==================== dist_ram_fifo
File: src/rtl/dist_ram_fifo.sv
// Purpose : first-word-fall-through FIFO on a LUT-style RAM (sync write, async read).
// Latency : a word written into an empty queue shows on DO, with EMPTY=0, one edge after its write.
// Backpr. : a write while FULL and a read while EMPTY are dropped; with DIST_RAM_FIFO_ERR_EN they set sticky WRERR/RDERR.
//
// Ports:
//   CLK        clock; IS_CLK_INVERTED=1 moves every state update to the falling edge
//   RST        synchronous active-high reset; it wins over WREN/RDEN and leaves the RAM contents alone
//   WREN, DI   write request and write data
//   RDEN       pop request
//   DO         head-of-queue data, read combinationally; stale while EMPTY=1
//   FULL/EMPTY occupancy flags, decoded from the pointers only
//   COUNT      occupancy, 0 .. 2^DEPTH_LOG2
//   WRERR      sticky overflow flag; built only with DIST_RAM_FIFO_ERR_EN, constant 0 otherwise
//   RDERR      sticky underflow flag; built only with DIST_RAM_FIFO_ERR_EN, constant 0 otherwise
// Optional macro: DIST_RAM_FIFO_ERR_EN

module dist_ram_fifo #(
    parameter int   WIDTH           = 8,
    parameter int   DEPTH_LOG2      = 5,
    parameter logic IS_CLK_INVERTED = 1'b0
) (
    input  logic                  CLK,
    input  logic                  RST,
    input  logic                  WREN,
    input  logic [WIDTH-1:0]      DI,
    input  logic                  RDEN,
    output logic [WIDTH-1:0]      DO,
    output logic                  FULL,
    output logic                  EMPTY,
    output logic [DEPTH_LOG2:0]   COUNT,
    output logic                  WRERR,
    output logic                  RDERR
);

    localparam int DEPTH = 1 << DEPTH_LOG2;

    // Polarity-selected clock; a constant XOR folds away to a plain or inverted clock.
    logic w_clk;
    assign w_clk = CLK ^ IS_CLK_INVERTED;

    // Storage powers up as zeros and is never cleared by reset.
    logic [WIDTH-1:0] r_mem [DEPTH] = '{default: '0};

    // One extra pointer bit tells a full queue apart from an empty one.
    logic [DEPTH_LOG2:0] r_wr_ptr;
    logic [DEPTH_LOG2:0] r_rd_ptr;

    logic [DEPTH_LOG2:0] w_count;
    logic                w_full;
    logic                w_empty;
    logic                w_wr_acc;
    logic                w_rd_acc;

    assign w_count = r_wr_ptr - r_rd_ptr;
    assign w_full  = (w_count == (DEPTH_LOG2+1)'(DEPTH));
    assign w_empty = (w_count == '0);

    // A full queue still accepts the pop and an empty one still accepts the push,
    // so the qualifiers only ever look at the registered flags.
    assign w_wr_acc = WREN & ~w_full  & ~RST;
    assign w_rd_acc = RDEN & ~w_empty & ~RST;

    always_ff @(posedge w_clk) begin
        if (w_wr_acc) begin
            r_mem[r_wr_ptr[DEPTH_LOG2-1:0]] <= DI;
        end
    end

    always_ff @(posedge w_clk) begin
        if (RST) begin
            r_wr_ptr <= '0;
            r_rd_ptr <= '0;
        end else begin
            if (w_wr_acc) begin
                r_wr_ptr <= r_wr_ptr + 1'b1;
            end
            if (w_rd_acc) begin
                r_rd_ptr <= r_rd_ptr + 1'b1;
            end
        end
    end

    assign DO    = r_mem[r_rd_ptr[DEPTH_LOG2-1:0]];
    assign COUNT = w_count;
    assign FULL  = w_full;
    assign EMPTY = w_empty;

`ifdef DIST_RAM_FIFO_ERR_EN
    logic r_wrerr;
    logic r_rderr;

    always_ff @(posedge w_clk) begin
        if (RST) begin
            r_wrerr <= 1'b0;
            r_rderr <= 1'b0;
        end else begin
            if (WREN && w_full) begin
                r_wrerr <= 1'b1;
            end
            if (RDEN && w_empty) begin
                r_rderr <= 1'b1;
            end
        end
    end

    assign WRERR = r_wrerr;
    assign RDERR = r_rderr;
`else
    assign WRERR = 1'b0;
    assign RDERR = 1'b0;
`endif

endmodule

File: config.mk
export PLATFORM = sky130hd
export DESIGN_NAME = dist_ram_fifo
export DESIGN_NICKNAME = d
export VERILOG_FILES = /design/src/rtl/dist_ram_fifo.sv
export SDC_FILE = /design/constraint.sdc
export NUM_CORES = 1
export LEC_CHECK = 0
export CELL_PAD_IN_SITES_DETAIL_PLACEMENT = 0
export CELL_PAD_IN_SITES_GLOBAL_PLACEMENT = 1
export CORE_ASPECT_RATIO = 0.75
export CORE_MARGIN = 3
export CORE_UTILIZATION = 40
export DETAILED_ROUTE_END_ITERATION = 16
export PLACE_DENSITY = 0.58
export SLEW_MARGIN = 20
export SYNTH_ARGS = -nofsm -noshare
export SYNTH_HDL_FRONTEND = slang
export SYNTH_SLANG_ARGS = --single-unit
File: constraint.sdc
create_clock -name CLK -period 5.13 [get_ports CLK]
set_input_delay 0.513 -clock CLK [delete_from_list [all_inputs] [get_ports CLK]]
set_output_delay 0.513 -clock CLK [all_outputs]
set_load 0.005 [all_outputs]
==================== fetch_unit_flat
### src/rtl/fetch_pkg.sv
// Shared types and constants for the instruction-fetch front end.
package fetch_pkg;
   localparam int XLEN_DEFAULT = 32;
   localparam logic [31:0] NOP = 32'h0000_0013;

   typedef struct packed {
      logic [XLEN_DEFAULT-1:0] pc;
      logic [31:0]             inst;
      logic [XLEN_DEFAULT-1:0] advance_pc;
   } fetch_entry_t;
endpackage

### src/rtl/fetch_if.sv
// Fetch-unit bus: instruction-memory port, redirect request, decode handshake.
interface fetch_if #(
   parameter int XLEN = fetch_pkg::XLEN_DEFAULT
);
   logic [XLEN-1:0] imem_addr_o;
   logic [31:0]     imem_data_i;
   logic            redirect_i;
   logic [XLEN-1:0] redirect_pc_i;
   logic            out_valid_o;
   logic            out_ready_i;
   logic [XLEN-1:0] out_pc_o;
   logic [31:0]     out_inst_o;
   logic [XLEN-1:0] out_advance_pc_o;

   modport master (
      output imem_addr_o,
      input  imem_data_i,
      input  redirect_i,
      input  redirect_pc_i,
      output out_valid_o,
      input  out_ready_i,
      output out_pc_o,
      output out_inst_o,
      output out_advance_pc_o
   );

   modport slave (
      input  imem_addr_o,
      output imem_data_i,
      output redirect_i,
      output redirect_pc_i,
      input  out_valid_o,
      output out_ready_i,
      input  out_pc_o,
      input  out_inst_o,
      input  out_advance_pc_o
   );
endinterface

### src/rtl/fetch_fifo.sv
// DEPTH-entry queue of fetch entries with push, pop and a flush that wins over both.
module fetch_fifo
   import fetch_pkg::*;
#(
   parameter int DEPTH = 4
) (
   input  logic                     clk_i,
   input  logic                     rst_i,
   input  logic                     flush,
   input  logic                     push,
   input  fetch_entry_t             push_entry,
   input  logic                     pop,
   output fetch_entry_t             head_entry,
   output logic [$clog2(DEPTH):0]   count
);
   localparam int PW = $clog2(DEPTH);
   localparam int CW = PW + 1;

   logic [PW-1:0] head;
   logic [PW-1:0] tail;
   fetch_entry_t  mem [DEPTH];

   always_ff @(posedge clk_i or negedge rst_i) begin
      if (!rst_i) begin
         head  <= '0;
         tail  <= '0;
         count <= '0;
      end else if (flush) begin
         head  <= '0;
         tail  <= '0;
         count <= '0;
      end else begin
         if (push) tail <= tail + PW'(1);
         if (pop)  head <= head + PW'(1);
         case ({push, pop})
            2'b10:   count <= count + CW'(1);
            2'b01:   count <= count - CW'(1);
            default: count <= count;
         endcase
      end
   end

   // Storage needs no reset: count alone decides which slots are live.
   always_ff @(posedge clk_i) begin
      if (push && !flush) mem[tail] <= push_entry;
   end

   assign head_entry = mem[head];
endmodule

### src/rtl/fetch_unit.sv
// Instruction-fetch front end: PC register, fetch queue and decode handshake.
// Optional FETCH_BYPASS_EN presents the imem word directly when the queue is empty.
module fetch_unit
   import fetch_pkg::*;
#(
   parameter int              XLEN     = XLEN_DEFAULT,
   parameter int              DEPTH    = 4,
   parameter logic [XLEN-1:0] RESET_PC = '0
) (
   input  logic                   clk_i,
   input  logic                   rst_i,
   input  logic                   start_i,
   fetch_if.master                bus,
   output logic [$clog2(DEPTH):0] count_o
);
   localparam int CW = $clog2(DEPTH) + 1;
   localparam logic [CW-1:0] FULL_CNT = CW'(DEPTH);

   if (XLEN != XLEN_DEFAULT) begin : g_xlen_check
      $error("fetch_unit: XLEN must match fetch_pkg::XLEN_DEFAULT");
   end

   logic [XLEN-1:0] pc;
   logic [XLEN-1:0] pc_next;
   fetch_entry_t    cur_entry;
   fetch_entry_t    head_entry;
   logic            queue_valid;
   logic            bypass;
   logic            pop_req;
   logic            fetch;
   logic            fifo_push;
   logic            fifo_pop;
   logic            unused_redirect_bits;

   assign unused_redirect_bits = ^bus.redirect_pc_i[1:0];

   assign pc_next   = pc + XLEN'(4);
   assign cur_entry = '{pc: pc, inst: bus.imem_data_i, advance_pc: pc_next};

   assign queue_valid = (count_o != '0);

`ifdef FETCH_BYPASS_EN
   assign bypass = !queue_valid && start_i && !bus.redirect_i;
`else
   assign bypass = 1'b0;
`endif

   // A redirect cancels the pop even when decode is ready.
   assign pop_req   = bus.out_valid_o && bus.out_ready_i && !bus.redirect_i;
   assign fetch     = start_i && !bus.redirect_i && ((count_o != FULL_CNT) || pop_req);
   assign fifo_pop  = pop_req && queue_valid;
   assign fifo_push = fetch && !(bypass && bus.out_ready_i);

   always_ff @(posedge clk_i or negedge rst_i) begin
      if (!rst_i) begin
         pc <= RESET_PC;
      end else if (bus.redirect_i) begin
         pc <= {bus.redirect_pc_i[XLEN-1:2], 2'b00};
      end else if (fetch) begin
         pc <= pc_next;
      end
   end

   fetch_fifo #(
      .DEPTH (DEPTH)
   ) u_fifo (
      .clk_i      (clk_i),
      .rst_i      (rst_i),
      .flush      (bus.redirect_i),
      .push       (fifo_push),
      .push_entry (cur_entry),
      .pop        (fifo_pop),
      .head_entry (head_entry),
      .count      (count_o)
   );

   assign bus.imem_addr_o = pc;

`ifdef FETCH_BYPASS_EN
   always_comb begin
      bus.out_valid_o      = queue_valid || bypass;
      bus.out_pc_o         = head_entry.pc;
      bus.out_inst_o       = NOP;
      bus.out_advance_pc_o = head_entry.advance_pc;
      if (queue_valid) begin
         bus.out_inst_o = head_entry.inst;
      end else if (bypass) begin
         bus.out_pc_o         = cur_entry.pc;
         bus.out_inst_o       = cur_entry.inst;
         bus.out_advance_pc_o = cur_entry.advance_pc;
      end
   end
`else
   assign bus.out_valid_o      = queue_valid || bypass;
   assign bus.out_pc_o         = head_entry.pc;
   assign bus.out_inst_o       = queue_valid ? head_entry.inst : NOP;
   assign bus.out_advance_pc_o = head_entry.advance_pc;
`endif
endmodule
### src/flat_wrapper.sv
// flat-port wrapper written by rule: the top's interface ports become plain ports
module fetch_unit_flat import fetch_pkg::*;
#(
   parameter int              XLEN     = XLEN_DEFAULT,
   parameter int              DEPTH    = 4,
   parameter logic [XLEN-1:0] RESET_PC = '0
)
  (clk_i, rst_i, start_i, count_o, bus_imem_addr_o, bus_imem_data_i, bus_redirect_i, bus_redirect_pc_i, bus_out_valid_o, bus_out_ready_i, bus_out_pc_o, bus_out_inst_o, bus_out_advance_pc_o);
  fetch_if #(.XLEN(XLEN)) bus_i ();
  input  logic clk_i;
  input  logic rst_i;
  input  logic start_i;
  output logic [$clog2(DEPTH):0] count_o;
  output wire logic [$bits(bus_i.imem_addr_o)-1:0] bus_imem_addr_o;
  input wire logic [$bits(bus_i.imem_data_i)-1:0] bus_imem_data_i;
  input wire logic [$bits(bus_i.redirect_i)-1:0] bus_redirect_i;
  input wire logic [$bits(bus_i.redirect_pc_i)-1:0] bus_redirect_pc_i;
  output wire logic [$bits(bus_i.out_valid_o)-1:0] bus_out_valid_o;
  input wire logic [$bits(bus_i.out_ready_i)-1:0] bus_out_ready_i;
  output wire logic [$bits(bus_i.out_pc_o)-1:0] bus_out_pc_o;
  output wire logic [$bits(bus_i.out_inst_o)-1:0] bus_out_inst_o;
  output wire logic [$bits(bus_i.out_advance_pc_o)-1:0] bus_out_advance_pc_o;
  assign bus_imem_addr_o = bus_i.imem_addr_o;
  assign bus_i.imem_data_i = bus_imem_data_i;
  assign bus_i.redirect_i = bus_redirect_i;
  assign bus_i.redirect_pc_i = bus_redirect_pc_i;
  assign bus_out_valid_o = bus_i.out_valid_o;
  assign bus_i.out_ready_i = bus_out_ready_i;
  assign bus_out_pc_o = bus_i.out_pc_o;
  assign bus_out_inst_o = bus_i.out_inst_o;
  assign bus_out_advance_pc_o = bus_i.out_advance_pc_o;
  fetch_unit #(.XLEN(XLEN), .DEPTH(DEPTH), .RESET_PC(RESET_PC)) u_core (.clk_i(clk_i), .rst_i(rst_i), .start_i(start_i), .bus(bus_i), .count_o(count_o));
endmodule
### config.mk
export PLATFORM = sky130hd
export DESIGN_NAME = fetch_unit_flat
export DESIGN_NICKNAME = d
export VERILOG_FILES = /design/src/rtl/fetch_pkg.sv /design/src/rtl/fetch_if.sv /design/src/rtl/fetch_fifo.sv /design/src/rtl/fetch_unit.sv /design/src/flat_wrapper.sv
export SDC_FILE = /design/constraint.sdc
export NUM_CORES = 1
export LEC_CHECK = 0
export ABC_CLOCK_PERIOD_IN_PS = 18990
export CAP_MARGIN = 30
export CORE_MARGIN = 2
export CORE_UTILIZATION = 55
export CTS_CLUSTER_DIAMETER = 80
export DETAILED_ROUTE_END_ITERATION = 10
export PLACE_DENSITY = 0.78
export SLEW_MARGIN = 0
export SYNTH_ARGS = -nofsm -noshare
export SYNTH_HDL_FRONTEND = slang
export SYNTH_SLANG_ARGS = --single-unit
### constraint.sdc
create_clock -name clk_i -period 18.99 [get_ports clk_i]
set_input_delay 1.899 -clock clk_i [delete_from_list [all_inputs] [get_ports clk_i]]
set_output_delay 1.899 -clock clk_i [all_outputs]
set_load 0.005 [all_outputs]
==================== pic_interrupt_ack_sequencer
## src/rtl/pic_pkg.sv

```systemverilog
// Shared definitions for the 8259 interrupt-acknowledge sequencer: control state
// encodings, the MCS-80 CALL opcode and a one-hot to binary IR index helper.
package pic_pkg;

   typedef enum logic [1:0] {
      CTL_READY = 2'd0,
      CTL_ACK1  = 2'd1,
      CTL_ACK2  = 2'd2,
      CTL_ACK3  = 2'd3
   } control_state_t;

   localparam logic [7:0] CALL_OPCODE = 8'hCD;

   // Lowest set bit wins; an all-zero input maps to index 0.
   function automatic logic [2:0] onehot_to_index(input logic [7:0] onehot);
      logic [2:0] index;
      index = 3'd0;
      for (int i = 7; i >= 0; i--) begin
         if (onehot[i]) index = 3'(i);
      end
      return index;
   endfunction

endpackage

```

## src/rtl/pic_inta_edge_detect.sv

```systemverilog
// Falling/rising edge detector for the already-synchronised INTA strobe.
// The delay flop idles high so a pin held low through reset is not seen as a fall.
module pic_inta_edge_detect (
   input  logic clock,
   input  logic reset_n,
   input  logic init,
   input  logic inta_level,
   output logic fall,
   output logic rise
);

   logic inta_prev;

   always_ff @(posedge clock or negedge reset_n) begin
      if (!reset_n) begin
         inta_prev <= 1'b1;
      end else if (init) begin
         inta_prev <= 1'b1;
      end else begin
         inta_prev <= inta_level;
      end
   end

   assign fall = inta_prev & ~inta_level;
   assign rise = ~inta_prev & inta_level;

endmodule

```

## src/rtl/pic_interrupt_ack_sequencer.sv

```systemverilog
// 8259 INTA sequencer: steps READY/ACK1/ACK2/ACK3 on INTA edges, latches the winning
// IR, pulses the ISR set, and drives the vector/CALL bytes and master cascade ID.
module pic_interrupt_ack_sequencer #(
   parameter int         SPURIOUS_IR = 7,
   parameter logic [7:0] CALL_OPCODE = pic_pkg::CALL_OPCODE
) (
   input  logic       clock,
   input  logic       reset_n,
   input  logic       interrupt_acknowledge_n,
   input  logic       write_initial_command_word_1,
   input  logic       u8086_or_mcs80_config,
   input  logic       single_or_cascade_config,
   input  logic       cascade_slave,
   input  logic       cascade_slave_enable,
   input  logic [7:0] cascade_device_config,
   input  logic [7:0] highest_priority_request,
   input  logic [7:0] interrupt_vector_base,
   input  logic [2:0] call_address_low,
   output logic [1:0] control_state,
   output logic [7:0] acknowledge_interrupt,
   output logic [7:0] in_service_set,
   output logic       end_of_acknowledge,
   output logic [2:0] cascade_out,
   output logic       cascade_out_enable,
   output logic [7:0] data_out,
   output logic       data_out_enable
);

   import pic_pkg::*;

   control_state_t state_reg, state_next;
   logic           mode_8086_reg;
   logic           spurious_reg;
   logic           entered_reg;
   logic           fall, rise;
   logic           start_ack, end_ack, enter_ack;
   logic [2:0]     ir_index;
   logic           is_master, has_slave, owns_vector;
   logic [7:0]     load_value;
   logic           load_drive;

   pic_inta_edge_detect u_edge (
      .clock      (clock),
      .reset_n    (reset_n),
      .init       (write_initial_command_word_1),
      .inta_level (interrupt_acknowledge_n),
      .fall       (fall),
      .rise       (rise)
   );

   assign ir_index    = spurious_reg ? 3'(SPURIOUS_IR) : onehot_to_index(acknowledge_interrupt);
   assign is_master   = ~single_or_cascade_config & ~cascade_slave;
   assign has_slave   = |(acknowledge_interrupt & cascade_device_config);
   assign owns_vector = single_or_cascade_config
                      | (cascade_slave & cascade_slave_enable)
                      | (is_master & ~has_slave);

   always_comb begin
      state_next = state_reg;
      start_ack  = 1'b0;
      end_ack    = 1'b0;
      unique case (state_reg)
         CTL_READY: if (fall) begin
            state_next = CTL_ACK1;
            start_ack  = 1'b1;
         end
         CTL_ACK1: if (fall) state_next = CTL_ACK2;
         CTL_ACK2: begin
            if (fall && !mode_8086_reg) begin
               state_next = CTL_ACK3;
            end else if (rise && mode_8086_reg) begin
               state_next = CTL_READY;
               end_ack    = 1'b1;
            end
         end
         CTL_ACK3: if (rise) begin
            state_next = CTL_READY;
            end_ack    = 1'b1;
         end
         default: state_next = CTL_READY;
      endcase
      enter_ack = (state_next != state_reg) && (state_next != CTL_READY);
   end

   // Byte and drive decision for the ACK state just entered; loaded one cycle later.
   always_comb begin
      load_value = data_out;
      load_drive = 1'b0;
      unique case (state_reg)
         CTL_ACK1: if (!mode_8086_reg) begin
            load_value = CALL_OPCODE;
            load_drive = single_or_cascade_config | ~cascade_slave;
         end
         CTL_ACK2: begin
            load_value = mode_8086_reg ? {interrupt_vector_base[7:3], ir_index}
                                       : {call_address_low, ir_index, 2'b00};
            load_drive = owns_vector;
         end
         CTL_ACK3: begin
            load_value = interrupt_vector_base;
            load_drive = owns_vector;
         end
         default: ;
      endcase
   end

   always_ff @(posedge clock or negedge reset_n) begin
      if (!reset_n) begin
         state_reg             <= CTL_READY;
         mode_8086_reg         <= 1'b0;
         spurious_reg          <= 1'b0;
         entered_reg           <= 1'b0;
         acknowledge_interrupt <= 8'h00;
         in_service_set        <= 8'h00;
         end_of_acknowledge    <= 1'b0;
         cascade_out           <= 3'd0;
         cascade_out_enable    <= 1'b0;
         data_out              <= 8'h00;
         data_out_enable       <= 1'b0;
      end else if (write_initial_command_word_1) begin
         state_reg             <= CTL_READY;
         mode_8086_reg         <= 1'b0;
         spurious_reg          <= 1'b0;
         entered_reg           <= 1'b0;
         acknowledge_interrupt <= 8'h00;
         in_service_set        <= 8'h00;
         end_of_acknowledge    <= 1'b0;
         cascade_out           <= 3'd0;
         cascade_out_enable    <= 1'b0;
         data_out              <= 8'h00;
         data_out_enable       <= 1'b0;
      end else begin
         state_reg          <= state_next;
         entered_reg        <= enter_ack;
         end_of_acknowledge <= end_ack;
         in_service_set     <= start_ack ? highest_priority_request : 8'h00;
         if (start_ack) begin
            acknowledge_interrupt <= highest_priority_request;
            spurious_reg          <= (highest_priority_request == 8'h00);
            mode_8086_reg         <= u8086_or_mcs80_config;
         end
         if (end_ack) begin
            acknowledge_interrupt <= 8'h00;
            cascade_out           <= 3'd0;
            cascade_out_enable    <= 1'b0;
            data_out_enable       <= 1'b0;
         end else if (rise) begin
            data_out_enable <= 1'b0;
         end else if (entered_reg) begin
            data_out        <= load_value;
            data_out_enable <= load_drive;
            if (state_reg == CTL_ACK1) begin
               cascade_out_enable <= is_master & has_slave;
               cascade_out        <= (is_master & has_slave) ? ir_index : 3'd0;
            end
         end
      end
   end

   assign control_state = state_reg;

endmodule

```

## config.mk

```make
export PLATFORM = sky130hd
export DESIGN_NAME = pic_interrupt_ack_sequencer
export DESIGN_NICKNAME = d
export VERILOG_FILES = /design/src/rtl/pic_pkg.sv /design/src/rtl/pic_inta_edge_detect.sv /design/src/rtl/pic_interrupt_ack_sequencer.sv
export SDC_FILE = /design/constraint.sdc
export NUM_CORES = 1
export LEC_CHECK = 0
export CAP_MARGIN = 40
export CORE_ASPECT_RATIO = 0.8
export CORE_UTILIZATION = 39
export CTS_CLUSTER_SIZE = 20
export DETAILED_ROUTE_END_ITERATION = 8
export GPL_TIMING_DRIVEN = 0
export PLACE_DENSITY = 0.76
export RECOVER_POWER = 25
export SYNTH_ARGS = -nofsm -noshare
export SYNTH_HDL_FRONTEND = slang
export SYNTH_HIERARCHICAL = 1
export SYNTH_SLANG_ARGS = --single-unit
```

## constraint.sdc

```tcl
create_clock -name clock -period 1.7 [get_ports clock]
set_input_delay 0.255 -clock clock [delete_from_list [all_inputs] [get_ports clock]]
set_output_delay 0.255 -clock clock [all_outputs]
set_load 0.005 [all_outputs]
```

==================== param_counter_flat
<file path="src/rtl/param_counter_if.sv">
// Handshake bundle between a param_counter and whatever drives it.
// Latency: none (wires only).
// Backpressure: none; the counter accepts every control input on every edge.
//
// master: drives control/compare inputs, observes count/tc/cmp_match.
// slave : the counter side.
interface param_counter_if #(
  parameter int WIDTH = 16
);
  logic             en;
  logic             up_dn;
  logic             clear;
  logic             load;
  logic [WIDTH-1:0] load_val;
  logic [WIDTH-1:0] cmp_val;
  logic [WIDTH-1:0] count;
  logic             tc;
  logic             cmp_match;

  modport master (
    output en, up_dn, clear, load, load_val, cmp_val,
    input  count, tc, cmp_match
  );

  modport slave (
    input  en, up_dn, clear, load, load_val, cmp_val,
    output count, tc, cmp_match
  );
endinterface

</file>
<file path="src/rtl/param_counter.sv">
// Parametrised up/down event counter with terminal value, wrap/saturate, clear, load and compare.
// Latency: count/tc update one edge after inputs are sampled; cmp_match is combinational from count.
// Backpressure: none; every edge consumes the current control inputs.
//
// Ports: clock, resetN (synchronous, active-low); bus (param_counter_if.slave):
//   en, up_dn, clear, load, load_val, cmp_val in; count, tc, cmp_match out.
// Optional macro PARAM_COUNTER_PRESCALE_EN: adds a prescaler so one count step
//   happens every PRESCALE enabled cycles.
module param_counter #(
  parameter int              WIDTH    = 16,
  parameter longint unsigned MAX_VAL  = (64'd1 << WIDTH) - 64'd1,
  parameter int              SATURATE = 0,
  parameter int              PRESCALE = 4
) (
  input  logic             clock,
  input  logic             resetN,
  param_counter_if.slave   bus
);

  localparam logic [WIDTH-1:0] MAX_W = WIDTH'(MAX_VAL);

  // Reject configurations the counter cannot represent.
  if (WIDTH < 2 || WIDTH > 32 || MAX_VAL < 64'd1 ||
      MAX_VAL > ((64'd1 << WIDTH) - 64'd1) || PRESCALE < 1) begin : g_bad_params
    $error("param_counter: illegal parameter combination");
  end

  logic [WIDTH-1:0] count_q, count_d;
  logic             tc_q, tc_d;
  logic             step;

`ifdef PARAM_COUNTER_PRESCALE_EN
  // One extra bit is kept for PRESCALE=1 so the vector is never zero-width;
  // it simply stays at 0 and every enabled cycle becomes a step.
  localparam int          PW         = (PRESCALE > 1) ? $clog2(PRESCALE) : 1;
  localparam logic [PW-1:0] PRESC_LAST = PW'(PRESCALE - 1);

  logic [PW-1:0] presc_q, presc_d;

  always_comb begin
    presc_d = presc_q;
    step    = 1'b0;
    if (bus.clear || bus.load) begin
      presc_d = '0;
    end else if (bus.en) begin
      if (presc_q == PRESC_LAST) begin
        presc_d = '0;
        step    = 1'b1;
      end else begin
        presc_d = presc_q + PW'(1);
      end
    end
  end

  always_ff @(posedge clock) begin
    if (!resetN) begin
      presc_q <= '0;
    end else begin
      presc_q <= presc_d;
    end
  end
`else
  assign step = bus.en;
`endif

  // Terminal checks happen on the current value before any +/-1, so the
  // arithmetic never needs a carry bit.
  always_comb begin
    count_d = count_q;
    tc_d    = 1'b0;
    if (bus.clear) begin
      count_d = '0;
    end else if (bus.load) begin
      count_d = (bus.load_val > MAX_W) ? MAX_W : bus.load_val;
    end else if (step) begin
      if (bus.up_dn) begin
        if (count_q == MAX_W) begin
          tc_d    = 1'b1;
          count_d = (SATURATE != 0) ? MAX_W : '0;
        end else begin
          count_d = count_q + WIDTH'(1);
        end
      end else begin
        if (count_q == '0) begin
          tc_d    = 1'b1;
          count_d = (SATURATE != 0) ? '0 : MAX_W;
        end else begin
          count_d = count_q - WIDTH'(1);
        end
      end
    end
  end

  always_ff @(posedge clock) begin
    if (!resetN) begin
      count_q <= '0;
      tc_q    <= 1'b0;
    end else begin
      count_q <= count_d;
      tc_q    <= tc_d;
    end
  end

  assign bus.count     = count_q;
  assign bus.tc        = tc_q;
  assign bus.cmp_match = (count_q == bus.cmp_val);

endmodule

</file>
<file path="src/flat_wrapper.sv">
// flat-port wrapper written by rule: the top's interface ports become plain ports
module param_counter_flat 
#(
  parameter int              WIDTH    = 16,
  parameter longint unsigned MAX_VAL  = (64'd1 << WIDTH) - 64'd1,
  parameter int              SATURATE = 0,
  parameter int              PRESCALE = 4
)
  (clock, resetN, bus_en, bus_up_dn, bus_clear, bus_load, bus_load_val, bus_cmp_val, bus_count, bus_tc, bus_cmp_match);
  param_counter_if #(.WIDTH(WIDTH)) bus_i ();
  input  logic clock;
  input  logic resetN;
  input wire logic [$bits(bus_i.en)-1:0] bus_en;
  input wire logic [$bits(bus_i.up_dn)-1:0] bus_up_dn;
  input wire logic [$bits(bus_i.clear)-1:0] bus_clear;
  input wire logic [$bits(bus_i.load)-1:0] bus_load;
  input wire logic [$bits(bus_i.load_val)-1:0] bus_load_val;
  input wire logic [$bits(bus_i.cmp_val)-1:0] bus_cmp_val;
  output wire logic [$bits(bus_i.count)-1:0] bus_count;
  output wire logic [$bits(bus_i.tc)-1:0] bus_tc;
  output wire logic [$bits(bus_i.cmp_match)-1:0] bus_cmp_match;
  assign bus_i.en = bus_en;
  assign bus_i.up_dn = bus_up_dn;
  assign bus_i.clear = bus_clear;
  assign bus_i.load = bus_load;
  assign bus_i.load_val = bus_load_val;
  assign bus_i.cmp_val = bus_cmp_val;
  assign bus_count = bus_i.count;
  assign bus_tc = bus_i.tc;
  assign bus_cmp_match = bus_i.cmp_match;
  param_counter #(.WIDTH(WIDTH), .MAX_VAL(MAX_VAL), .SATURATE(SATURATE), .PRESCALE(PRESCALE)) u_core (.clock(clock), .resetN(resetN), .bus(bus_i));
endmodule
</file>
<file path="config.mk">
export PLATFORM = sky130hd
export DESIGN_NAME = param_counter_flat
export DESIGN_NICKNAME = d
export VERILOG_FILES = /design/src/rtl/param_counter_if.sv /design/src/rtl/param_counter.sv /design/src/flat_wrapper.sv
export SDC_FILE = /design/constraint.sdc
export NUM_CORES = 1
export LEC_CHECK = 0
export ABC_AREA = 1
export ABC_CLOCK_PERIOD_IN_PS = 3400
export CAP_MARGIN = 20
export CELL_PAD_IN_SITES_DETAIL_PLACEMENT = 0
export CELL_PAD_IN_SITES_GLOBAL_PLACEMENT = 1
export CORE_UTILIZATION = 38
export DETAILED_ROUTE_END_ITERATION = 7
export GPL_TIMING_DRIVEN = 0
export PLACE_DENSITY_LB_ADDON = 0.2
export SLEW_MARGIN = 10
export SYNTH_ARGS = -nofsm -noshare
export SYNTH_HDL_FRONTEND = slang
export SYNTH_SLANG_ARGS = --single-unit
</file>
<file path="constraint.sdc">
create_clock -name clock -period 3.4 [get_ports clock]
set_input_delay 0.85 -clock clock [delete_from_list [all_inputs] [get_ports clock]]
set_output_delay 0.85 -clock clock [all_outputs]
set_load 0.02 [all_outputs]
</file>
dist_ram_fifo/logic_types.png
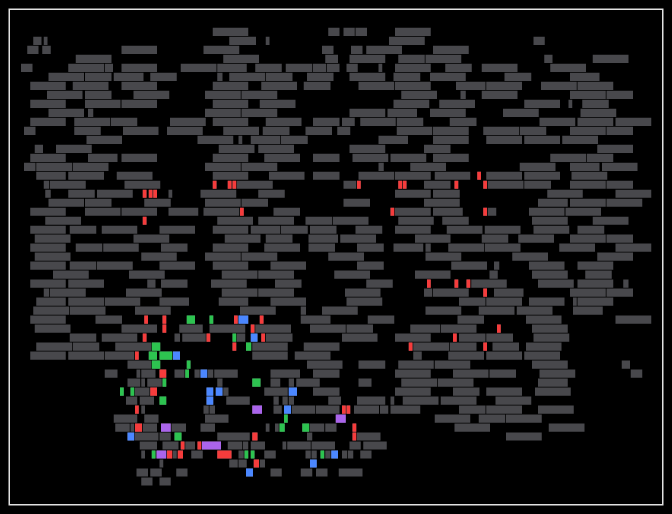
| color | family | cells |
|---|---|---|
| blue | AND and OR gates | 13 |
| green | NAND gates | 23 |
| purple | XOR/XNOR gates | 5 |
| red | NOR gates | 50 |

dist_ram_fifo/placement_by_type.png
Bar = 50 µm.
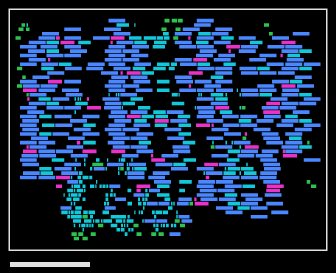
| color | class | cells | share of their area |
|---|---|---|---|
| green | other buffers and delay cells | 38 | 3.0% |
| blue | flops | 273 | 67% |
| magenta | clock drivers and dummy loads | 49 | 7.0% |
| cyan | combinational and other logic | 235 | 23% |

==> flow_metrics.tcl, dist_ram_fifo <==
# flow metrics
set metrics [dict create \
    setup_viol 0 \
    status "completed" \
    ys_sh_adder_pct 1.32 \
    final_cell_count_no_fill 939 \
    warnings 29 \
    drt-initial-drc-count 436 \
    finalSetupTns_ns 0 \
    whs_path_depth 2 \
    tightest_slew_ns 0.828 \
    vias 5311 \
    cts.sinks 273 \
    hold_viol_final 0 \
    path_delay_family "multiplexers" \
    areaGrowthSynthToFinish_pct 13.6 \
    maxCapViolCount 0 \
    cts_max_level 1 \
    slew_viol_final 0 \
    power_leakage_nw 3.80 \
    hold_class "flop to flop" \
    path_cells "buf_4 -> mux4_2 -> mux4_2 -> mux2_2 -> clkdlybuf4s50_1" \
    whs_endpoint "r_rd_ptr[5]" \
    drive_gt1_share_pct 26.7 \
    synth_cell_types 46 \
    flop_cell "edfxtp_1" \
    path_buffers 2 \
    fin_skew_ns 0.00893 \
    largest_register_ffs 256 \
    via_per_inst 5.66 \
    dr_wl_met2_mm 10.3 \
    hold_slack_ns 0.498 \
    grt_pass1_vias 5217 \
    nNonClkBuffers 38 \
    dieHeight_um 149 \
    xor_share_pct 0.468 \
    switching_power_mw 1.54 \
    synth.top_cell.area_share_pct 70.1 \
    most_common_cell "edfxtp_1" \
    power_frac_comb_pct 22.6 \
    ys_sh_mux_pct 17.7 \
    dp_hpwl_mm 16.0 \
    wl_met1_mm 12.0 \
    die_w_um 197 \
    critPathCaptureType "output port" \
    async_flop_share_pct 0 \
    synthCells 535 \
    cts_setup_buffers 0 \
    fp_util_pct 41.4 \
    required_ns 4.62 \
]
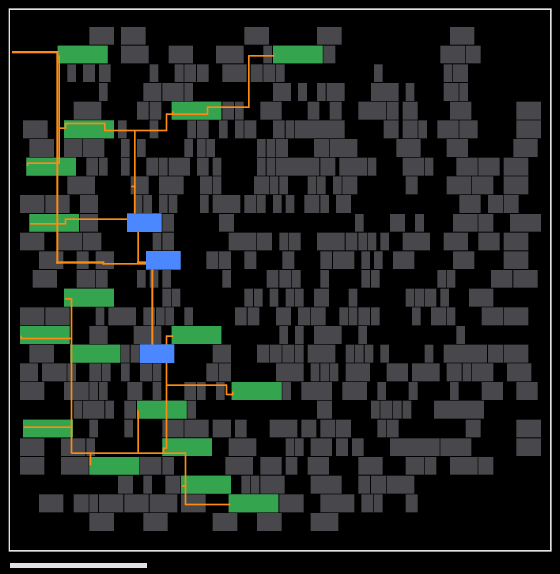
param_counter_flat/clk_routes.png
Bar = 20 µm.
[orange] clock wires | length: 281 µm
[green] flip-flops | count: 17
[blue] clock drivers | count: 3
routed clock nets: 4

param_counter_flat/metal_density.png
Bar = 20 µm. 16 x 16 tiles, from dark blue (low) to red (high), scaled to the fullest tile. Values are wire area over tile area, all layers added.
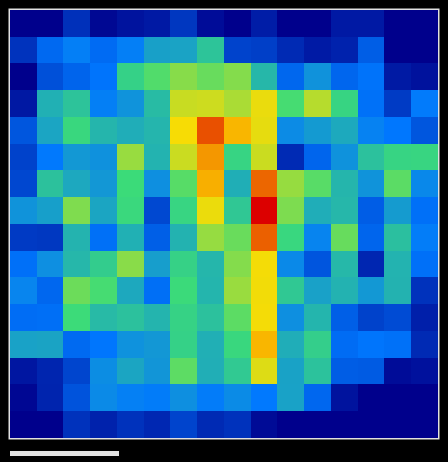
tiles over half the peak: 17%
fullest tile: 0.54
densest ninth of the die: center
mean over tiles: 0.17

==> flow_metrics.tcl, param_counter_flat <==
# flow metrics
set metrics [dict create \
    total_power_uw 741 \
    synth.top_cell.area_share_pct 15.3 \
    synth_cell_types 39 \
    synth_chip_area_mm2 0.00223 \
    fin_util_pct 52.2 \
    dr_wl_met2_mm 2.81 \
    bufAreaShareNonClock_pct 24.2 \
    root_buffer "clkbuf_8" \
    ff_latch_area_um2 340 \
    ys_sh_adder_pct 1.69 \
    drive_gt1_share_pct 21.2 \
    clock_area_share_pct 1.68 \
    grt_max_degree 12 \
    layout_top_cells "nand2_1 (85), clkdlybuf4s50_1 (53), nand3_1 (25)" \
    cp-startpoint "bus_cmp_val[12]" \
    status "completed" \
    synthCells 334 \
    wl_met1_mm 3.36 \
    path_depth 6 \
    r2r_cells 10 \
    timing.final.ws_setup_ns 0.485 \
    whs_endpoint "u_core.bus.count[0]" \
    path_delay_family "buffers and inverters" \
    grt.busiest_layer "met2" \
    async_flop_share_pct 0 \
    switching_share_pct 39.4 \
    ys.flops 17 \
    routabilityCongestion 0.921 \
    crit_slowest_cell "clkdlybuf4s50_1" \
    post_cts_resized 0 \
    path_clk_slew_ns 0.08 \
    use_met3_pct 1.74 \
    critPathCaptureType "output port" \
    final_nets 434 \
    ioPinCount 56 \
    logic_family "simple AND/OR/NAND/NOR gates" \
    syn_area_per_cell_um2 6.67 \
]
fetch_unit_flat/flops_by_reg.png
Bar = 50 µm. Other sequential cells in the stronger gray, the rest of the logic in the fainter gray.
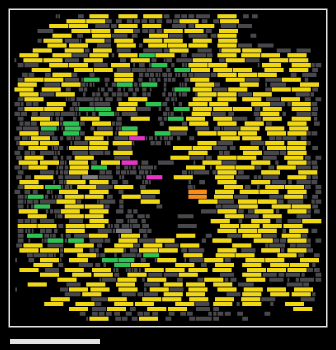
| color | signal | placed flops |
|---|---|---|
| magenta | u_core.u_fifo.count | 3 |
| green | u_core.bus.imem_addr_o | 30 |
| yellow | u_core.u_fifo.mem | 368 |
| orange | u_core.u_fifo.head | 2 |
not colored: 2

==> flow_metrics.tcl, fetch_unit_flat <==
# flow metrics
set metrics [dict create \
    required_ns 17.09 \
    timing.final.ws_setup_ns 13.83 \
    grt.busiest_layer "met2" \
    inv_count 8 \
    path_cells "buf_4 -> mux4_2 -> and2_1 -> clkdlybuf4s50_1" \
    critPathCaptureType "output port" \
    grt_setup_unrepaired "no" \
    grt_pass1_vias 8881 \
    clock_latency_ns 0.53 \
    cts_made_buffers 41 \
    path_depth 4 \
    flop_cell "edfxtp_1" \
    fmax_mhz 194 \
    crit_arrival_ns 3.26 \
    status "completed" \
    path_clk_slew_ns 0.06 \
    coreArea_mm2 0.0294 \
    hold_buffers 0 \
]
pic_interrupt_ack_sequencer/flops_by_reg.png
Bar = 20 µm. Other sequential cells in the stronger gray, the rest of the logic in the fainter gray.
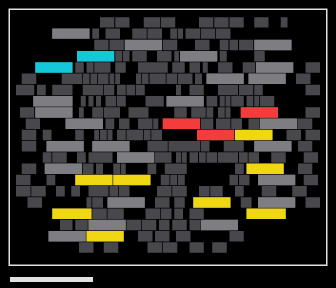
| color | signal | placed flops |
|---|---|---|
| red | cascade_out | 3 |
| yellow | acknowledge_interrupt | 8 |
| cyan | control_state | 2 |
not colored: 23

pic_interrupt_ack_sequencer/logic_types.png
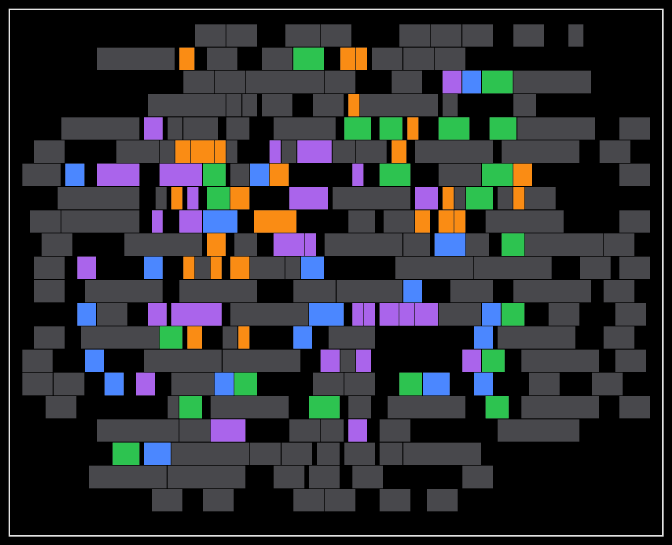
| color | family | cells |
|---|---|---|
| orange | NAND gates | 25 |
| purple | NOR gates | 28 |
| green | AND-OR and OR-AND gates | 21 |
| blue | AND and OR gates | 19 |

==> flow_metrics.tcl, pic_interrupt_ack_sequencer <==
# flow metrics
set metrics [dict create \
    status "completed" \
    cts.sinks 36 \
    ys.flops 36 \
    path_cells "nor2b_4 -> or3b_4 -> nor2_4 -> and2_1 -> a21o_1" \
    power_leader "registers" \
    slew_viol_final 0 \
    crit_arrival_ns 1.90 \
    p_int_mw 1.45 \
    total_power_mw 1.94 \
    common_cells "dfrtp_1 (35), nand2_1 (11), a21o_1 (9), and2_1 (9), nor2_1 (9)" \
    n_antenna_cell 0 \
    ys_sh_aoi_pct 19.7 \
    logic_family "simple AND/OR/NAND/NOR gates" \
    final_nets 269 \
    grt_pass1_vias 1423 \
    synthCells 158 \
    yosysSeqAreaShare_pct 52.3 \
    mi_logic_area_um2 845 \
]

==================== hdr_merge_accum
hdr_merge_accum/clk_routes.png
Bar = 50 µm.
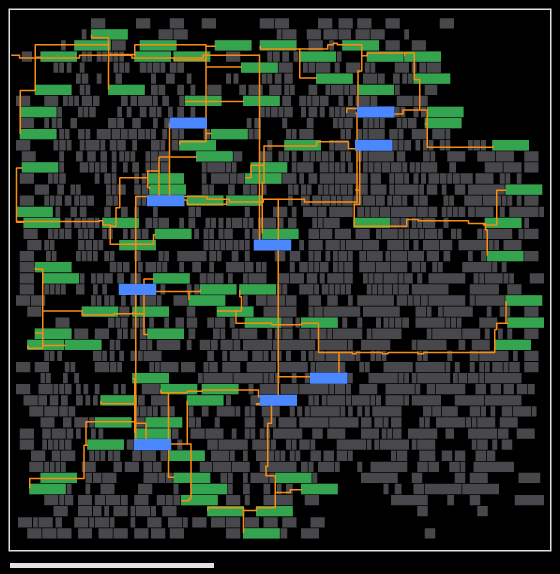

### config.mk
export PLATFORM = sky130hd
export DESIGN_NAME = hdr_merge_accum
export DESIGN_NICKNAME = d
export VERILOG_FILES = /design/src/rtl/hdr_pkg.sv /design/src/rtl/hdr_hat_weight.sv /design/src/rtl/hdr_merge_accum.sv
export SDC_FILE = /design/constraint.sdc
export NUM_CORES = 1
export LEC_CHECK = 0
export ABC_AREA = 1
export CAP_MARGIN = 20
export CORE_UTILIZATION = 45
export DETAILED_ROUTE_END_ITERATION = 6
export PLACE_DENSITY = 0.7
export SLEW_MARGIN = 20
export SYNTH_ARGS = -nofsm -noshare
export SYNTH_HDL_FRONTEND = slang
export SYNTH_SLANG_ARGS = --single-unit
### constraint.sdc
create_clock -name clk -period 4.2 [get_ports clk]
set_input_delay 0.42 -clock clk [delete_from_list [all_inputs] [get_ports clk]]
set_output_delay 0.42 -clock clk [all_outputs]
set_load 0.01 [all_outputs]
### src/rtl/hdr_pkg.sv
`default_nettype none
// +----------------------------------------------------------------------------+
// | Package     : hdr_pkg                                                      |
// | Description : Shared types and constants for the HDR exposure merge path:  |
// |               FSM state encoding, fixed-point geometry, saturation code    |
// |               and the hat-weight helper w(z) = min(z, 2^PIX_W-1-z).        |
// | Revision    : 1.0 - initial release                                        |
// +----------------------------------------------------------------------------+
package hdr_pkg;

  // Default sample width and fixed-point layout of the divider result.
  localparam int PIX_W_DEF = 8;
  localparam int FRAC_BITS = 4;

  // Saturated 8.4 output code (all ones).
  localparam int SAT_VALUE = 32'h0000_0FFF;

  // Merge FSM states.
  typedef enum logic [1:0] {
    ST_ACCUM  = 2'd0,
    ST_ISSUE  = 2'd1,
    ST_WAIT   = 2'd2,
    ST_OUTPUT = 2'd3
  } state_e;

  // Hat weight: distance of z to the nearer end of the code range, so that
  // clipped (very dark / very bright) samples contribute little or nothing.
  function automatic logic [15:0] hat_weight(input logic [15:0] z, input int pix_w);
    logic [15:0] zmax;
    logic [15:0] mirror;
    zmax   = 16'((32'd1 << pix_w) - 32'd1);
    mirror = zmax - z;
    return (z < mirror) ? z : mirror;
  endfunction

endpackage
`default_nettype wire

### src/rtl/hdr_hat_weight.sv
`default_nettype none
// +----------------------------------------------------------------------------+
// | Module      : hdr_hat_weight                                               |
// | Description : Combinational hat weight w = min(z, 2^PIX_W-1-z).            |
// |   z_i : PIX_W-bit exposure sample                                          |
// |   w_o : PIX_W-bit weight (never exceeds 2^(PIX_W-1)-1)                     |
// | Revision    : 1.0 - initial release                                        |
// +----------------------------------------------------------------------------+
module hdr_hat_weight
  import hdr_pkg::*;
#(
  parameter int PIX_W = PIX_W_DEF
) (
  input  logic [PIX_W-1:0] z_i,
  output logic [PIX_W-1:0] w_o
);

  assign w_o = PIX_W'(hat_weight(16'(z_i), PIX_W));

endmodule
`default_nettype wire

### src/rtl/hdr_merge_accum.sv
`default_nettype none
// +----------------------------------------------------------------------------+
// | Module      : hdr_merge_accum                                              |
// | Description : Collects EXPOSURES samples of one pixel, accumulates         |
// |               num = sum(w*z) and den = sum(w), issues one divide request   |
// |               and emits the merged radiance pixel in 8.4 fixed point.      |
// | Ports       :                                                              |
// |   clk, rst_n           clock, asynchronous active-low reset                |
// |   in_valid/in_data     exposure sample stream (exposure 0 first)           |
// |   in_ready             high while collecting samples                       |
// |   div_a/div_b          numerator / denominator to the divider              |
// |   div_valid            one-cycle divide request                            |
// |   div_q/div_done       divider quotient (4 fraction bits) and its strobe   |
// |   div_ovf/div_inv      divider overflow / divide-by-zero flags             |
// |   px_out/px_valid      merged pixel and its one-cycle strobe               |
// |   px_err               error flag, qualified by px_valid                   |
// | Options     : define HDR_DIV_TIMEOUT_EN to bound the divider wait to       |
// |               TIMEOUT cycles (saturated pixel with px_err on expiry).      |
// | Revision    : 1.0 - initial release                                        |
// +----------------------------------------------------------------------------+
module hdr_merge_accum
  import hdr_pkg::*;
#(
  parameter int EXPOSURES = 3,
  parameter int PIX_W     = PIX_W_DEF,
  parameter int TIMEOUT   = 64
) (
  input  logic                       clk,
  input  logic                       rst_n,
  input  logic                       in_valid,
  input  logic [PIX_W-1:0]           in_data,
  output logic                       in_ready,
  output logic [31:0]                div_a,
  output logic [31:0]                div_b,
  output logic                       div_valid,
  input  logic [31:0]                div_q,
  input  logic                       div_done,
  input  logic                       div_ovf,
  input  logic                       div_inv,
  output logic [PIX_W+FRAC_BITS-1:0] px_out,
  output logic                       px_valid,
  output logic                       px_err
);

  localparam int PX_W  = PIX_W + FRAC_BITS;
  localparam int CNT_W = 4;
  localparam logic [CNT_W-1:0] c_LAST = CNT_W'(EXPOSURES - 1);
  localparam logic [PX_W-1:0]  c_SAT  = (PIX_W == PIX_W_DEF) ? PX_W'(SAT_VALUE) : '1;
  // Largest integer radiance with zero fraction, used when every weight is 0.
  localparam logic [PX_W-1:0]  c_MAX_INT = {{PIX_W{1'b1}}, {FRAC_BITS{1'b0}}};

  state_e              state_q, state_d;
  logic [CNT_W-1:0]    cnt_q, cnt_d;
  logic [31:0]         num_q, num_d;
  logic [31:0]         den_q, den_d;
  logic                last_hi_q, last_hi_d;
  logic [PX_W-1:0]     px_out_q, px_out_d;
  logic                px_err_q, px_err_d;

  logic [PIX_W-1:0]    w_weight;
  logic [2*PIX_W-1:0]  w_prod;
  logic                w_accept;
  logic                w_q_big;
  logic                w_timeout;

  hdr_hat_weight #(
    .PIX_W (PIX_W)
  ) u_hat (
    .z_i (in_data),
    .w_o (w_weight)
  );

  assign w_prod   = (2*PIX_W)'(w_weight) * (2*PIX_W)'(in_data);
  assign w_accept = in_valid && in_ready;
  // Quotient does not fit the 8.4 output when any integer bit above PIX_W is set.
  assign w_q_big  = (div_q >> PX_W) != 32'd0;

`ifdef HDR_DIV_TIMEOUT_EN
  logic [15:0] tmo_q;

  always_ff @(posedge clk or negedge rst_n) begin
    if (!rst_n) begin
      tmo_q <= '0;
    end else if (state_q == ST_WAIT && !div_done) begin
      tmo_q <= tmo_q + 16'd1;
    end else begin
      tmo_q <= '0;
    end
  end

  // Fires on the TIMEOUT-th consecutive WAIT cycle.
  assign w_timeout = (state_q == ST_WAIT) && (tmo_q == 16'(TIMEOUT - 1));
`else
  logic w_unused_timeout;
  assign w_unused_timeout = (TIMEOUT != 0);
  assign w_timeout        = 1'b0;
`endif

  // ---------------------------------------------------------------- state reg
  always_ff @(posedge clk or negedge rst_n) begin
    if (!rst_n) begin
      state_q <= ST_ACCUM;
    end else begin
      state_q <= state_d;
    end
  end

  // ---------------------------------------------------------------- next state
  always_comb begin
    state_d = state_q;
    case (state_q)
      ST_ACCUM:  if (w_accept && cnt_q == c_LAST) state_d = ST_ISSUE;
      ST_ISSUE:  state_d = (den_q == 32'd0) ? ST_OUTPUT : ST_WAIT;
      ST_WAIT:   if (div_done || w_timeout) state_d = ST_OUTPUT;
      ST_OUTPUT: state_d = ST_ACCUM;
      default:   state_d = ST_ACCUM;
    endcase
  end

  // ---------------------------------------------------------------- outputs
  always_comb begin
    in_ready  = (state_q == ST_ACCUM);
    div_valid = (state_q == ST_ISSUE) && (den_q != 32'd0);
    px_valid  = (state_q == ST_OUTPUT);
  end

  // Accumulators are only cleared in OUTPUT, so they double as the stable
  // divider operands for the whole ISSUE/WAIT window.
  assign div_a  = num_q;
  assign div_b  = den_q;
  assign px_out = px_out_q;
  assign px_err = px_err_q;

  // ---------------------------------------------------------------- datapath
  always_comb begin
    cnt_d     = cnt_q;
    num_d     = num_q;
    den_d     = den_q;
    last_hi_d = last_hi_q;
    px_out_d  = px_out_q;
    px_err_d  = px_err_q;
    case (state_q)
      ST_ACCUM: begin
        if (w_accept) begin
          cnt_d     = cnt_q + CNT_W'(1);
          num_d     = num_q + 32'(w_prod);
          den_d     = den_q + 32'(w_weight);
          last_hi_d = in_data[PIX_W-1];
        end
      end
      ST_ISSUE: begin
        // All samples clipped: pick black or full white from the last exposure.
        if (den_q == 32'd0) begin
          px_out_d = last_hi_q ? c_MAX_INT : '0;
          px_err_d = 1'b0;
        end
      end
      ST_WAIT: begin
        if (div_done) begin
          if (div_inv) begin
            px_out_d = c_SAT;
            px_err_d = 1'b1;
          end else if (div_ovf || w_q_big) begin
            px_out_d = c_SAT;
            px_err_d = 1'b0;
          end else begin
            px_out_d = div_q[PX_W-1:0];
            px_err_d = 1'b0;
          end
        end else if (w_timeout) begin
          px_out_d = c_SAT;
          px_err_d = 1'b1;
        end
      end
      ST_OUTPUT: begin
        cnt_d     = '0;
        num_d     = '0;
        den_d     = '0;
        last_hi_d = 1'b0;
      end
      default: begin
        cnt_d = '0;
      end
    endcase
  end

  always_ff @(posedge clk or negedge rst_n) begin
    if (!rst_n) begin
      cnt_q     <= '0;
      num_q     <= '0;
      den_q     <= '0;
      last_hi_q <= 1'b0;
      px_out_q  <= '0;
      px_err_q  <= 1'b0;
    end else begin
      cnt_q     <= cnt_d;
      num_q     <= num_d;
      den_q     <= den_d;
      last_hi_q <= last_hi_d;
      px_out_q  <= px_out_d;
      px_err_q  <= px_err_d;
    end
  end

endmodule
`default_nettype wire

==================== vpi_param_gen
===== config.mk =====
export PLATFORM = sky130hd
export DESIGN_NAME = vpi_param_gen
export DESIGN_NICKNAME = d
export VERILOG_FILES = /design/src/rtl/vpi_param_pkg.sv /design/src/rtl/vpi_lfsr16.sv /design/src/rtl/vpi_param_gen.sv
export SDC_FILE = /design/constraint.sdc
export NUM_CORES = 1
export LEC_CHECK = 0
export CAP_MARGIN = 20
export CORE_MARGIN = 8
export CORE_UTILIZATION = 38
export CTS_CLUSTER_DIAMETER = 30
export DETAILED_ROUTE_END_ITERATION = 10
export PLACE_DENSITY_LB_ADDON = 0.25
export RECOVER_POWER = 100
export SLEW_MARGIN = 0
export SYNTH_ARGS = -nofsm -noshare
export SYNTH_HDL_FRONTEND = slang
export SYNTH_SLANG_ARGS = --single-unit

===== constraint.sdc =====
create_clock -name clk -period 5.6 [get_ports clk]
set_input_delay 1.4 -clock clk [delete_from_list [all_inputs] [get_ports clk]]
set_output_delay 1.4 -clock clk [all_outputs]
set_load 0.01 [all_outputs]

===== src/rtl/vpi_param_pkg.sv =====
// Shared widths, FSM state encoding, LFSR taps and default seed for the VPI parameter generator.
// Latency: n/a (package only).
// Backpressure: n/a (package only).
package vpi_param_pkg;

    localparam int A_W = 16;
    localparam int B_W = 7;
    localparam int C_W = 32;

    // Taps at bits 15, 13, 12 and 10 of the Fibonacci LFSR
    localparam logic [A_W-1:0] LFSR_TAPS    = 16'hB400;
    localparam logic [A_W-1:0] DEFAULT_SEED = 16'hACE1;

    typedef enum logic [1:0] {
        ST_IDLE = 2'd0,
        ST_RUN  = 2'd1,
        ST_DONE = 2'd2
    } state_t;

    // Left-shift Fibonacci step: feedback is the parity of the tapped bits
    function automatic logic [A_W-1:0] lfsr_next(input logic [A_W-1:0] v);
        return {v[A_W-2:0], ^(v & LFSR_TAPS)};
    endfunction

endpackage


===== src/rtl/vpi_lfsr16.sv =====
// 16-bit Fibonacci LFSR register with seed load and advance; a zero seed is replaced by 1.
// Latency: new value visible one cycle after load/advance.
// Backpressure: holds its value whenever advance is low.
module vpi_lfsr16
    import vpi_param_pkg::*;
#(
    parameter logic [15:0] SEED = DEFAULT_SEED
) (
    input  logic           clk,
    input  logic           rst_n,
    input  logic           load,
    input  logic           advance,
    output logic [A_W-1:0] value
);

    // The all-zero state is a lock-up point for this LFSR, so never load it
    localparam logic [A_W-1:0] SEED_SAFE = (SEED == '0) ? 16'h0001 : SEED;

    // Load has priority over advance; otherwise hold
    always_ff @(posedge clk or negedge rst_n) begin
        if (!rst_n) begin
            value <= '0;
        end else if (load) begin
            value <= SEED_SAFE;
        end else if (advance) begin
            value <= lfsr_next(value);
        end
    end

endmodule


===== src/rtl/vpi_param_gen.sv =====
// Emits num_vec (a, b, c) parameter vectors after a start pulse, then pulses done; optional chksum via VPI_PARAM_GEN_CHKSUM_EN.
// Latency: first vector valid the cycle after start; one vector per cycle while ready stays high.
// Backpressure: valid/ready; a/b/c held stable while valid && !ready, start ignored outside IDLE.
module vpi_param_gen
    import vpi_param_pkg::*;
#(
    parameter logic [15:0] LFSR_SEED = DEFAULT_SEED,
    parameter int          B_STEP    = 1,
    parameter int          MAX_VEC_W = 16
) (
    input  logic                 clk,
    input  logic                 rst_n,
    input  logic                 start,
    input  logic [MAX_VEC_W-1:0] num_vec,
    input  logic                 ready,
    output logic                 valid,
    output logic [A_W-1:0]       a,
    output logic [B_W-1:0]       b,
    output logic [C_W-1:0]       c,
    output logic                 busy,
    output logic                 done
`ifdef VPI_PARAM_GEN_CHKSUM_EN
    ,
    output logic [31:0]          chksum
`endif
);

    localparam logic [B_W-1:0] B_INC = B_W'(B_STEP);

    state_t               state;
    logic [MAX_VEC_W-1:0] num_vec_q;
    logic                 start_acc;
    logic                 run_start;
    logic                 hs;
    logic                 last_vec;
    logic                 lfsr_adv;

    assign start_acc = (state == ST_IDLE) && start;
    assign run_start = start_acc && (num_vec != '0);
    // valid is only ever high in RUN, so a handshake implies RUN
    assign hs        = valid && ready;
    assign last_vec  = (c == (C_W'(num_vec_q) - 32'd1));
    assign lfsr_adv  = hs && !last_vec;

    vpi_lfsr16 #(
        .SEED    (LFSR_SEED)
    ) u_lfsr (
        .clk     (clk),
        .rst_n   (rst_n),
        .load    (run_start),
        .advance (lfsr_adv),
        .value   (a)
    );

    // Run-control FSM with registered valid/busy/done and the b/c counters
    always_ff @(posedge clk or negedge rst_n) begin
        if (!rst_n) begin
            state     <= ST_IDLE;
            valid     <= 1'b0;
            busy      <= 1'b0;
            done      <= 1'b0;
            b         <= '0;
            c         <= '0;
            num_vec_q <= '0;
        end else begin
            done <= 1'b0;
            case (state)
                ST_IDLE: begin
                    if (start) begin
                        busy <= 1'b1;
                        if (num_vec != '0) begin
                            num_vec_q <= num_vec;
                            b         <= '0;
                            c         <= '0;
                            valid     <= 1'b1;
                            state     <= ST_RUN;
                        end else begin
                            // Empty run: straight to the done pulse, no vector
                            done  <= 1'b1;
                            state <= ST_DONE;
                        end
                    end
                end
                ST_RUN: begin
                    if (hs) begin
                        if (last_vec) begin
                            valid <= 1'b0;
                            done  <= 1'b1;
                            state <= ST_DONE;
                        end else begin
                            b <= b + B_INC;
                            c <= c + 32'd1;
                        end
                    end
                end
                ST_DONE: begin
                    busy  <= 1'b0;
                    state <= ST_IDLE;
                end
                default: begin
                    valid <= 1'b0;
                    busy  <= 1'b0;
                    state <= ST_IDLE;
                end
            endcase
        end
    end

`ifdef VPI_PARAM_GEN_CHKSUM_EN
    // Running XOR signature of every accepted vector; cleared by an accepted start
    always_ff @(posedge clk or negedge rst_n) begin
        if (!rst_n) begin
            chksum <= '0;
        end else if (start_acc) begin
            chksum <= '0;
        end else if (hs) begin
            chksum <= chksum ^ {a, 9'b0, b} ^ c;
        end
    end
`endif

endmodule



==> gallery <==
Where the registers sit.
Bar = 50 µm. Other sequential cells in the stronger gray, the rest of the logic in the fainter gray.
panel A
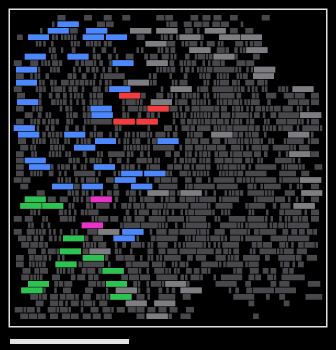
panel B
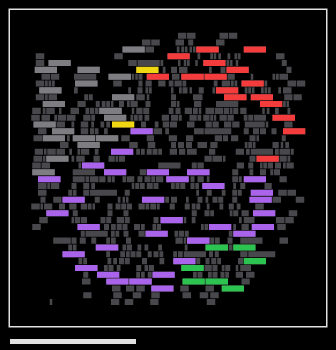
panel B -> vpi_param_gen
panel A -> hdr_merge_accum

vpi_param_gen/placement_by_type.png
Bar = 50 µm.
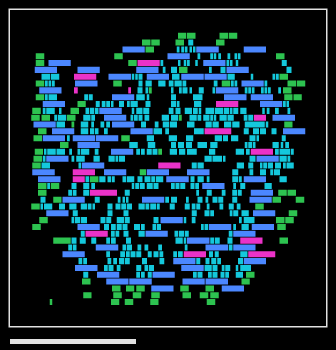
| color | class | cells | share of their area |
|---|---|---|---|
| magenta | clock drivers and dummy loads | 16 | 6.3% |
| cyan | combinational and other logic | 418 | 45% |
| green | other buffers and delay cells | 83 | 15% |
| blue | flops | 76 | 34% |

==> flow_metrics.tcl, vpi_param_gen <==
# flow metrics
set metrics [dict create \
    grt_setup_unrepaired "no" \
    ys_warn_count 0 \
    drcViolationCount 0 \
    xor_share_pct 3.93 \
    hold_slack_ns 0.510 \
    hold_buffers 0 \
    largest_register_ffs 32 \
    cts_max_level 3 \
    timing.final.ws_setup_ns 1.44 \
    ys_sh_adder_pct 0.819 \
    placed_cell_area_mm2 0.00542 \
    n_fill_cell 1152 \
    r2r_cells 8 \
    required_ns 5.81 \
    dr.max_layer_used "met4" \
    critPathCaptureType "flop" \
    finalSetupTns_ns 0 \
    fin_util_pct 48.2 \
    clock_latency_ns 0.35 \
    path_delay_family "simple AND/OR/NAND/NOR gates" \
    clock_power_uw 696 \
    cts.sinks 76 \
    slew_viol_final 34 \
    worstSetupPathType "flop to flop" \
    vdd_ir_drop_max_mv 0.214 \
    die_area_mm2 0.0158 \
    nNonClkBuffers 83 \
    cts_tree "yes" \
    p_per_area_mw_per_mm2 335 \
    maxCapViolCount 1 \
    status "complete, but fails checks" \
    root_buffer "clkbuf_16" \
    setup_viol 0 \
    violations "max-capacitance violations, max-slew violations" \
    drtAntennaViolNets 0 \
    fp_nets 551 \
    edf_count 0 \
    dr.pass1.iters 4 \
    synth_area_mm2 0.00459 \
    fin_crit_sh_pct 74.2 \
    post_cts_resized 0 \
    top_regs "c x32, num_vec_q x16, u_lfsr.value x16" \
    path_buffers 1 \
    total_power_mw 1.92 \
    path_depth 8 \
    crit_slowest_cell "nor4b_1" \
    met2_usage_pct 28.1 \
    whs_path_depth 2 \
    via_per_inst 5.87 \
    top_area_cell "dfrtp_1" \
]
hdr_merge_accum/congestion.png
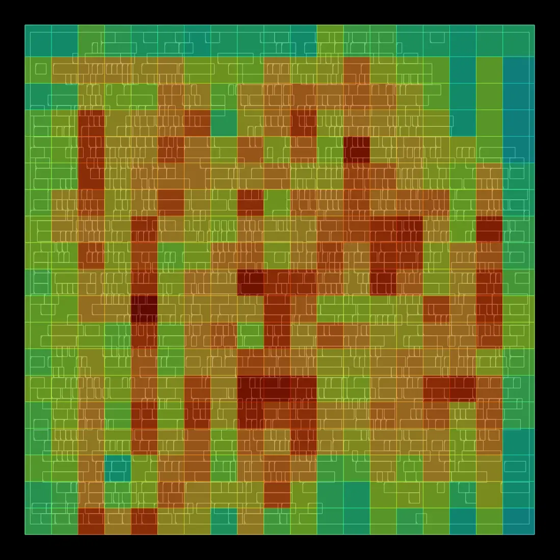
busiest layer in global routing: met2
GRT Util Overall: 25.2%
GR Util met3: 3.14%
wire length per cell: 14.4 µm
met2 usage: 43.2%

About hdr_merge_accum/clk_routes.png:
[blue] clock drivers | count: 9
[orange] clock wires | length: 1330 µm
[green] flip-flops | count: 84
flops lie: spread over the die

==> flow_metrics.tcl, hdr_merge_accum <==
# flow metrics
set metrics [dict create \
    clock_area_share_pct 2.69 \
    clock_power_uw 793 \
    die_w_um 132 \
    seqPwrFrac_pct 16.5 \
    dr_wl_met2_mm 10.7 \
    ioPinCount 126 \
    fp_nets 1250 \
    maxCapViolCount 0 \
    ff_latch_area_mm2 0.00210 \
    power_leader "combinational cells" \
    ys_sh_mux_pct 0 \
    cts_setup_buffers 3 \
    dieHeight_um 132 \
    pwr-share-clk_pct 10.0 \
    powerSeq_mw 1.30 \
    ys_sh_adder_pct 22.4 \
    final_nets 1430 \
    fin_crit_sh_pct 99.3 \
    path_delay_family "adder cells" \
    async_flop_share_pct 100 \
    ys_warn_count 0 \
    n_fill_cell 1471 \
    warnings 39 \
    layout_top_cells "nand2_1 (240), inv_1 (183), nor2_1 (119)" \
    status "completed" \
    syn_area_per_cell_um2 7.01 \
    cp-startpoint "in_data[7]" \
    stdcell_area_mm2 0.0106 \
    grt_pass1_wl_mm 35.2 \
    largestClassByArea "combinational gates" \
    synth_chip_area_mm2 0.00766 \
    flops 84 \
    met1_usage_pct 33.1 \
    most_common_cell "nand2_1" \
    met3_length_um 828 \
    hold_slack_ns 0.0925 \
    cts.sinks 84 \
    hold_viol_final 0 \
    cts_tree "yes" \
    final_cell_count_no_fill 1498 \
    comb_share_pct 50.4 \
    dp_hpwl_mm 16.4 \
    drive_gt1_share_pct 19.0 \
    crit_slowest_cell "fa_1" \
    via_per_inst 4.96 \
    vdd_ir_drop_max_mv 0.709 \
    critPathCaptureType "flop" \
    drcViolationCount 0 \
    cts_max_level 3 \
    grt_pass1_vias 7337 \
    power_leakage_nw 5.20 \
    switching_share_pct 50.1 \
    power_frac_comb_pct 73.5 \
    port_buffers 125 \
    hold_buffers 0 \
    grt_setup_unrepaired "yes" \
    period_needed_ns 4.17 \
    dr.max_layer_used "met4" \
    routabilityCongestion 0.933 \
    inv_count 213 \
    synthCells 1093 \
    powerComb_mw 5.80 \
    tightest_slew_ns 0.672 \
]

==================== reset_seq_ctrl
reset_seq_ctrl/placement_by_type.png
Bar = 20 µm.
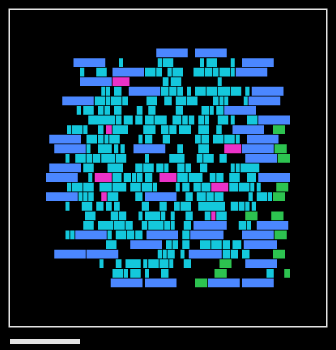

`config.mk`:
```
export PLATFORM = sky130hd
export DESIGN_NAME = reset_seq_ctrl
export DESIGN_NICKNAME = d
export VERILOG_FILES = /design/src/rtl/reset_seq_pkg.sv /design/src/rtl/sync_edge_detect.sv /design/src/rtl/reset_seq_ctrl.sv
export SDC_FILE = /design/constraint.sdc
export NUM_CORES = 1
export LEC_CHECK = 0
export CORE_MARGIN = 10
export CORE_UTILIZATION = 55
export CTS_CLUSTER_SIZE = 8
export DETAILED_ROUTE_END_ITERATION = 10
export GPL_TIMING_DRIVEN = 1
export PLACE_DENSITY = 0.72
export SYNTH_ARGS = -nofsm -noshare
export SYNTH_HDL_FRONTEND = slang
export SYNTH_SLANG_ARGS = --single-unit
```
`constraint.sdc`:
```
create_clock -name i_slowest_clk -period 6.6 [get_ports i_slowest_clk]
set_clock_uncertainty 0.1 [all_clocks]
set_input_delay 1.32 -clock i_slowest_clk [delete_from_list [all_inputs] [get_ports i_slowest_clk]]
set_output_delay 1.32 -clock i_slowest_clk [all_outputs]
set_load 0.05 [all_outputs]
```
`src/rtl/reset_seq_pkg.sv`:
```
// Shared state encoding and counter sizing helper for the reset sequencer.
package reset_seq_pkg;

    typedef enum logic [2:0] {
        StHold     = 3'd0,
        StWaitLock = 3'd1,
        StRelease  = 3'd2,
        StInit     = 3'd3,
        StReady    = 3'd4
    } state_e;

    localparam int unsigned StateW = 3;

    // True when value is representable in an unsigned counter of the given width.
    function automatic bit fits_cnt(longint unsigned value, int unsigned width);
        return value <= ((64'd1 << width) - 64'd1);
    endfunction

endpackage

```
`src/rtl/sync_edge_detect.sv`:
```
// Two-flop synchroniser for an asynchronous level, plus a one-cycle rising-edge pulse.
module sync_edge_detect (
    input  logic clk_i,
    input  logic rst_ni,
    input  logic data_i,
    output logic level_o,
    output logic rise_o
);

    logic meta_q;
    logic sync_q;
    logic sync_dly_q;

    always_ff @(posedge clk_i or negedge rst_ni) begin
        if (!rst_ni) begin
            meta_q     <= 1'b0;
            sync_q     <= 1'b0;
            sync_dly_q <= 1'b0;
        end else begin
            meta_q     <= data_i;
            sync_q     <= meta_q;
            sync_dly_q <= sync_q;
        end
    end

    assign level_o = sync_q;
    assign rise_o  = sync_q & ~sync_dly_q;

endmodule

```
`src/rtl/reset_seq_ctrl.sv`:
```
// Multi-stage reset sequencer: hold, filtered PLL lock wait, staggered stage release,
// init window, ready. Restarts on a trigger rising edge or on loss of lock.
module reset_seq_ctrl
    import reset_seq_pkg::*;
#(
    parameter int unsigned NUM_STAGES   = 3,
    parameter int unsigned RESET_CYCLES = 2**27 - 1,
    parameter int unsigned LOCK_FILTER  = 16,
    parameter int unsigned STAGE_GAP    = 4,
    parameter int unsigned INIT_CYCLES  = 2**27 - 1,
    parameter int unsigned CNT_W        = 27
) (
    input  logic                  i_slowest_clk,
    input  logic                  i_rst_n,
    input  logic                  i_reset_trigger,
    input  logic                  i_pll_locked,
    input  logic                  i_clear_sticky,
    output logic [NUM_STAGES-1:0] o_reset,
    output logic                  o_await_initialization,
    output logic                  o_ready,
    output logic [StateW-1:0]     o_state,
    output logic                  o_lock_lost_sticky
);

    localparam bit CfgOk = (NUM_STAGES >= 1) && (RESET_CYCLES >= 1) && (LOCK_FILTER >= 1) &&
                           (STAGE_GAP >= 1) && (INIT_CYCLES >= 1) &&
                           fits_cnt(longint'(RESET_CYCLES), CNT_W) &&
                           fits_cnt(longint'(LOCK_FILTER), CNT_W) &&
                           fits_cnt(longint'(STAGE_GAP), CNT_W) &&
                           fits_cnt(longint'(INIT_CYCLES), CNT_W) &&
                           fits_cnt(longint'(NUM_STAGES) * longint'(STAGE_GAP), CNT_W);

    if (!CfgOk) begin : gen_cfg_err
        $error("reset_seq_ctrl: cycle parameters out of range for CNT_W");
    end

    localparam logic [CNT_W-1:0] CntOne   = CNT_W'(1);
    localparam logic [CNT_W-1:0] HoldLast = CNT_W'(RESET_CYCLES - 1);
    localparam logic [CNT_W-1:0] LockLast = CNT_W'(LOCK_FILTER - 1);
    localparam logic [CNT_W-1:0] RelLast  = CNT_W'((NUM_STAGES - 1) * STAGE_GAP);
    localparam logic [CNT_W-1:0] InitLast = CNT_W'(INIT_CYCLES - 1);

    state_e                state_q, state_d;
    logic [CNT_W-1:0]      cnt_q, cnt_d;
    logic [NUM_STAGES-1:0] reset_q, reset_d;
    logic                  await_q, await_d;
    logic                  ready_q, ready_d;
    logic                  sticky_q, sticky_d;

    logic trig_rise;
    logic trig_level_unused;
    logic lock_sync;
    logic unused_lock_rise;
    logic lock_lost;

    sync_edge_detect u_sync_trigger (
        .clk_i   (i_slowest_clk),
        .rst_ni  (i_rst_n),
        .data_i  (i_reset_trigger),
        .level_o (trig_level_unused),
        .rise_o  (trig_rise)
    );

    sync_edge_detect u_sync_lock (
        .clk_i   (i_slowest_clk),
        .rst_ni  (i_rst_n),
        .data_i  (i_pll_locked),
        .level_o (lock_sync),
        .rise_o  (unused_lock_rise)
    );

    // Next state and shared counter.
    always_comb begin
        state_d   = state_q;
        cnt_d     = cnt_q;
        lock_lost = 1'b0;

        case (state_q)
            StHold: begin
                if (cnt_q == HoldLast) begin
                    state_d = StWaitLock;
                    cnt_d   = '0;
                end else begin
                    cnt_d = cnt_q + CntOne;
                end
            end
            StWaitLock: begin
                if (!lock_sync) begin
                    cnt_d = '0;
                end else if (cnt_q == LockLast) begin
                    state_d = StRelease;
                    cnt_d   = '0;
                end else begin
                    cnt_d = cnt_q + CntOne;
                end
            end
            StRelease: begin
                if (cnt_q == RelLast) begin
                    state_d = StInit;
                    cnt_d   = '0;
                end else begin
                    cnt_d = cnt_q + CntOne;
                end
            end
            StInit: begin
                if (cnt_q == InitLast) begin
                    state_d = StReady;
                    cnt_d   = '0;
                end else begin
                    cnt_d = cnt_q + CntOne;
                end
            end
            StReady: begin
                cnt_d = '0;
            end
            default: begin
                state_d = StHold;
                cnt_d   = '0;
            end
        endcase

        if (!lock_sync && (state_q inside {StRelease, StInit, StReady})) begin
            lock_lost = 1'b1;
        end

        // Restart events override any in-state progress.
        if (lock_lost || trig_rise) begin
            state_d = StHold;
            cnt_d   = '0;
        end
    end

    // Registered outputs are derived from the next state so they line up with o_state.
    always_comb begin
        reset_d = reset_q;
        case (state_d)
            StRelease: begin
                for (int k = 0; k < int'(NUM_STAGES); k++) begin
                    if (cnt_d == CNT_W'(k * int'(STAGE_GAP))) begin
                        reset_d[k] = 1'b0;
                    end
                end
            end
            StInit, StReady: reset_d = '0;
            default:         reset_d = '1;
        endcase

        ready_d  = (state_d == StReady);
        await_d  = ~ready_d;
        sticky_d = lock_lost ? 1'b1 : (i_clear_sticky ? 1'b0 : sticky_q);
    end

    always_ff @(posedge i_slowest_clk or negedge i_rst_n) begin
        if (!i_rst_n) begin
            state_q  <= StHold;
            cnt_q    <= '0;
            reset_q  <= '1;
            await_q  <= 1'b1;
            ready_q  <= 1'b0;
            sticky_q <= 1'b0;
        end else begin
            state_q  <= state_d;
            cnt_q    <= cnt_d;
            reset_q  <= reset_d;
            await_q  <= await_d;
            ready_q  <= ready_d;
            sticky_q <= sticky_d;
        end
    end

    logic unused_trig_level;
    assign unused_trig_level = trig_level_unused;

    assign o_reset                = reset_q;
    assign o_await_initialization = await_q;
    assign o_ready                = ready_q;
    assign o_state                = state_q;
    assign o_lock_lost_sticky     = sticky_q;

endmodule

```
==================== codes_ram_arbiter
File: src/rtl/icblbc_pkg.sv
// Shared definitions for the codes RAM arbiter: parameter defaults, FSM
// state encoding, requester index names and a one-hot decode helper.
package icblbc_pkg;

  localparam int NREQ_DEFAULT   = 3;
  localparam int AW_DEFAULT     = 11;
  localparam int DW_DEFAULT     = 8;
  localparam int RD_LAT_DEFAULT = 2;

  // Requester slots as wired at the system level.
  localparam int REQ_POPCAND = 0;
  localparam int REQ_ISO     = 1;
  localparam int REQ_HOST    = 2;

  typedef enum logic [1:0] {
    IDLE   = 2'd0,
    RR     = 2'd1,
    LOCKED = 2'd2
  } arb_state_e;

  // Index of the set bit of a one-hot vector (0 when the vector is empty).
  function automatic int unsigned oh2idx(input logic [31:0] oh);
    oh2idx = 0;
    for (int i = 0; i < 32; i++) begin
      if (oh[i]) oh2idx = i;
    end
  endfunction

endpackage

File: src/rtl/codes_ram_arbiter_rr_pick.sv
// Combinational round-robin picker: returns the one-hot first eligible
// requester at or after the search pointer, wrapping around.
module rr_pick #(
  parameter int NREQ = 3,
  parameter int IDW  = 2
) (
  input  logic [NREQ-1:0] i_elig,
  input  logic [IDW-1:0]  i_ptr,
  output logic [NREQ-1:0] o_win
);

  logic [2*NREQ-1:0] w_dbl;
  logic [2*NREQ-1:0] w_back;
  logic [NREQ-1:0]   w_rot;
  logic [NREQ-1:0]   w_pick;

  // Rotate so the pointer sits at bit 0, keep the lowest set bit, rotate back.
  always_comb begin
    w_dbl  = {i_elig, i_elig} >> i_ptr;
    w_rot  = w_dbl[NREQ-1:0];
    w_pick = w_rot & (~w_rot + NREQ'(1));
    w_back = {w_pick, w_pick} << i_ptr;
    o_win  = w_back[2*NREQ-1:NREQ];
  end

endmodule

File: src/rtl/codes_ram_arbiter.sv
// Single-port RAM arbiter: one access per cycle, round-robin with an
// optional lock, registered RAM command and a read-return pipeline that
// routes ram_q back to the requester that issued the read.
module codes_ram_arbiter
  import icblbc_pkg::*;
#(
  parameter int NREQ   = NREQ_DEFAULT,
  parameter int AW     = AW_DEFAULT,
  parameter int DW     = DW_DEFAULT,
  parameter int RD_LAT = RD_LAT_DEFAULT
) (
  input  logic               clock,
  input  logic               reset_n,
  input  logic [NREQ-1:0]    req,
  input  logic [NREQ-1:0]    lock,
  input  logic [NREQ-1:0]    we,
  input  logic [NREQ*AW-1:0] addr,
  input  logic [NREQ*DW-1:0] wdata,
  output logic [NREQ-1:0]    gnt,
  output logic [NREQ-1:0]    rvalid,
  output logic [DW-1:0]      rdata,
  output logic [AW-1:0]      ram_address,
  output logic [DW-1:0]      ram_data,
  output logic               ram_wren,
  input  logic [DW-1:0]      ram_q
);

  localparam int IDW = (NREQ > 1) ? $clog2(NREQ) : 1;

  arb_state_e        r_state;
  arb_state_e        w_state_nxt;
  logic              r_arm;
  logic [NREQ-1:0]   r_gnt;
  logic [IDW-1:0]    r_ptr;
  logic [IDW-1:0]    r_last;
  logic [AW-1:0]     r_ram_addr;
  logic [DW-1:0]     r_ram_data;
  logic              r_ram_wren;
  logic [RD_LAT-1:0] r_rd_vld;
  logic [IDW-1:0]    r_rd_id [RD_LAT];
  logic [DW-1:0]     r_rdata;

  logic              w_lock_hold;
  logic [NREQ-1:0]   w_owner_oh;
  logic [NREQ-1:0]   w_elig;
  logic [NREQ-1:0]   w_win;
  logic              w_any;
  logic [IDW-1:0]    w_win_idx;
  logic [IDW-1:0]    w_ptr_nxt;

  // Eligibility: requesting and not granted this cycle; while the lock owner
  // keeps lock high, nobody else may compete. Nothing is eligible in the
  // first cycle after reset release.
  always_comb begin
    // NOTE: every signal gets a default first so no path leaves it unassigned
    // (which would infer a latch).
    w_lock_hold = 1'b0;
    w_owner_oh  = '0;
    w_elig      = '0;
    w_lock_hold = (r_state == LOCKED) && lock[r_last];
    w_owner_oh  = NREQ'(1) << r_last;
    if (r_arm) begin
      w_elig = req & ~r_gnt;
      if (w_lock_hold) w_elig = w_elig & w_owner_oh;
    end
  end

  rr_pick #(
    .NREQ (NREQ),
    .IDW  (IDW)
  ) u_rr_pick (
    .i_elig (w_elig),
    .i_ptr  (r_ptr),
    .o_win  (w_win)
  );

  // Winner decode and the pointer that follows it.
  always_comb begin
    w_any     = |w_win;
    w_win_idx = IDW'(oh2idx(32'(w_win)));
    w_ptr_nxt = (w_win_idx == IDW'(NREQ - 1)) ? '0 : w_win_idx + IDW'(1);
  end

  // Next state: stay locked while the owner holds lock; otherwise the winner
  // (if any) decides between RR and LOCKED, and no winner means IDLE.
  always_comb begin
    w_state_nxt = r_state;
    if (w_lock_hold) begin
      w_state_nxt = LOCKED;
    end else if (w_any) begin
      w_state_nxt = lock[w_win_idx] ? LOCKED : RR;
    end else begin
      w_state_nxt = IDLE;
    end
  end

  // FSM state register plus the one-cycle arming flag after reset.
  always_ff @(posedge clock or negedge reset_n) begin
    if (!reset_n) begin
      r_state <= IDLE;
      r_arm   <= 1'b0;
    end else begin
      // NOTE: sequential state always uses non-blocking assignment so every
      // flop samples pre-edge values regardless of block ordering.
      r_state <= w_state_nxt;
      r_arm   <= 1'b1;
    end
  end

  // Grant, search pointer, last-granted index and the registered RAM command.
  always_ff @(posedge clock or negedge reset_n) begin
    if (!reset_n) begin
      r_gnt      <= '0;
      r_ptr      <= '0;
      r_last     <= '0;
      r_ram_addr <= '0;
      r_ram_data <= '0;
      r_ram_wren <= 1'b0;
    end else begin
      r_gnt      <= w_win;
      r_ram_wren <= w_any && we[w_win_idx];
      if (w_any) begin
        r_ptr      <= w_ptr_nxt;
        r_last     <= w_win_idx;
        r_ram_addr <= addr[w_win_idx*AW +: AW];
        r_ram_data <= wdata[w_win_idx*DW +: DW];
      end
    end
  end

  // Read-return pipeline: a granted read enters stage 0 and leaves the last
  // stage exactly RD_LAT cycles after its grant.
  always_ff @(posedge clock or negedge reset_n) begin
    if (!reset_n) begin
      r_rd_vld <= '0;
      for (int k = 0; k < RD_LAT; k++) r_rd_id[k] <= '0;
    end else begin
      r_rd_vld[0] <= (|r_gnt) && !r_ram_wren;
      r_rd_id[0]  <= r_last;
      for (int k = 1; k < RD_LAT; k++) begin
        r_rd_vld[k] <= r_rd_vld[k-1];
        r_rd_id[k]  <= r_rd_id[k-1];
      end
    end
  end

  // Holding copy of the last returned read data.
  always_ff @(posedge clock or negedge reset_n) begin
    if (!reset_n) begin
      r_rdata <= '0;
    end else if (r_rd_vld[RD_LAT-1]) begin
      r_rdata <= ram_q;
    end
  end

  assign gnt         = r_gnt;
  assign ram_address = r_ram_addr;
  assign ram_data    = r_ram_data;
  assign ram_wren    = r_ram_wren;
  assign rvalid      = r_rd_vld[RD_LAT-1] ? (NREQ'(1) << r_rd_id[RD_LAT-1]) : '0;
  assign rdata       = r_rd_vld[RD_LAT-1] ? ram_q : r_rdata;

endmodule

File: config.mk
export PLATFORM = sky130hd
export DESIGN_NAME = codes_ram_arbiter
export DESIGN_NICKNAME = d
export VERILOG_FILES = /design/src/rtl/icblbc_pkg.sv /design/src/rtl/codes_ram_arbiter_rr_pick.sv /design/src/rtl/codes_ram_arbiter.sv
export SDC_FILE = /design/constraint.sdc
export NUM_CORES = 1
export LEC_CHECK = 0
export ABC_CLOCK_PERIOD_IN_PS = 2700
export CELL_PAD_IN_SITES_DETAIL_PLACEMENT = 0
export CELL_PAD_IN_SITES_GLOBAL_PLACEMENT = 1
export CORE_MARGIN = 2
export CORE_UTILIZATION = 27
export DETAILED_ROUTE_END_ITERATION = 12
export PLACE_DENSITY = 0.84
export SYNTH_ARGS = -nofsm -noshare
export SYNTH_HDL_FRONTEND = slang
export SYNTH_HIERARCHICAL = 1
export SYNTH_SLANG_ARGS = --single-unit
export TNS_END_PERCENT = 20
File: constraint.sdc
create_clock -name clock -period 2.7 [get_ports clock]
set_input_delay 0.54 -clock clock [delete_from_list [all_inputs] [get_ports clock]]
set_output_delay 0.54 -clock clock [all_outputs]
set_load 0.01 [all_outputs]
==================== plic_tmr_sched_flat
[config.mk]
export PLATFORM = sky130hd
export DESIGN_NAME = plic_tmr_sched_flat
export DESIGN_NICKNAME = d
export VERILOG_FILES = /design/src/rtl/plic_tmr_sched_if.sv /design/src/rtl/plic_tmr_sched.sv /design/src/flat_wrapper.sv
export SDC_FILE = /design/constraint.sdc
export NUM_CORES = 1
export LEC_CHECK = 0
export CAP_MARGIN = 20
export CELL_PAD_IN_SITES_DETAIL_PLACEMENT = 0
export CELL_PAD_IN_SITES_GLOBAL_PLACEMENT = 1
export CORE_MARGIN = 2
export CORE_UTILIZATION = 31
export CTS_CLUSTER_DIAMETER = 80
export DETAILED_ROUTE_END_ITERATION = 16
export HOLD_SLACK_MARGIN = 0.03
export PLACE_DENSITY_LB_ADDON = 0.05
export RECOVER_POWER = 25
export REMOVE_ABC_BUFFERS = 1
export SLEW_MARGIN = 15
export SYNTH_ARGS = -nofsm -noshare
export SYNTH_HDL_FRONTEND = slang
export SYNTH_SLANG_ARGS = --single-unit
[constraint.sdc]
create_clock -name clk_i -period 3.3 [get_ports clk_i]
set_input_delay 0.66 -clock clk_i [delete_from_list [all_inputs] [get_ports clk_i]]
set_output_delay 0.66 -clock clk_i [all_outputs]
set_load 0.01 [all_outputs]
[src/rtl/plic_tmr_sched_if.sv]
// Configuration and cause-read port bundle between the interrupt target and the
// multi-channel timer scheduler.
interface plic_tmr_sched_if #(
   parameter int unsigned N_CH = 4,
   parameter int unsigned CW   = 32
);
   localparam int unsigned CHW = $clog2(N_CH);
   localparam int unsigned IDW = $clog2(N_CH + 1);

   logic           cfg_we;
   logic [CHW-1:0] cfg_ch;
   logic           cfg_sel;
   logic [CW-1:0]  cfg_wdata;
   logic           cause_re;
   logic [IDW-1:0] cause_id;

   modport master (
      output cfg_we, cfg_ch, cfg_sel, cfg_wdata, cause_re,
      input  cause_id
   );

   modport slave (
      input  cfg_we, cfg_ch, cfg_sel, cfg_wdata, cause_re,
      output cause_id
   );
endinterface

[src/rtl/plic_tmr_sched.sv]
// N_CH periodic/one-shot timers sharing one PLIC source line; expiries latch into
// a pending vector, read and acknowledged round-robin through the cause port.
module plic_tmr_sched #(
   parameter int unsigned N_CH = 4,
   parameter int unsigned CW   = 32
) (
   input  logic            clk_i,
   input  logic            rst_ni,
   plic_tmr_sched_if.slave bus,
   input  logic            irq_edge_i,
   output logic [N_CH-1:0] pending_o,
   output logic [N_CH-1:0] ovf_o,
   output logic            irq_o
);
   localparam int unsigned CHW = $clog2(N_CH);
   localparam int unsigned IDW = $clog2(N_CH + 1);

   typedef enum logic {IDLE, RUN} state_e;

   state_e          state_q  [N_CH];
   state_e          state_d  [N_CH];
   logic [CW-1:0]   period_q [N_CH];
   logic [CW-1:0]   period_d [N_CH];
   logic [CW-1:0]   cnt_q    [N_CH];
   logic [CW-1:0]   cnt_d    [N_CH];
   logic [N_CH-1:0] periodic_q, periodic_d;
   logic [N_CH-1:0] pending_q, pending_d;
   logic [N_CH-1:0] ovf_q, ovf_d;
   logic [N_CH-1:0] expire;
   logic [CHW-1:0]  rr_q, rr_d;
   logic [CHW-1:0]  arb_idx, win_idx;
   logic            win_vld, ack;
   logic            rise_q, rise_d;
   logic            irq_q, irq_d;

   // Round-robin search from rr+1; descending loop lets the nearest candidate win.
   always_comb begin
      win_vld = 1'b0;
      win_idx = '0;
      arb_idx = '0;
      for (int unsigned i = N_CH; i >= 1; i--) begin
         arb_idx = CHW'((32'(rr_q) + i) % N_CH);
         if (pending_q[arb_idx]) begin
            win_vld = 1'b1;
            win_idx = arb_idx;
         end
      end
   end

   assign bus.cause_id = win_vld ? (IDW'(win_idx) + IDW'(1)) : '0;
   assign ack          = bus.cause_re & win_vld;

   always_comb begin
      state_d    = state_q;
      period_d   = period_q;
      cnt_d      = cnt_q;
      periodic_d = periodic_q;
      pending_d  = pending_q;
      ovf_d      = ovf_q;
      expire     = '0;
      rr_d       = rr_q;
      rise_d     = 1'b0;

      for (int unsigned ch = 0; ch < N_CH; ch++) begin
         case (state_q[ch])
            RUN: begin
               if (cnt_q[ch] == '0) begin
                  expire[ch] = 1'b1;
                  if (periodic_q[ch]) cnt_d[ch] = period_q[ch];
                  else                state_d[ch] = IDLE;
               end else begin
                  cnt_d[ch] = cnt_q[ch] - CW'(1);
               end
            end
            default: ;
         endcase

         // A config write overrides the counter/state update of a same-cycle expiry.
         if (bus.cfg_we && (bus.cfg_ch == CHW'(ch))) begin
            if (!bus.cfg_sel) begin
               period_d[ch] = bus.cfg_wdata;
            end else begin
               periodic_d[ch] = bus.cfg_wdata[1];
               if (bus.cfg_wdata[0] && bus.cfg_wdata[2]) begin
                  state_d[ch] = RUN;
                  cnt_d[ch]   = period_q[ch];
               end else begin
                  state_d[ch] = IDLE;
                  cnt_d[ch]   = '0;
               end
            end
         end

         // Ack clears ovf unconditionally; a coincident expiry re-sets pending.
         if (expire[ch] && pending_q[ch]) ovf_d[ch] = 1'b1;
         if (ack && (win_idx == CHW'(ch))) begin
            pending_d[ch] = 1'b0;
            ovf_d[ch]     = 1'b0;
            if (expire[ch]) rise_d = 1'b1;
         end
         if (expire[ch]) begin
            pending_d[ch] = 1'b1;
            if (!pending_q[ch]) rise_d = 1'b1;
         end
      end

      if (ack) rr_d = win_idx;
      irq_d = irq_edge_i ? rise_q : (|pending_q);
   end

   always_ff @(posedge clk_i or negedge rst_ni) begin
      if (!rst_ni) begin
         for (int unsigned ch = 0; ch < N_CH; ch++) begin
            state_q[ch]  <= IDLE;
            period_q[ch] <= '0;
            cnt_q[ch]    <= '0;
         end
         periodic_q <= '0;
         pending_q  <= '0;
         ovf_q      <= '0;
         rr_q       <= '0;
         rise_q     <= 1'b0;
         irq_q      <= 1'b0;
      end else begin
         state_q    <= state_d;
         period_q   <= period_d;
         cnt_q      <= cnt_d;
         periodic_q <= periodic_d;
         pending_q  <= pending_d;
         ovf_q      <= ovf_d;
         rr_q       <= rr_d;
         rise_q     <= rise_d;
         irq_q      <= irq_d;
      end
   end

   assign pending_o = pending_q;
   assign ovf_o     = ovf_q;
   assign irq_o     = irq_q;
endmodule

[src/flat_wrapper.sv]
// flat-port wrapper written by rule: the top's interface ports become plain ports
module plic_tmr_sched_flat 
#(
   parameter int unsigned N_CH = 4,
   parameter int unsigned CW   = 32
)
  (clk_i, rst_ni, irq_edge_i, pending_o, ovf_o, irq_o, bus_cfg_we, bus_cfg_ch, bus_cfg_sel, bus_cfg_wdata, bus_cause_re, bus_cause_id);
  plic_tmr_sched_if #(.N_CH(N_CH), .CW(CW)) bus_i ();
  input  logic clk_i;
  input  logic rst_ni;
  input  logic irq_edge_i;
  output logic [N_CH-1:0] pending_o;
  output logic [N_CH-1:0] ovf_o;
  output logic irq_o;
  input wire logic [$bits(bus_i.cfg_we)-1:0] bus_cfg_we;
  input wire logic [$bits(bus_i.cfg_ch)-1:0] bus_cfg_ch;
  input wire logic [$bits(bus_i.cfg_sel)-1:0] bus_cfg_sel;
  input wire logic [$bits(bus_i.cfg_wdata)-1:0] bus_cfg_wdata;
  input wire logic [$bits(bus_i.cause_re)-1:0] bus_cause_re;
  output wire logic [$bits(bus_i.cause_id)-1:0] bus_cause_id;
  assign bus_i.cfg_we = bus_cfg_we;
  assign bus_i.cfg_ch = bus_cfg_ch;
  assign bus_i.cfg_sel = bus_cfg_sel;
  assign bus_i.cfg_wdata = bus_cfg_wdata;
  assign bus_i.cause_re = bus_cause_re;
  assign bus_cause_id = bus_i.cause_id;
  plic_tmr_sched #(.N_CH(N_CH), .CW(CW)) u_core (.clk_i(clk_i), .rst_ni(rst_ni), .bus(bus_i), .irq_edge_i(irq_edge_i), .pending_o(pending_o), .ovf_o(ovf_o), .irq_o(irq_o));
endmodule
==================== led_activity
### src/rtl/led_activity.sv
// Per-channel activity stretcher: synchronise, detect any toggle, and drive a
// fixed ON/OFF blink so short bursts of link activity stay visible on an LED.
module led_activity #(
    parameter int unsigned ON_CYCLES   = 3000000,
    parameter int unsigned OFF_CYCLES  = 3000000,
    parameter int unsigned SYNC_STAGES = 2
) (
    input  logic       i_clk,
    input  logic       i_res,
    input  logic [1:0] i_rx_sig,
    input  logic [1:0] i_tx_sig,
    output logic [1:0] o_rx_led,
    output logic [1:0] o_tx_led
);

    localparam int unsigned NCH   = 4;
    localparam int unsigned MAXC  = (ON_CYCLES > OFF_CYCLES) ? ON_CYCLES : OFF_CYCLES;
    localparam int unsigned CW    = (MAXC > 1) ? $clog2(MAXC) : 1;
    localparam int unsigned PRIME = SYNC_STAGES + 1;
    localparam int unsigned PW    = $clog2(PRIME + 1);

    localparam logic [CW-1:0] ON_LOAD  = CW'(ON_CYCLES - 1);
    localparam logic [CW-1:0] OFF_LOAD = CW'(OFF_CYCLES - 1);

    typedef enum logic [1:0] {
        S_IDLE,
        S_ON,
        S_OFF
    } state_t;

    logic [NCH-1:0]         sig;
    logic [SYNC_STAGES-1:0] sync [NCH];
    logic [NCH-1:0]         prev;
    logic [NCH-1:0]         act;
    logic [PW-1:0]          prime_cnt;
    logic                   primed;

    state_t                 state   [NCH];
    state_t                 state_n [NCH];
    logic [CW-1:0]          cnt     [NCH];
    logic [CW-1:0]          cnt_n   [NCH];
    logic [NCH-1:0]         pend;
    logic [NCH-1:0]         pend_n;
    logic [NCH-1:0]         led_d;
    logic [NCH-1:0]         led_q;

    assign sig    = {i_tx_sig, i_rx_sig};
    assign primed = (prime_cnt == PW'(PRIME));

    // Activity is masked until the synchronisers and prev register hold
    // post-reset samples, so inputs already high at release do not blink.
    always_comb begin
        act = '0;
        for (int unsigned i = 0; i < NCH; i++) begin
            act[i] = primed & (sync[i][SYNC_STAGES-1] ^ prev[i]);
        end
    end

    always_ff @(posedge i_clk) begin
        if (i_res) begin
            prime_cnt <= '0;
            prev      <= '0;
            pend      <= '0;
            led_q     <= '0;
            for (int unsigned i = 0; i < NCH; i++) begin
                sync[i]  <= '0;
                state[i] <= S_IDLE;
                cnt[i]   <= '0;
            end
        end else begin
            if (!primed) prime_cnt <= prime_cnt + PW'(1);
            pend  <= pend_n;
            led_q <= led_d;
            for (int unsigned i = 0; i < NCH; i++) begin
                sync[i]  <= {sync[i][SYNC_STAGES-2:0], sig[i]};
                prev[i]  <= sync[i][SYNC_STAGES-1];
                state[i] <= state_n[i];
                cnt[i]   <= cnt_n[i];
            end
        end
    end

    always_comb begin
        pend_n = pend;
        for (int unsigned i = 0; i < NCH; i++) begin
            state_n[i] = state[i];
            cnt_n[i]   = cnt[i];
            case (state[i])
                S_IDLE: begin
                    if (act[i]) begin
                        state_n[i] = S_ON;
                        cnt_n[i]   = ON_LOAD;
                    end
                end
                S_ON: begin
                    if (cnt[i] == '0) begin
                        state_n[i] = S_OFF;
                        cnt_n[i]   = OFF_LOAD;
                    end else begin
                        cnt_n[i] = cnt[i] - CW'(1);
                    end
                end
                S_OFF: begin
                    if (cnt[i] == '0) begin
                        pend_n[i] = 1'b0;
                        if (pend[i] | act[i]) begin
                            state_n[i] = S_ON;
                            cnt_n[i]   = ON_LOAD;
                        end else begin
                            state_n[i] = S_IDLE;
                        end
                    end else begin
                        cnt_n[i] = cnt[i] - CW'(1);
                        if (act[i]) pend_n[i] = 1'b1;
                    end
                end
                default: begin
                    state_n[i] = S_IDLE;
                    cnt_n[i]   = '0;
                    pend_n[i]  = 1'b0;
                end
            endcase
        end
    end

    always_comb begin
        led_d = '0;
        for (int unsigned i = 0; i < NCH; i++) begin
            led_d[i] = (state[i] == S_ON);
        end
    end

    assign o_rx_led = led_q[1:0];
    assign o_tx_led = led_q[3:2];

endmodule

### config.mk
export PLATFORM = sky130hd
export DESIGN_NAME = led_activity
export DESIGN_NICKNAME = d
export VERILOG_FILES = /design/src/rtl/led_activity.sv
export SDC_FILE = /design/constraint.sdc
export NUM_CORES = 1
export LEC_CHECK = 0
export CORE_MARGIN = 1.5
export CORE_UTILIZATION = 57
export CTS_CLUSTER_DIAMETER = 30
export DETAILED_ROUTE_END_ITERATION = 16
export GPL_TIMING_DRIVEN = 0
export HOLD_SLACK_MARGIN = 0.05
export PLACE_DENSITY = 0.78
export SYNTH_ARGS = -nofsm -noshare
export SYNTH_HDL_FRONTEND = slang
export SYNTH_SLANG_ARGS = --single-unit
### constraint.sdc
create_clock -name i_clk -period 2.25 [get_ports i_clk]
set_input_delay 0.225 -clock i_clk [delete_from_list [all_inputs] [get_ports i_clk]]
set_output_delay 0.225 -clock i_clk [all_outputs]
set_load 0.005 [all_outputs]
plic_tmr_sched_flat/placement_by_type.png
Bar = 50 µm.
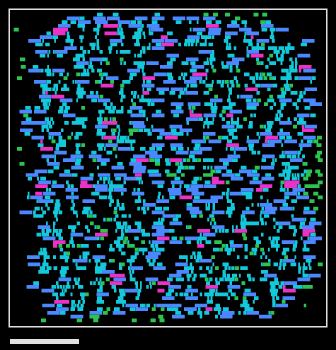
| color | class | cells | share of their area |
|---|---|---|---|
| blue | flops | 276 | 38% |
| magenta | clock drivers and dummy loads | 65 | 7.1% |
| cyan | combinational and other logic | 1365 | 47% |
| green | other buffers and delay cells | 161 | 7.6% |

==> flow_metrics.tcl, plic_tmr_sched_flat <==
# flow metrics
set metrics [dict create \
    finalSetupTns_ns 0 \
    warnings 32 \
    n_fill_cell 5281 \
    flop_cell "dfrtp_1" \
    dp_hpwl_mm 43.0 \
    whs_endpoint "u_core.cnt_q[12]" \
    layout_top_cells "dfrtp_1 (273), nand2_1 (213), o21ai_0 (154)" \
    cts_setup_buffers 0 \
    met1_usage_pct 33.4 \
    regToRegStartpoint "u_core.cnt_q[83]" \
    slew_viol_final 75 \
    areaGrowthSynthToFinish_pct 19.5 \
    fmax_mhz 318 \
    status "complete, but fails checks" \
    ys.flops 276 \
    maxCapViolCount 1 \
    synth_chip_area_mm2 0.0159 \
    violations "max-capacitance violations, max-slew violations" \
    hold_slack_ns 0.482 \
    reg2reg_slack_ns 0.36 \
]
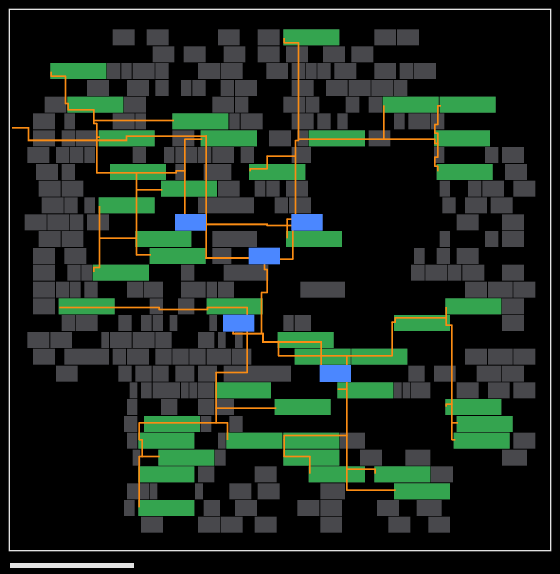
codes_ram_arbiter/clk_routes.png
Bar = 20 µm.
[orange] clock wires | length: 541 µm
[blue] clock drivers | count: 5
[green] flip-flops | count: 43
routed clock nets: 6
flops lie: spread over the die

==> flow_metrics.tcl, codes_ram_arbiter <==
# flow metrics
set metrics [dict create \
    regToRegStartpoint "r_last[1]" \
    worstSetupPathType "input pin to flop" \
    n_fill_cell 630 \
    coreArea_mm2 0.00676 \
    maxCapViolCount 0 \
    largestClassByArea "buffers" \
    hold_slack_ns 0.351 \
    grt_use_total_pct 14.7 \
    dp.cells 360 \
    reg2reg_slack_ns 0.27 \
    die_area_mm2 0.00764 \
    r2r_cells 9 \
    ys_sh_simple_pct 8.93 \
    ys_top_cells_by_area "dfrtp_1 (57%), o22ai_1 (12%), a21oi_1 (5.6%), mux2_2 (4.8%), buf_6 (2.4%)" \
    drive_gt1_share_pct 13.8 \
    whs_path_depth 0 \
    antenna_found_initial 0 \
    crit_path_end "ram_address[1]" \
    stdcell_area_mm2 0.00330 \
    mi_logic_area_um2 716 \
    fmax_mhz 389 \
    crit_fanout 13 \
    dp_hpwl_mm 4.11 \
    num-multi-input-gates 108 \
    dieHeight_um 87.4 \
    lay_top_count "clkdlybuf4s50_1" \
    ys_warn_count 6 \
    syn_area_per_cell_um2 11.2 \
    yosysSeqAreaShare_pct 57.3 \
    hold_class "flop to flop" \
    grt_max_degree 44 \
    grt_pass1_vias 1894 \
    tap_cells 80 \
    vias 1806 \
    fin_crit_sh_pct 95.2 \
    status "completed" \
    clock_path_buffers 2 \
    finalSetupTns_ns 0 \
    fp-row-count 30 \
    synthCells 167 \
    cts_setup_buffers 0 \
    path_buffers 2 \
    path_depth 10 \
    fp_util_pct 27.8 \
    fin_skew_ns 0.00287 \
]
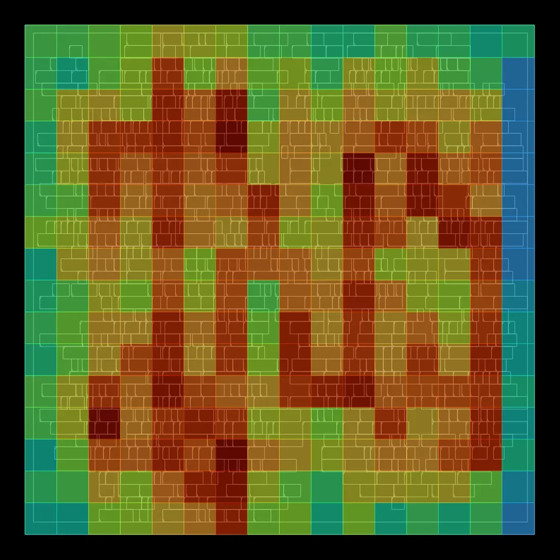
led_activity/congestion.png
wire length per cell: 17.6 µm
GR Util met3: 6.53%
met2 usage: 48.2%
GRT Util Overall: 28.8%
Final Util: 71.8%

led_activity/clk_routes.png
Bar = 20 µm.
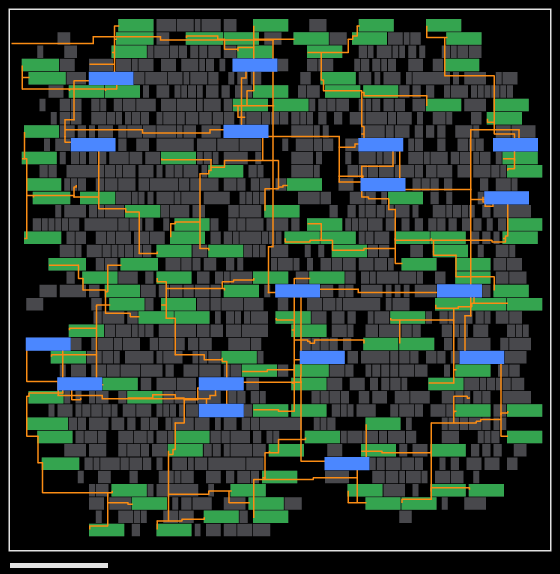
[green] flip-flops | count: 118
[blue] clock drivers | count: 17
[orange] clock wires | length: 1620 µm
routed clock nets: 18

==> flow_metrics.tcl, led_activity <==
# flow metrics
set metrics [dict create \
    status "complete, but fails checks" \
    violations "negative setup slack" \
    ys_sh_aoi_pct 20.6 \
    fp_nets 862 \
    synth.top_cell.area_share_pct 35.8 \
    critPathCaptureType "flop" \
    ys.flops 118 \
    fin_crit_sh_pct 101 \
    path_delay_family "simple AND/OR/NAND/NOR gates" \
    areaGrowthSynthToFinish_pct 23.9 \
    bufAreaShareNonClock_pct 6.92 \
    dieHeight_um 111 \
    drtAntennaViolNets 0 \
    cp-startpoint "cnt[2][13]" \
    setup_viol 3 \
    hold_class "input pin to flop" \
    dp_hpwl_mm 11.5 \
    drt-initial-drc-count 702 \
    ioPinCount 10 \
    yosysSeqAreaShare_pct 35.8 \
    crit_fanout 5 \
    warnings 43 \
    lay_top_count "dfxtp_1" \
    grt.busiest_layer "met2" \
    ys_cells 832 \
    final_nets 928 \
    wl_met1_mm 7.66 \
    n_fill_cell 811 \
    met3_length_mm 1.23 \
    inv_count 29 \
    slew_headroom_pct 49.6 \
    critPathLaunchType "flop" \
    ys_sh_simple_pct 28.7 \
    fmax_mhz 440 \
    vias 6683 \
    ys_top_cells_by_area "dfxtp_1 (36%), a21oi_1 (6.5%), nor2_1 (5.7%), ha_1 (4.6%), o21ai_0 (4.0%)" \
    n_antenna_cell 0 \
    via_per_inst 6.34 \
    post_cts_resized 46 \
    drive_gt1_share_pct 19.3 \
    reg2reg_slack_ns -0.02 \
    timing.final.ws_setup_ns -0.0237 \
    largestClassByArea "combinational gates" \
    coreArea_mm2 0.0114 \
    antenna_found_initial 0 \
    path_cells "or4_4 -> or3_4 -> nor3_4 -> buf_4 -> o211ai_1 -> and3_1 -> o21ai_1" \
    path_clk_slew_ns 0.05 \
    tap_cells 143 \
    maxCapViolCount 0 \
    grt_setup_unrepaired "yes" \
    finalSetupTns_ns -0.0580 \
    async_flop_share_pct 0 \
]
reset_seq_ctrl/flops_by_reg.png
Bar = 20 µm. Other sequential cells in the stronger gray, the rest of the logic in the fainter gray.
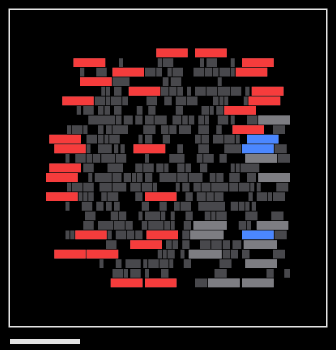
| color | signal | placed flops |
|---|---|---|
| blue | o_state | 3 |
| red | cnt_q | 27 |
not colored: 11

## Picture notes: reset_seq_ctrl/placement_by_type.png
| color | class | cells | share of their area |
|---|---|---|---|
| blue | flops | 41 | 37% |
| green | other buffers and delay cells | 13 | 4.5% |
| cyan | combinational and other logic | 232 | 55% |
| magenta | clock drivers and dummy loads | 8 | 3.0% |

==> flow_metrics.tcl, reset_seq_ctrl <==
# flow metrics
set metrics [dict create \
    final_nets 302 \
    cts.sinks 41 \
    bufAreaShareNonClock_pct 4.40 \
    clock_area_share_pct 2.91 \
    grt_pass1_vias 1949 \
    slowest_delay_ns 0.88 \
    clock_path_buffers 2 \
    worstSetupPathType "flop to output port" \
    r2r-end "o_reset[2]" \
    async_flop_share_pct 100 \
    crit_slowest_cell "clkdlybuf4s50_1" \
    inv_count 6 \
    dp.cells 353 \
    drcViolationCount 0 \
    grt_setup_unrepaired "no" \
    path_delay_family "buffers and inverters" \
    met3_length_um 200 \
    syn_area_per_cell_um2 9.18 \
    regToRegStartpoint "cnt_q[5]" \
    maxCapViolCount 0 \
    met2_usage_pct 22.2 \
    largestClassByArea "combinational gates" \
    slew_headroom_pct 40.3 \
    hold_buffers 0 \
    n_fill_cell 413 \
    fmax_mhz 315 \
    synth.top_cell.area_share_pct 34.6 \
    ioPinCount 14 \
    dr_wl_met2_mm 2.65 \
    r2r_cells 6 \
    crit_arrival_ns 1.76 \
    largest_register "cnt_q" \
    layout_top_cells "nor2_1 (41), dfrtp_1 (37), xnor2_1 (18)" \
    post_cts_resized 0 \
    root_buffer "clkbuf_8" \
    fp_nets 300 \
    flops 41 \
    ys_sh_aoi_pct 11.1 \
    ys_sh_adder_pct 1.87 \
    dieHeight_um 89.7 \
    areaGrowthSynthToFinish_pct 6.32 \
    largest_register_ffs 27 \
    lay_top_count "nor2_1" \
    whs_endpoint "u_sync_trigger.level_o" \
    final_cell_count_no_fill 361 \
    grt_overflow_total 0 \
    top_area_cell "dfrtp_1" \
    num-multi-input-gates 226 \
    slew_viol_final 0 \
    fp_util_pct 56.6 \
    port_buffers 13 \
    clock_latency_ns 0.29 \
    dr.pass1.iters 4 \
    logic_family "simple AND/OR/NAND/NOR gates" \
    status "completed" \
    critPathCaptureType "output port" \
    timing.final.ws_setup_ns 3.42 \
    tightest_slew_ns 0.895 \
    met1_usage_pct 19.0 \
    cts_tree "yes" \
    avgRoutedWirePerCell_um 15.9 \
    die_area_mm2 0.00805 \
    num-clock-buffers 6 \
    wl_mm 5.74 \
]


==> gallery <==
Clock wires, drivers and flops.
image #1
Bar = 50 µm.
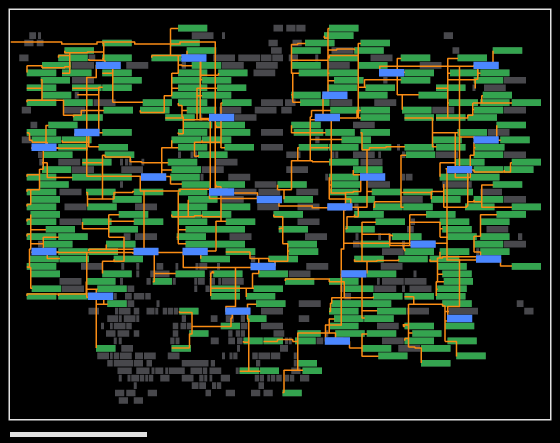
image #2
Bar = 50 µm.
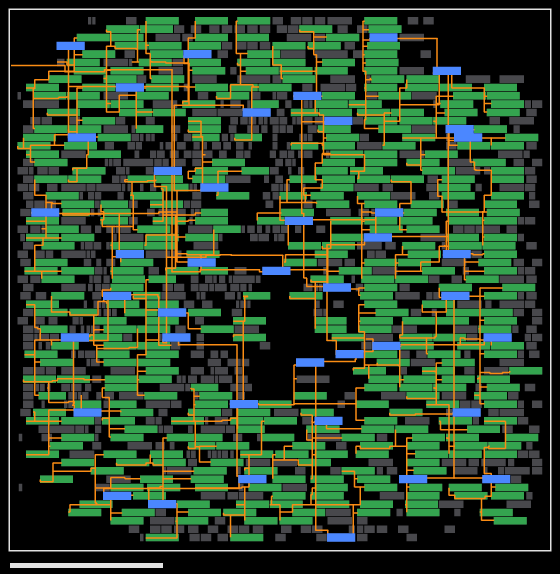
image #3
Bar = 50 µm.
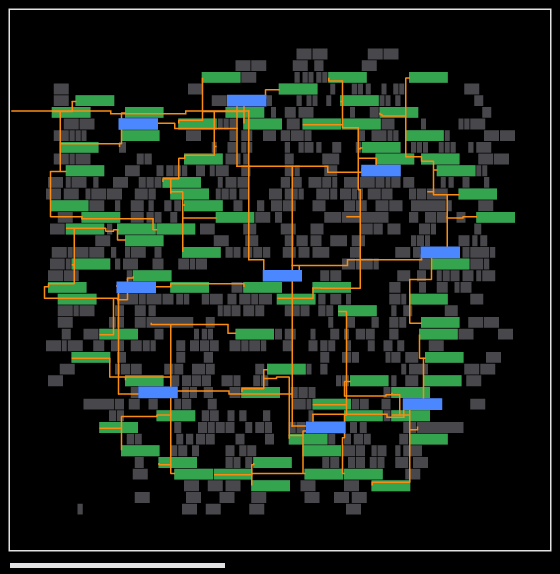
image #4
Bar = 20 µm.
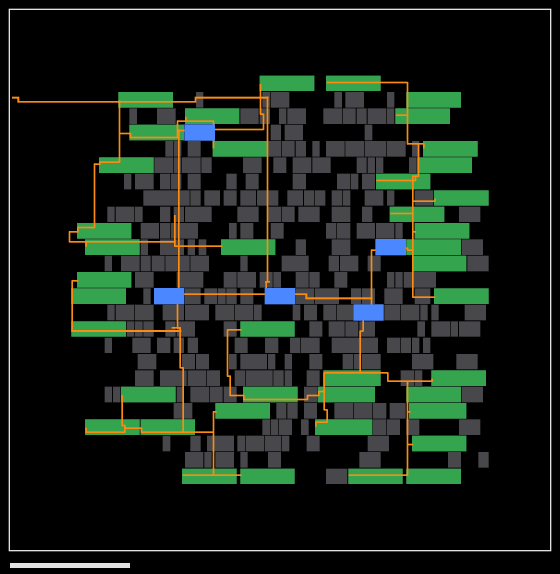
image #5
Bar = 50 µm.
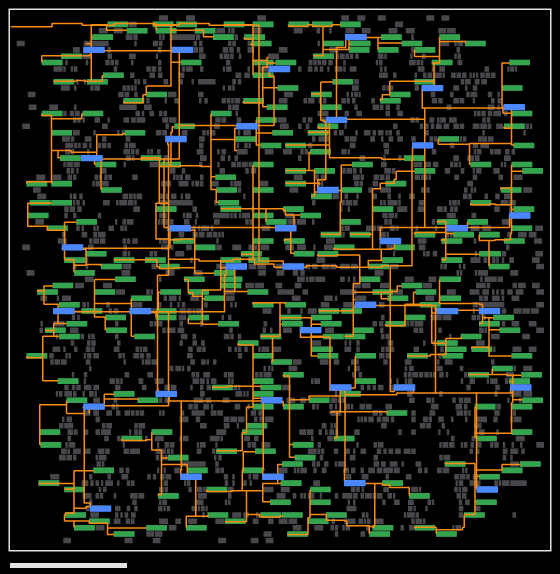
image #6
Bar = 20 µm.
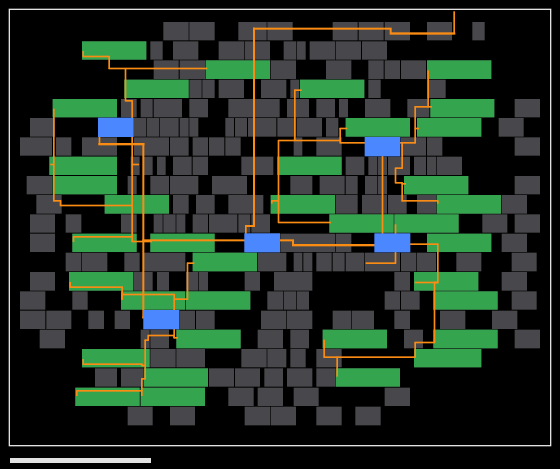
The one with the smallest die is image #6.
The one with the largest die is image #5.
| picture | from |
|---|---|
| image #4 | reset_seq_ctrl |
| image #3 | vpi_param_gen |
| image #6 | pic_interrupt_ack_sequencer |
| image #5 | plic_tmr_sched_flat |
| image #1 | dist_ram_fifo |
| image #2 | fetch_unit_flat |

Key to image #6:
[blue] clock drivers | count: 5
[orange] clock wires | length: 431 µm
[green] flip-flops | count: 36
flops lie: spread over the die
routed clock nets: 6


==> layout pictures side by side <==
Where the registers sit.
(a)
Bar = 20 µm. Other sequential cells in the stronger gray, the rest of the logic in the fainter gray.
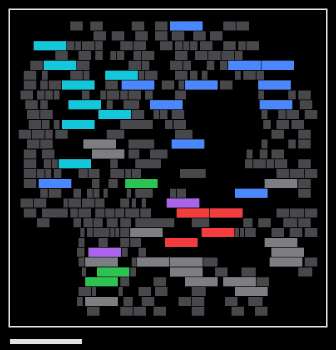
(b)
Bar = 50 µm. Other sequential cells in the stronger gray, the rest of the logic in the fainter gray.
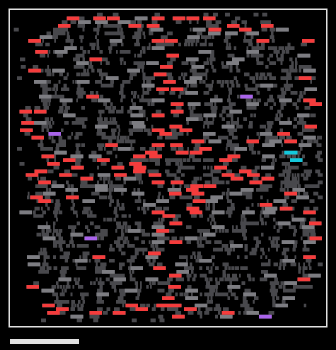
(c)
Bar = 50 µm. Other sequential cells in the stronger gray, the rest of the logic in the fainter gray.
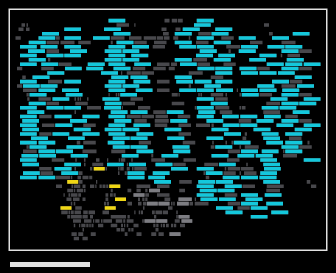
(d)
Bar = 20 µm. Other sequential cells in the stronger gray, the rest of the logic in the fainter gray.
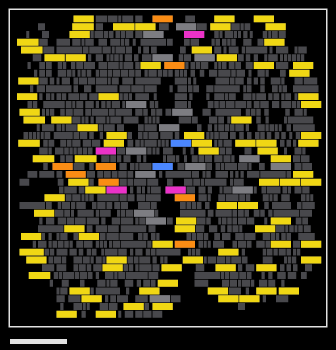
(d) is led_activity.
(c) is dist_ram_fifo.
(b) is plic_tmr_sched_flat.
(a) is codes_ram_arbiter.
Of these, fewest sequential cells: (a)
Of these, smallest die: (a)

Key to (b):
| color | signal | placed flops |
|---|---|---|
| purple | u_core.state_q | 4 |
| red | u_core.period_q | 128 |
| cyan | u_core.rr_q | 2 |

Power and IR drop assume default switching activity.
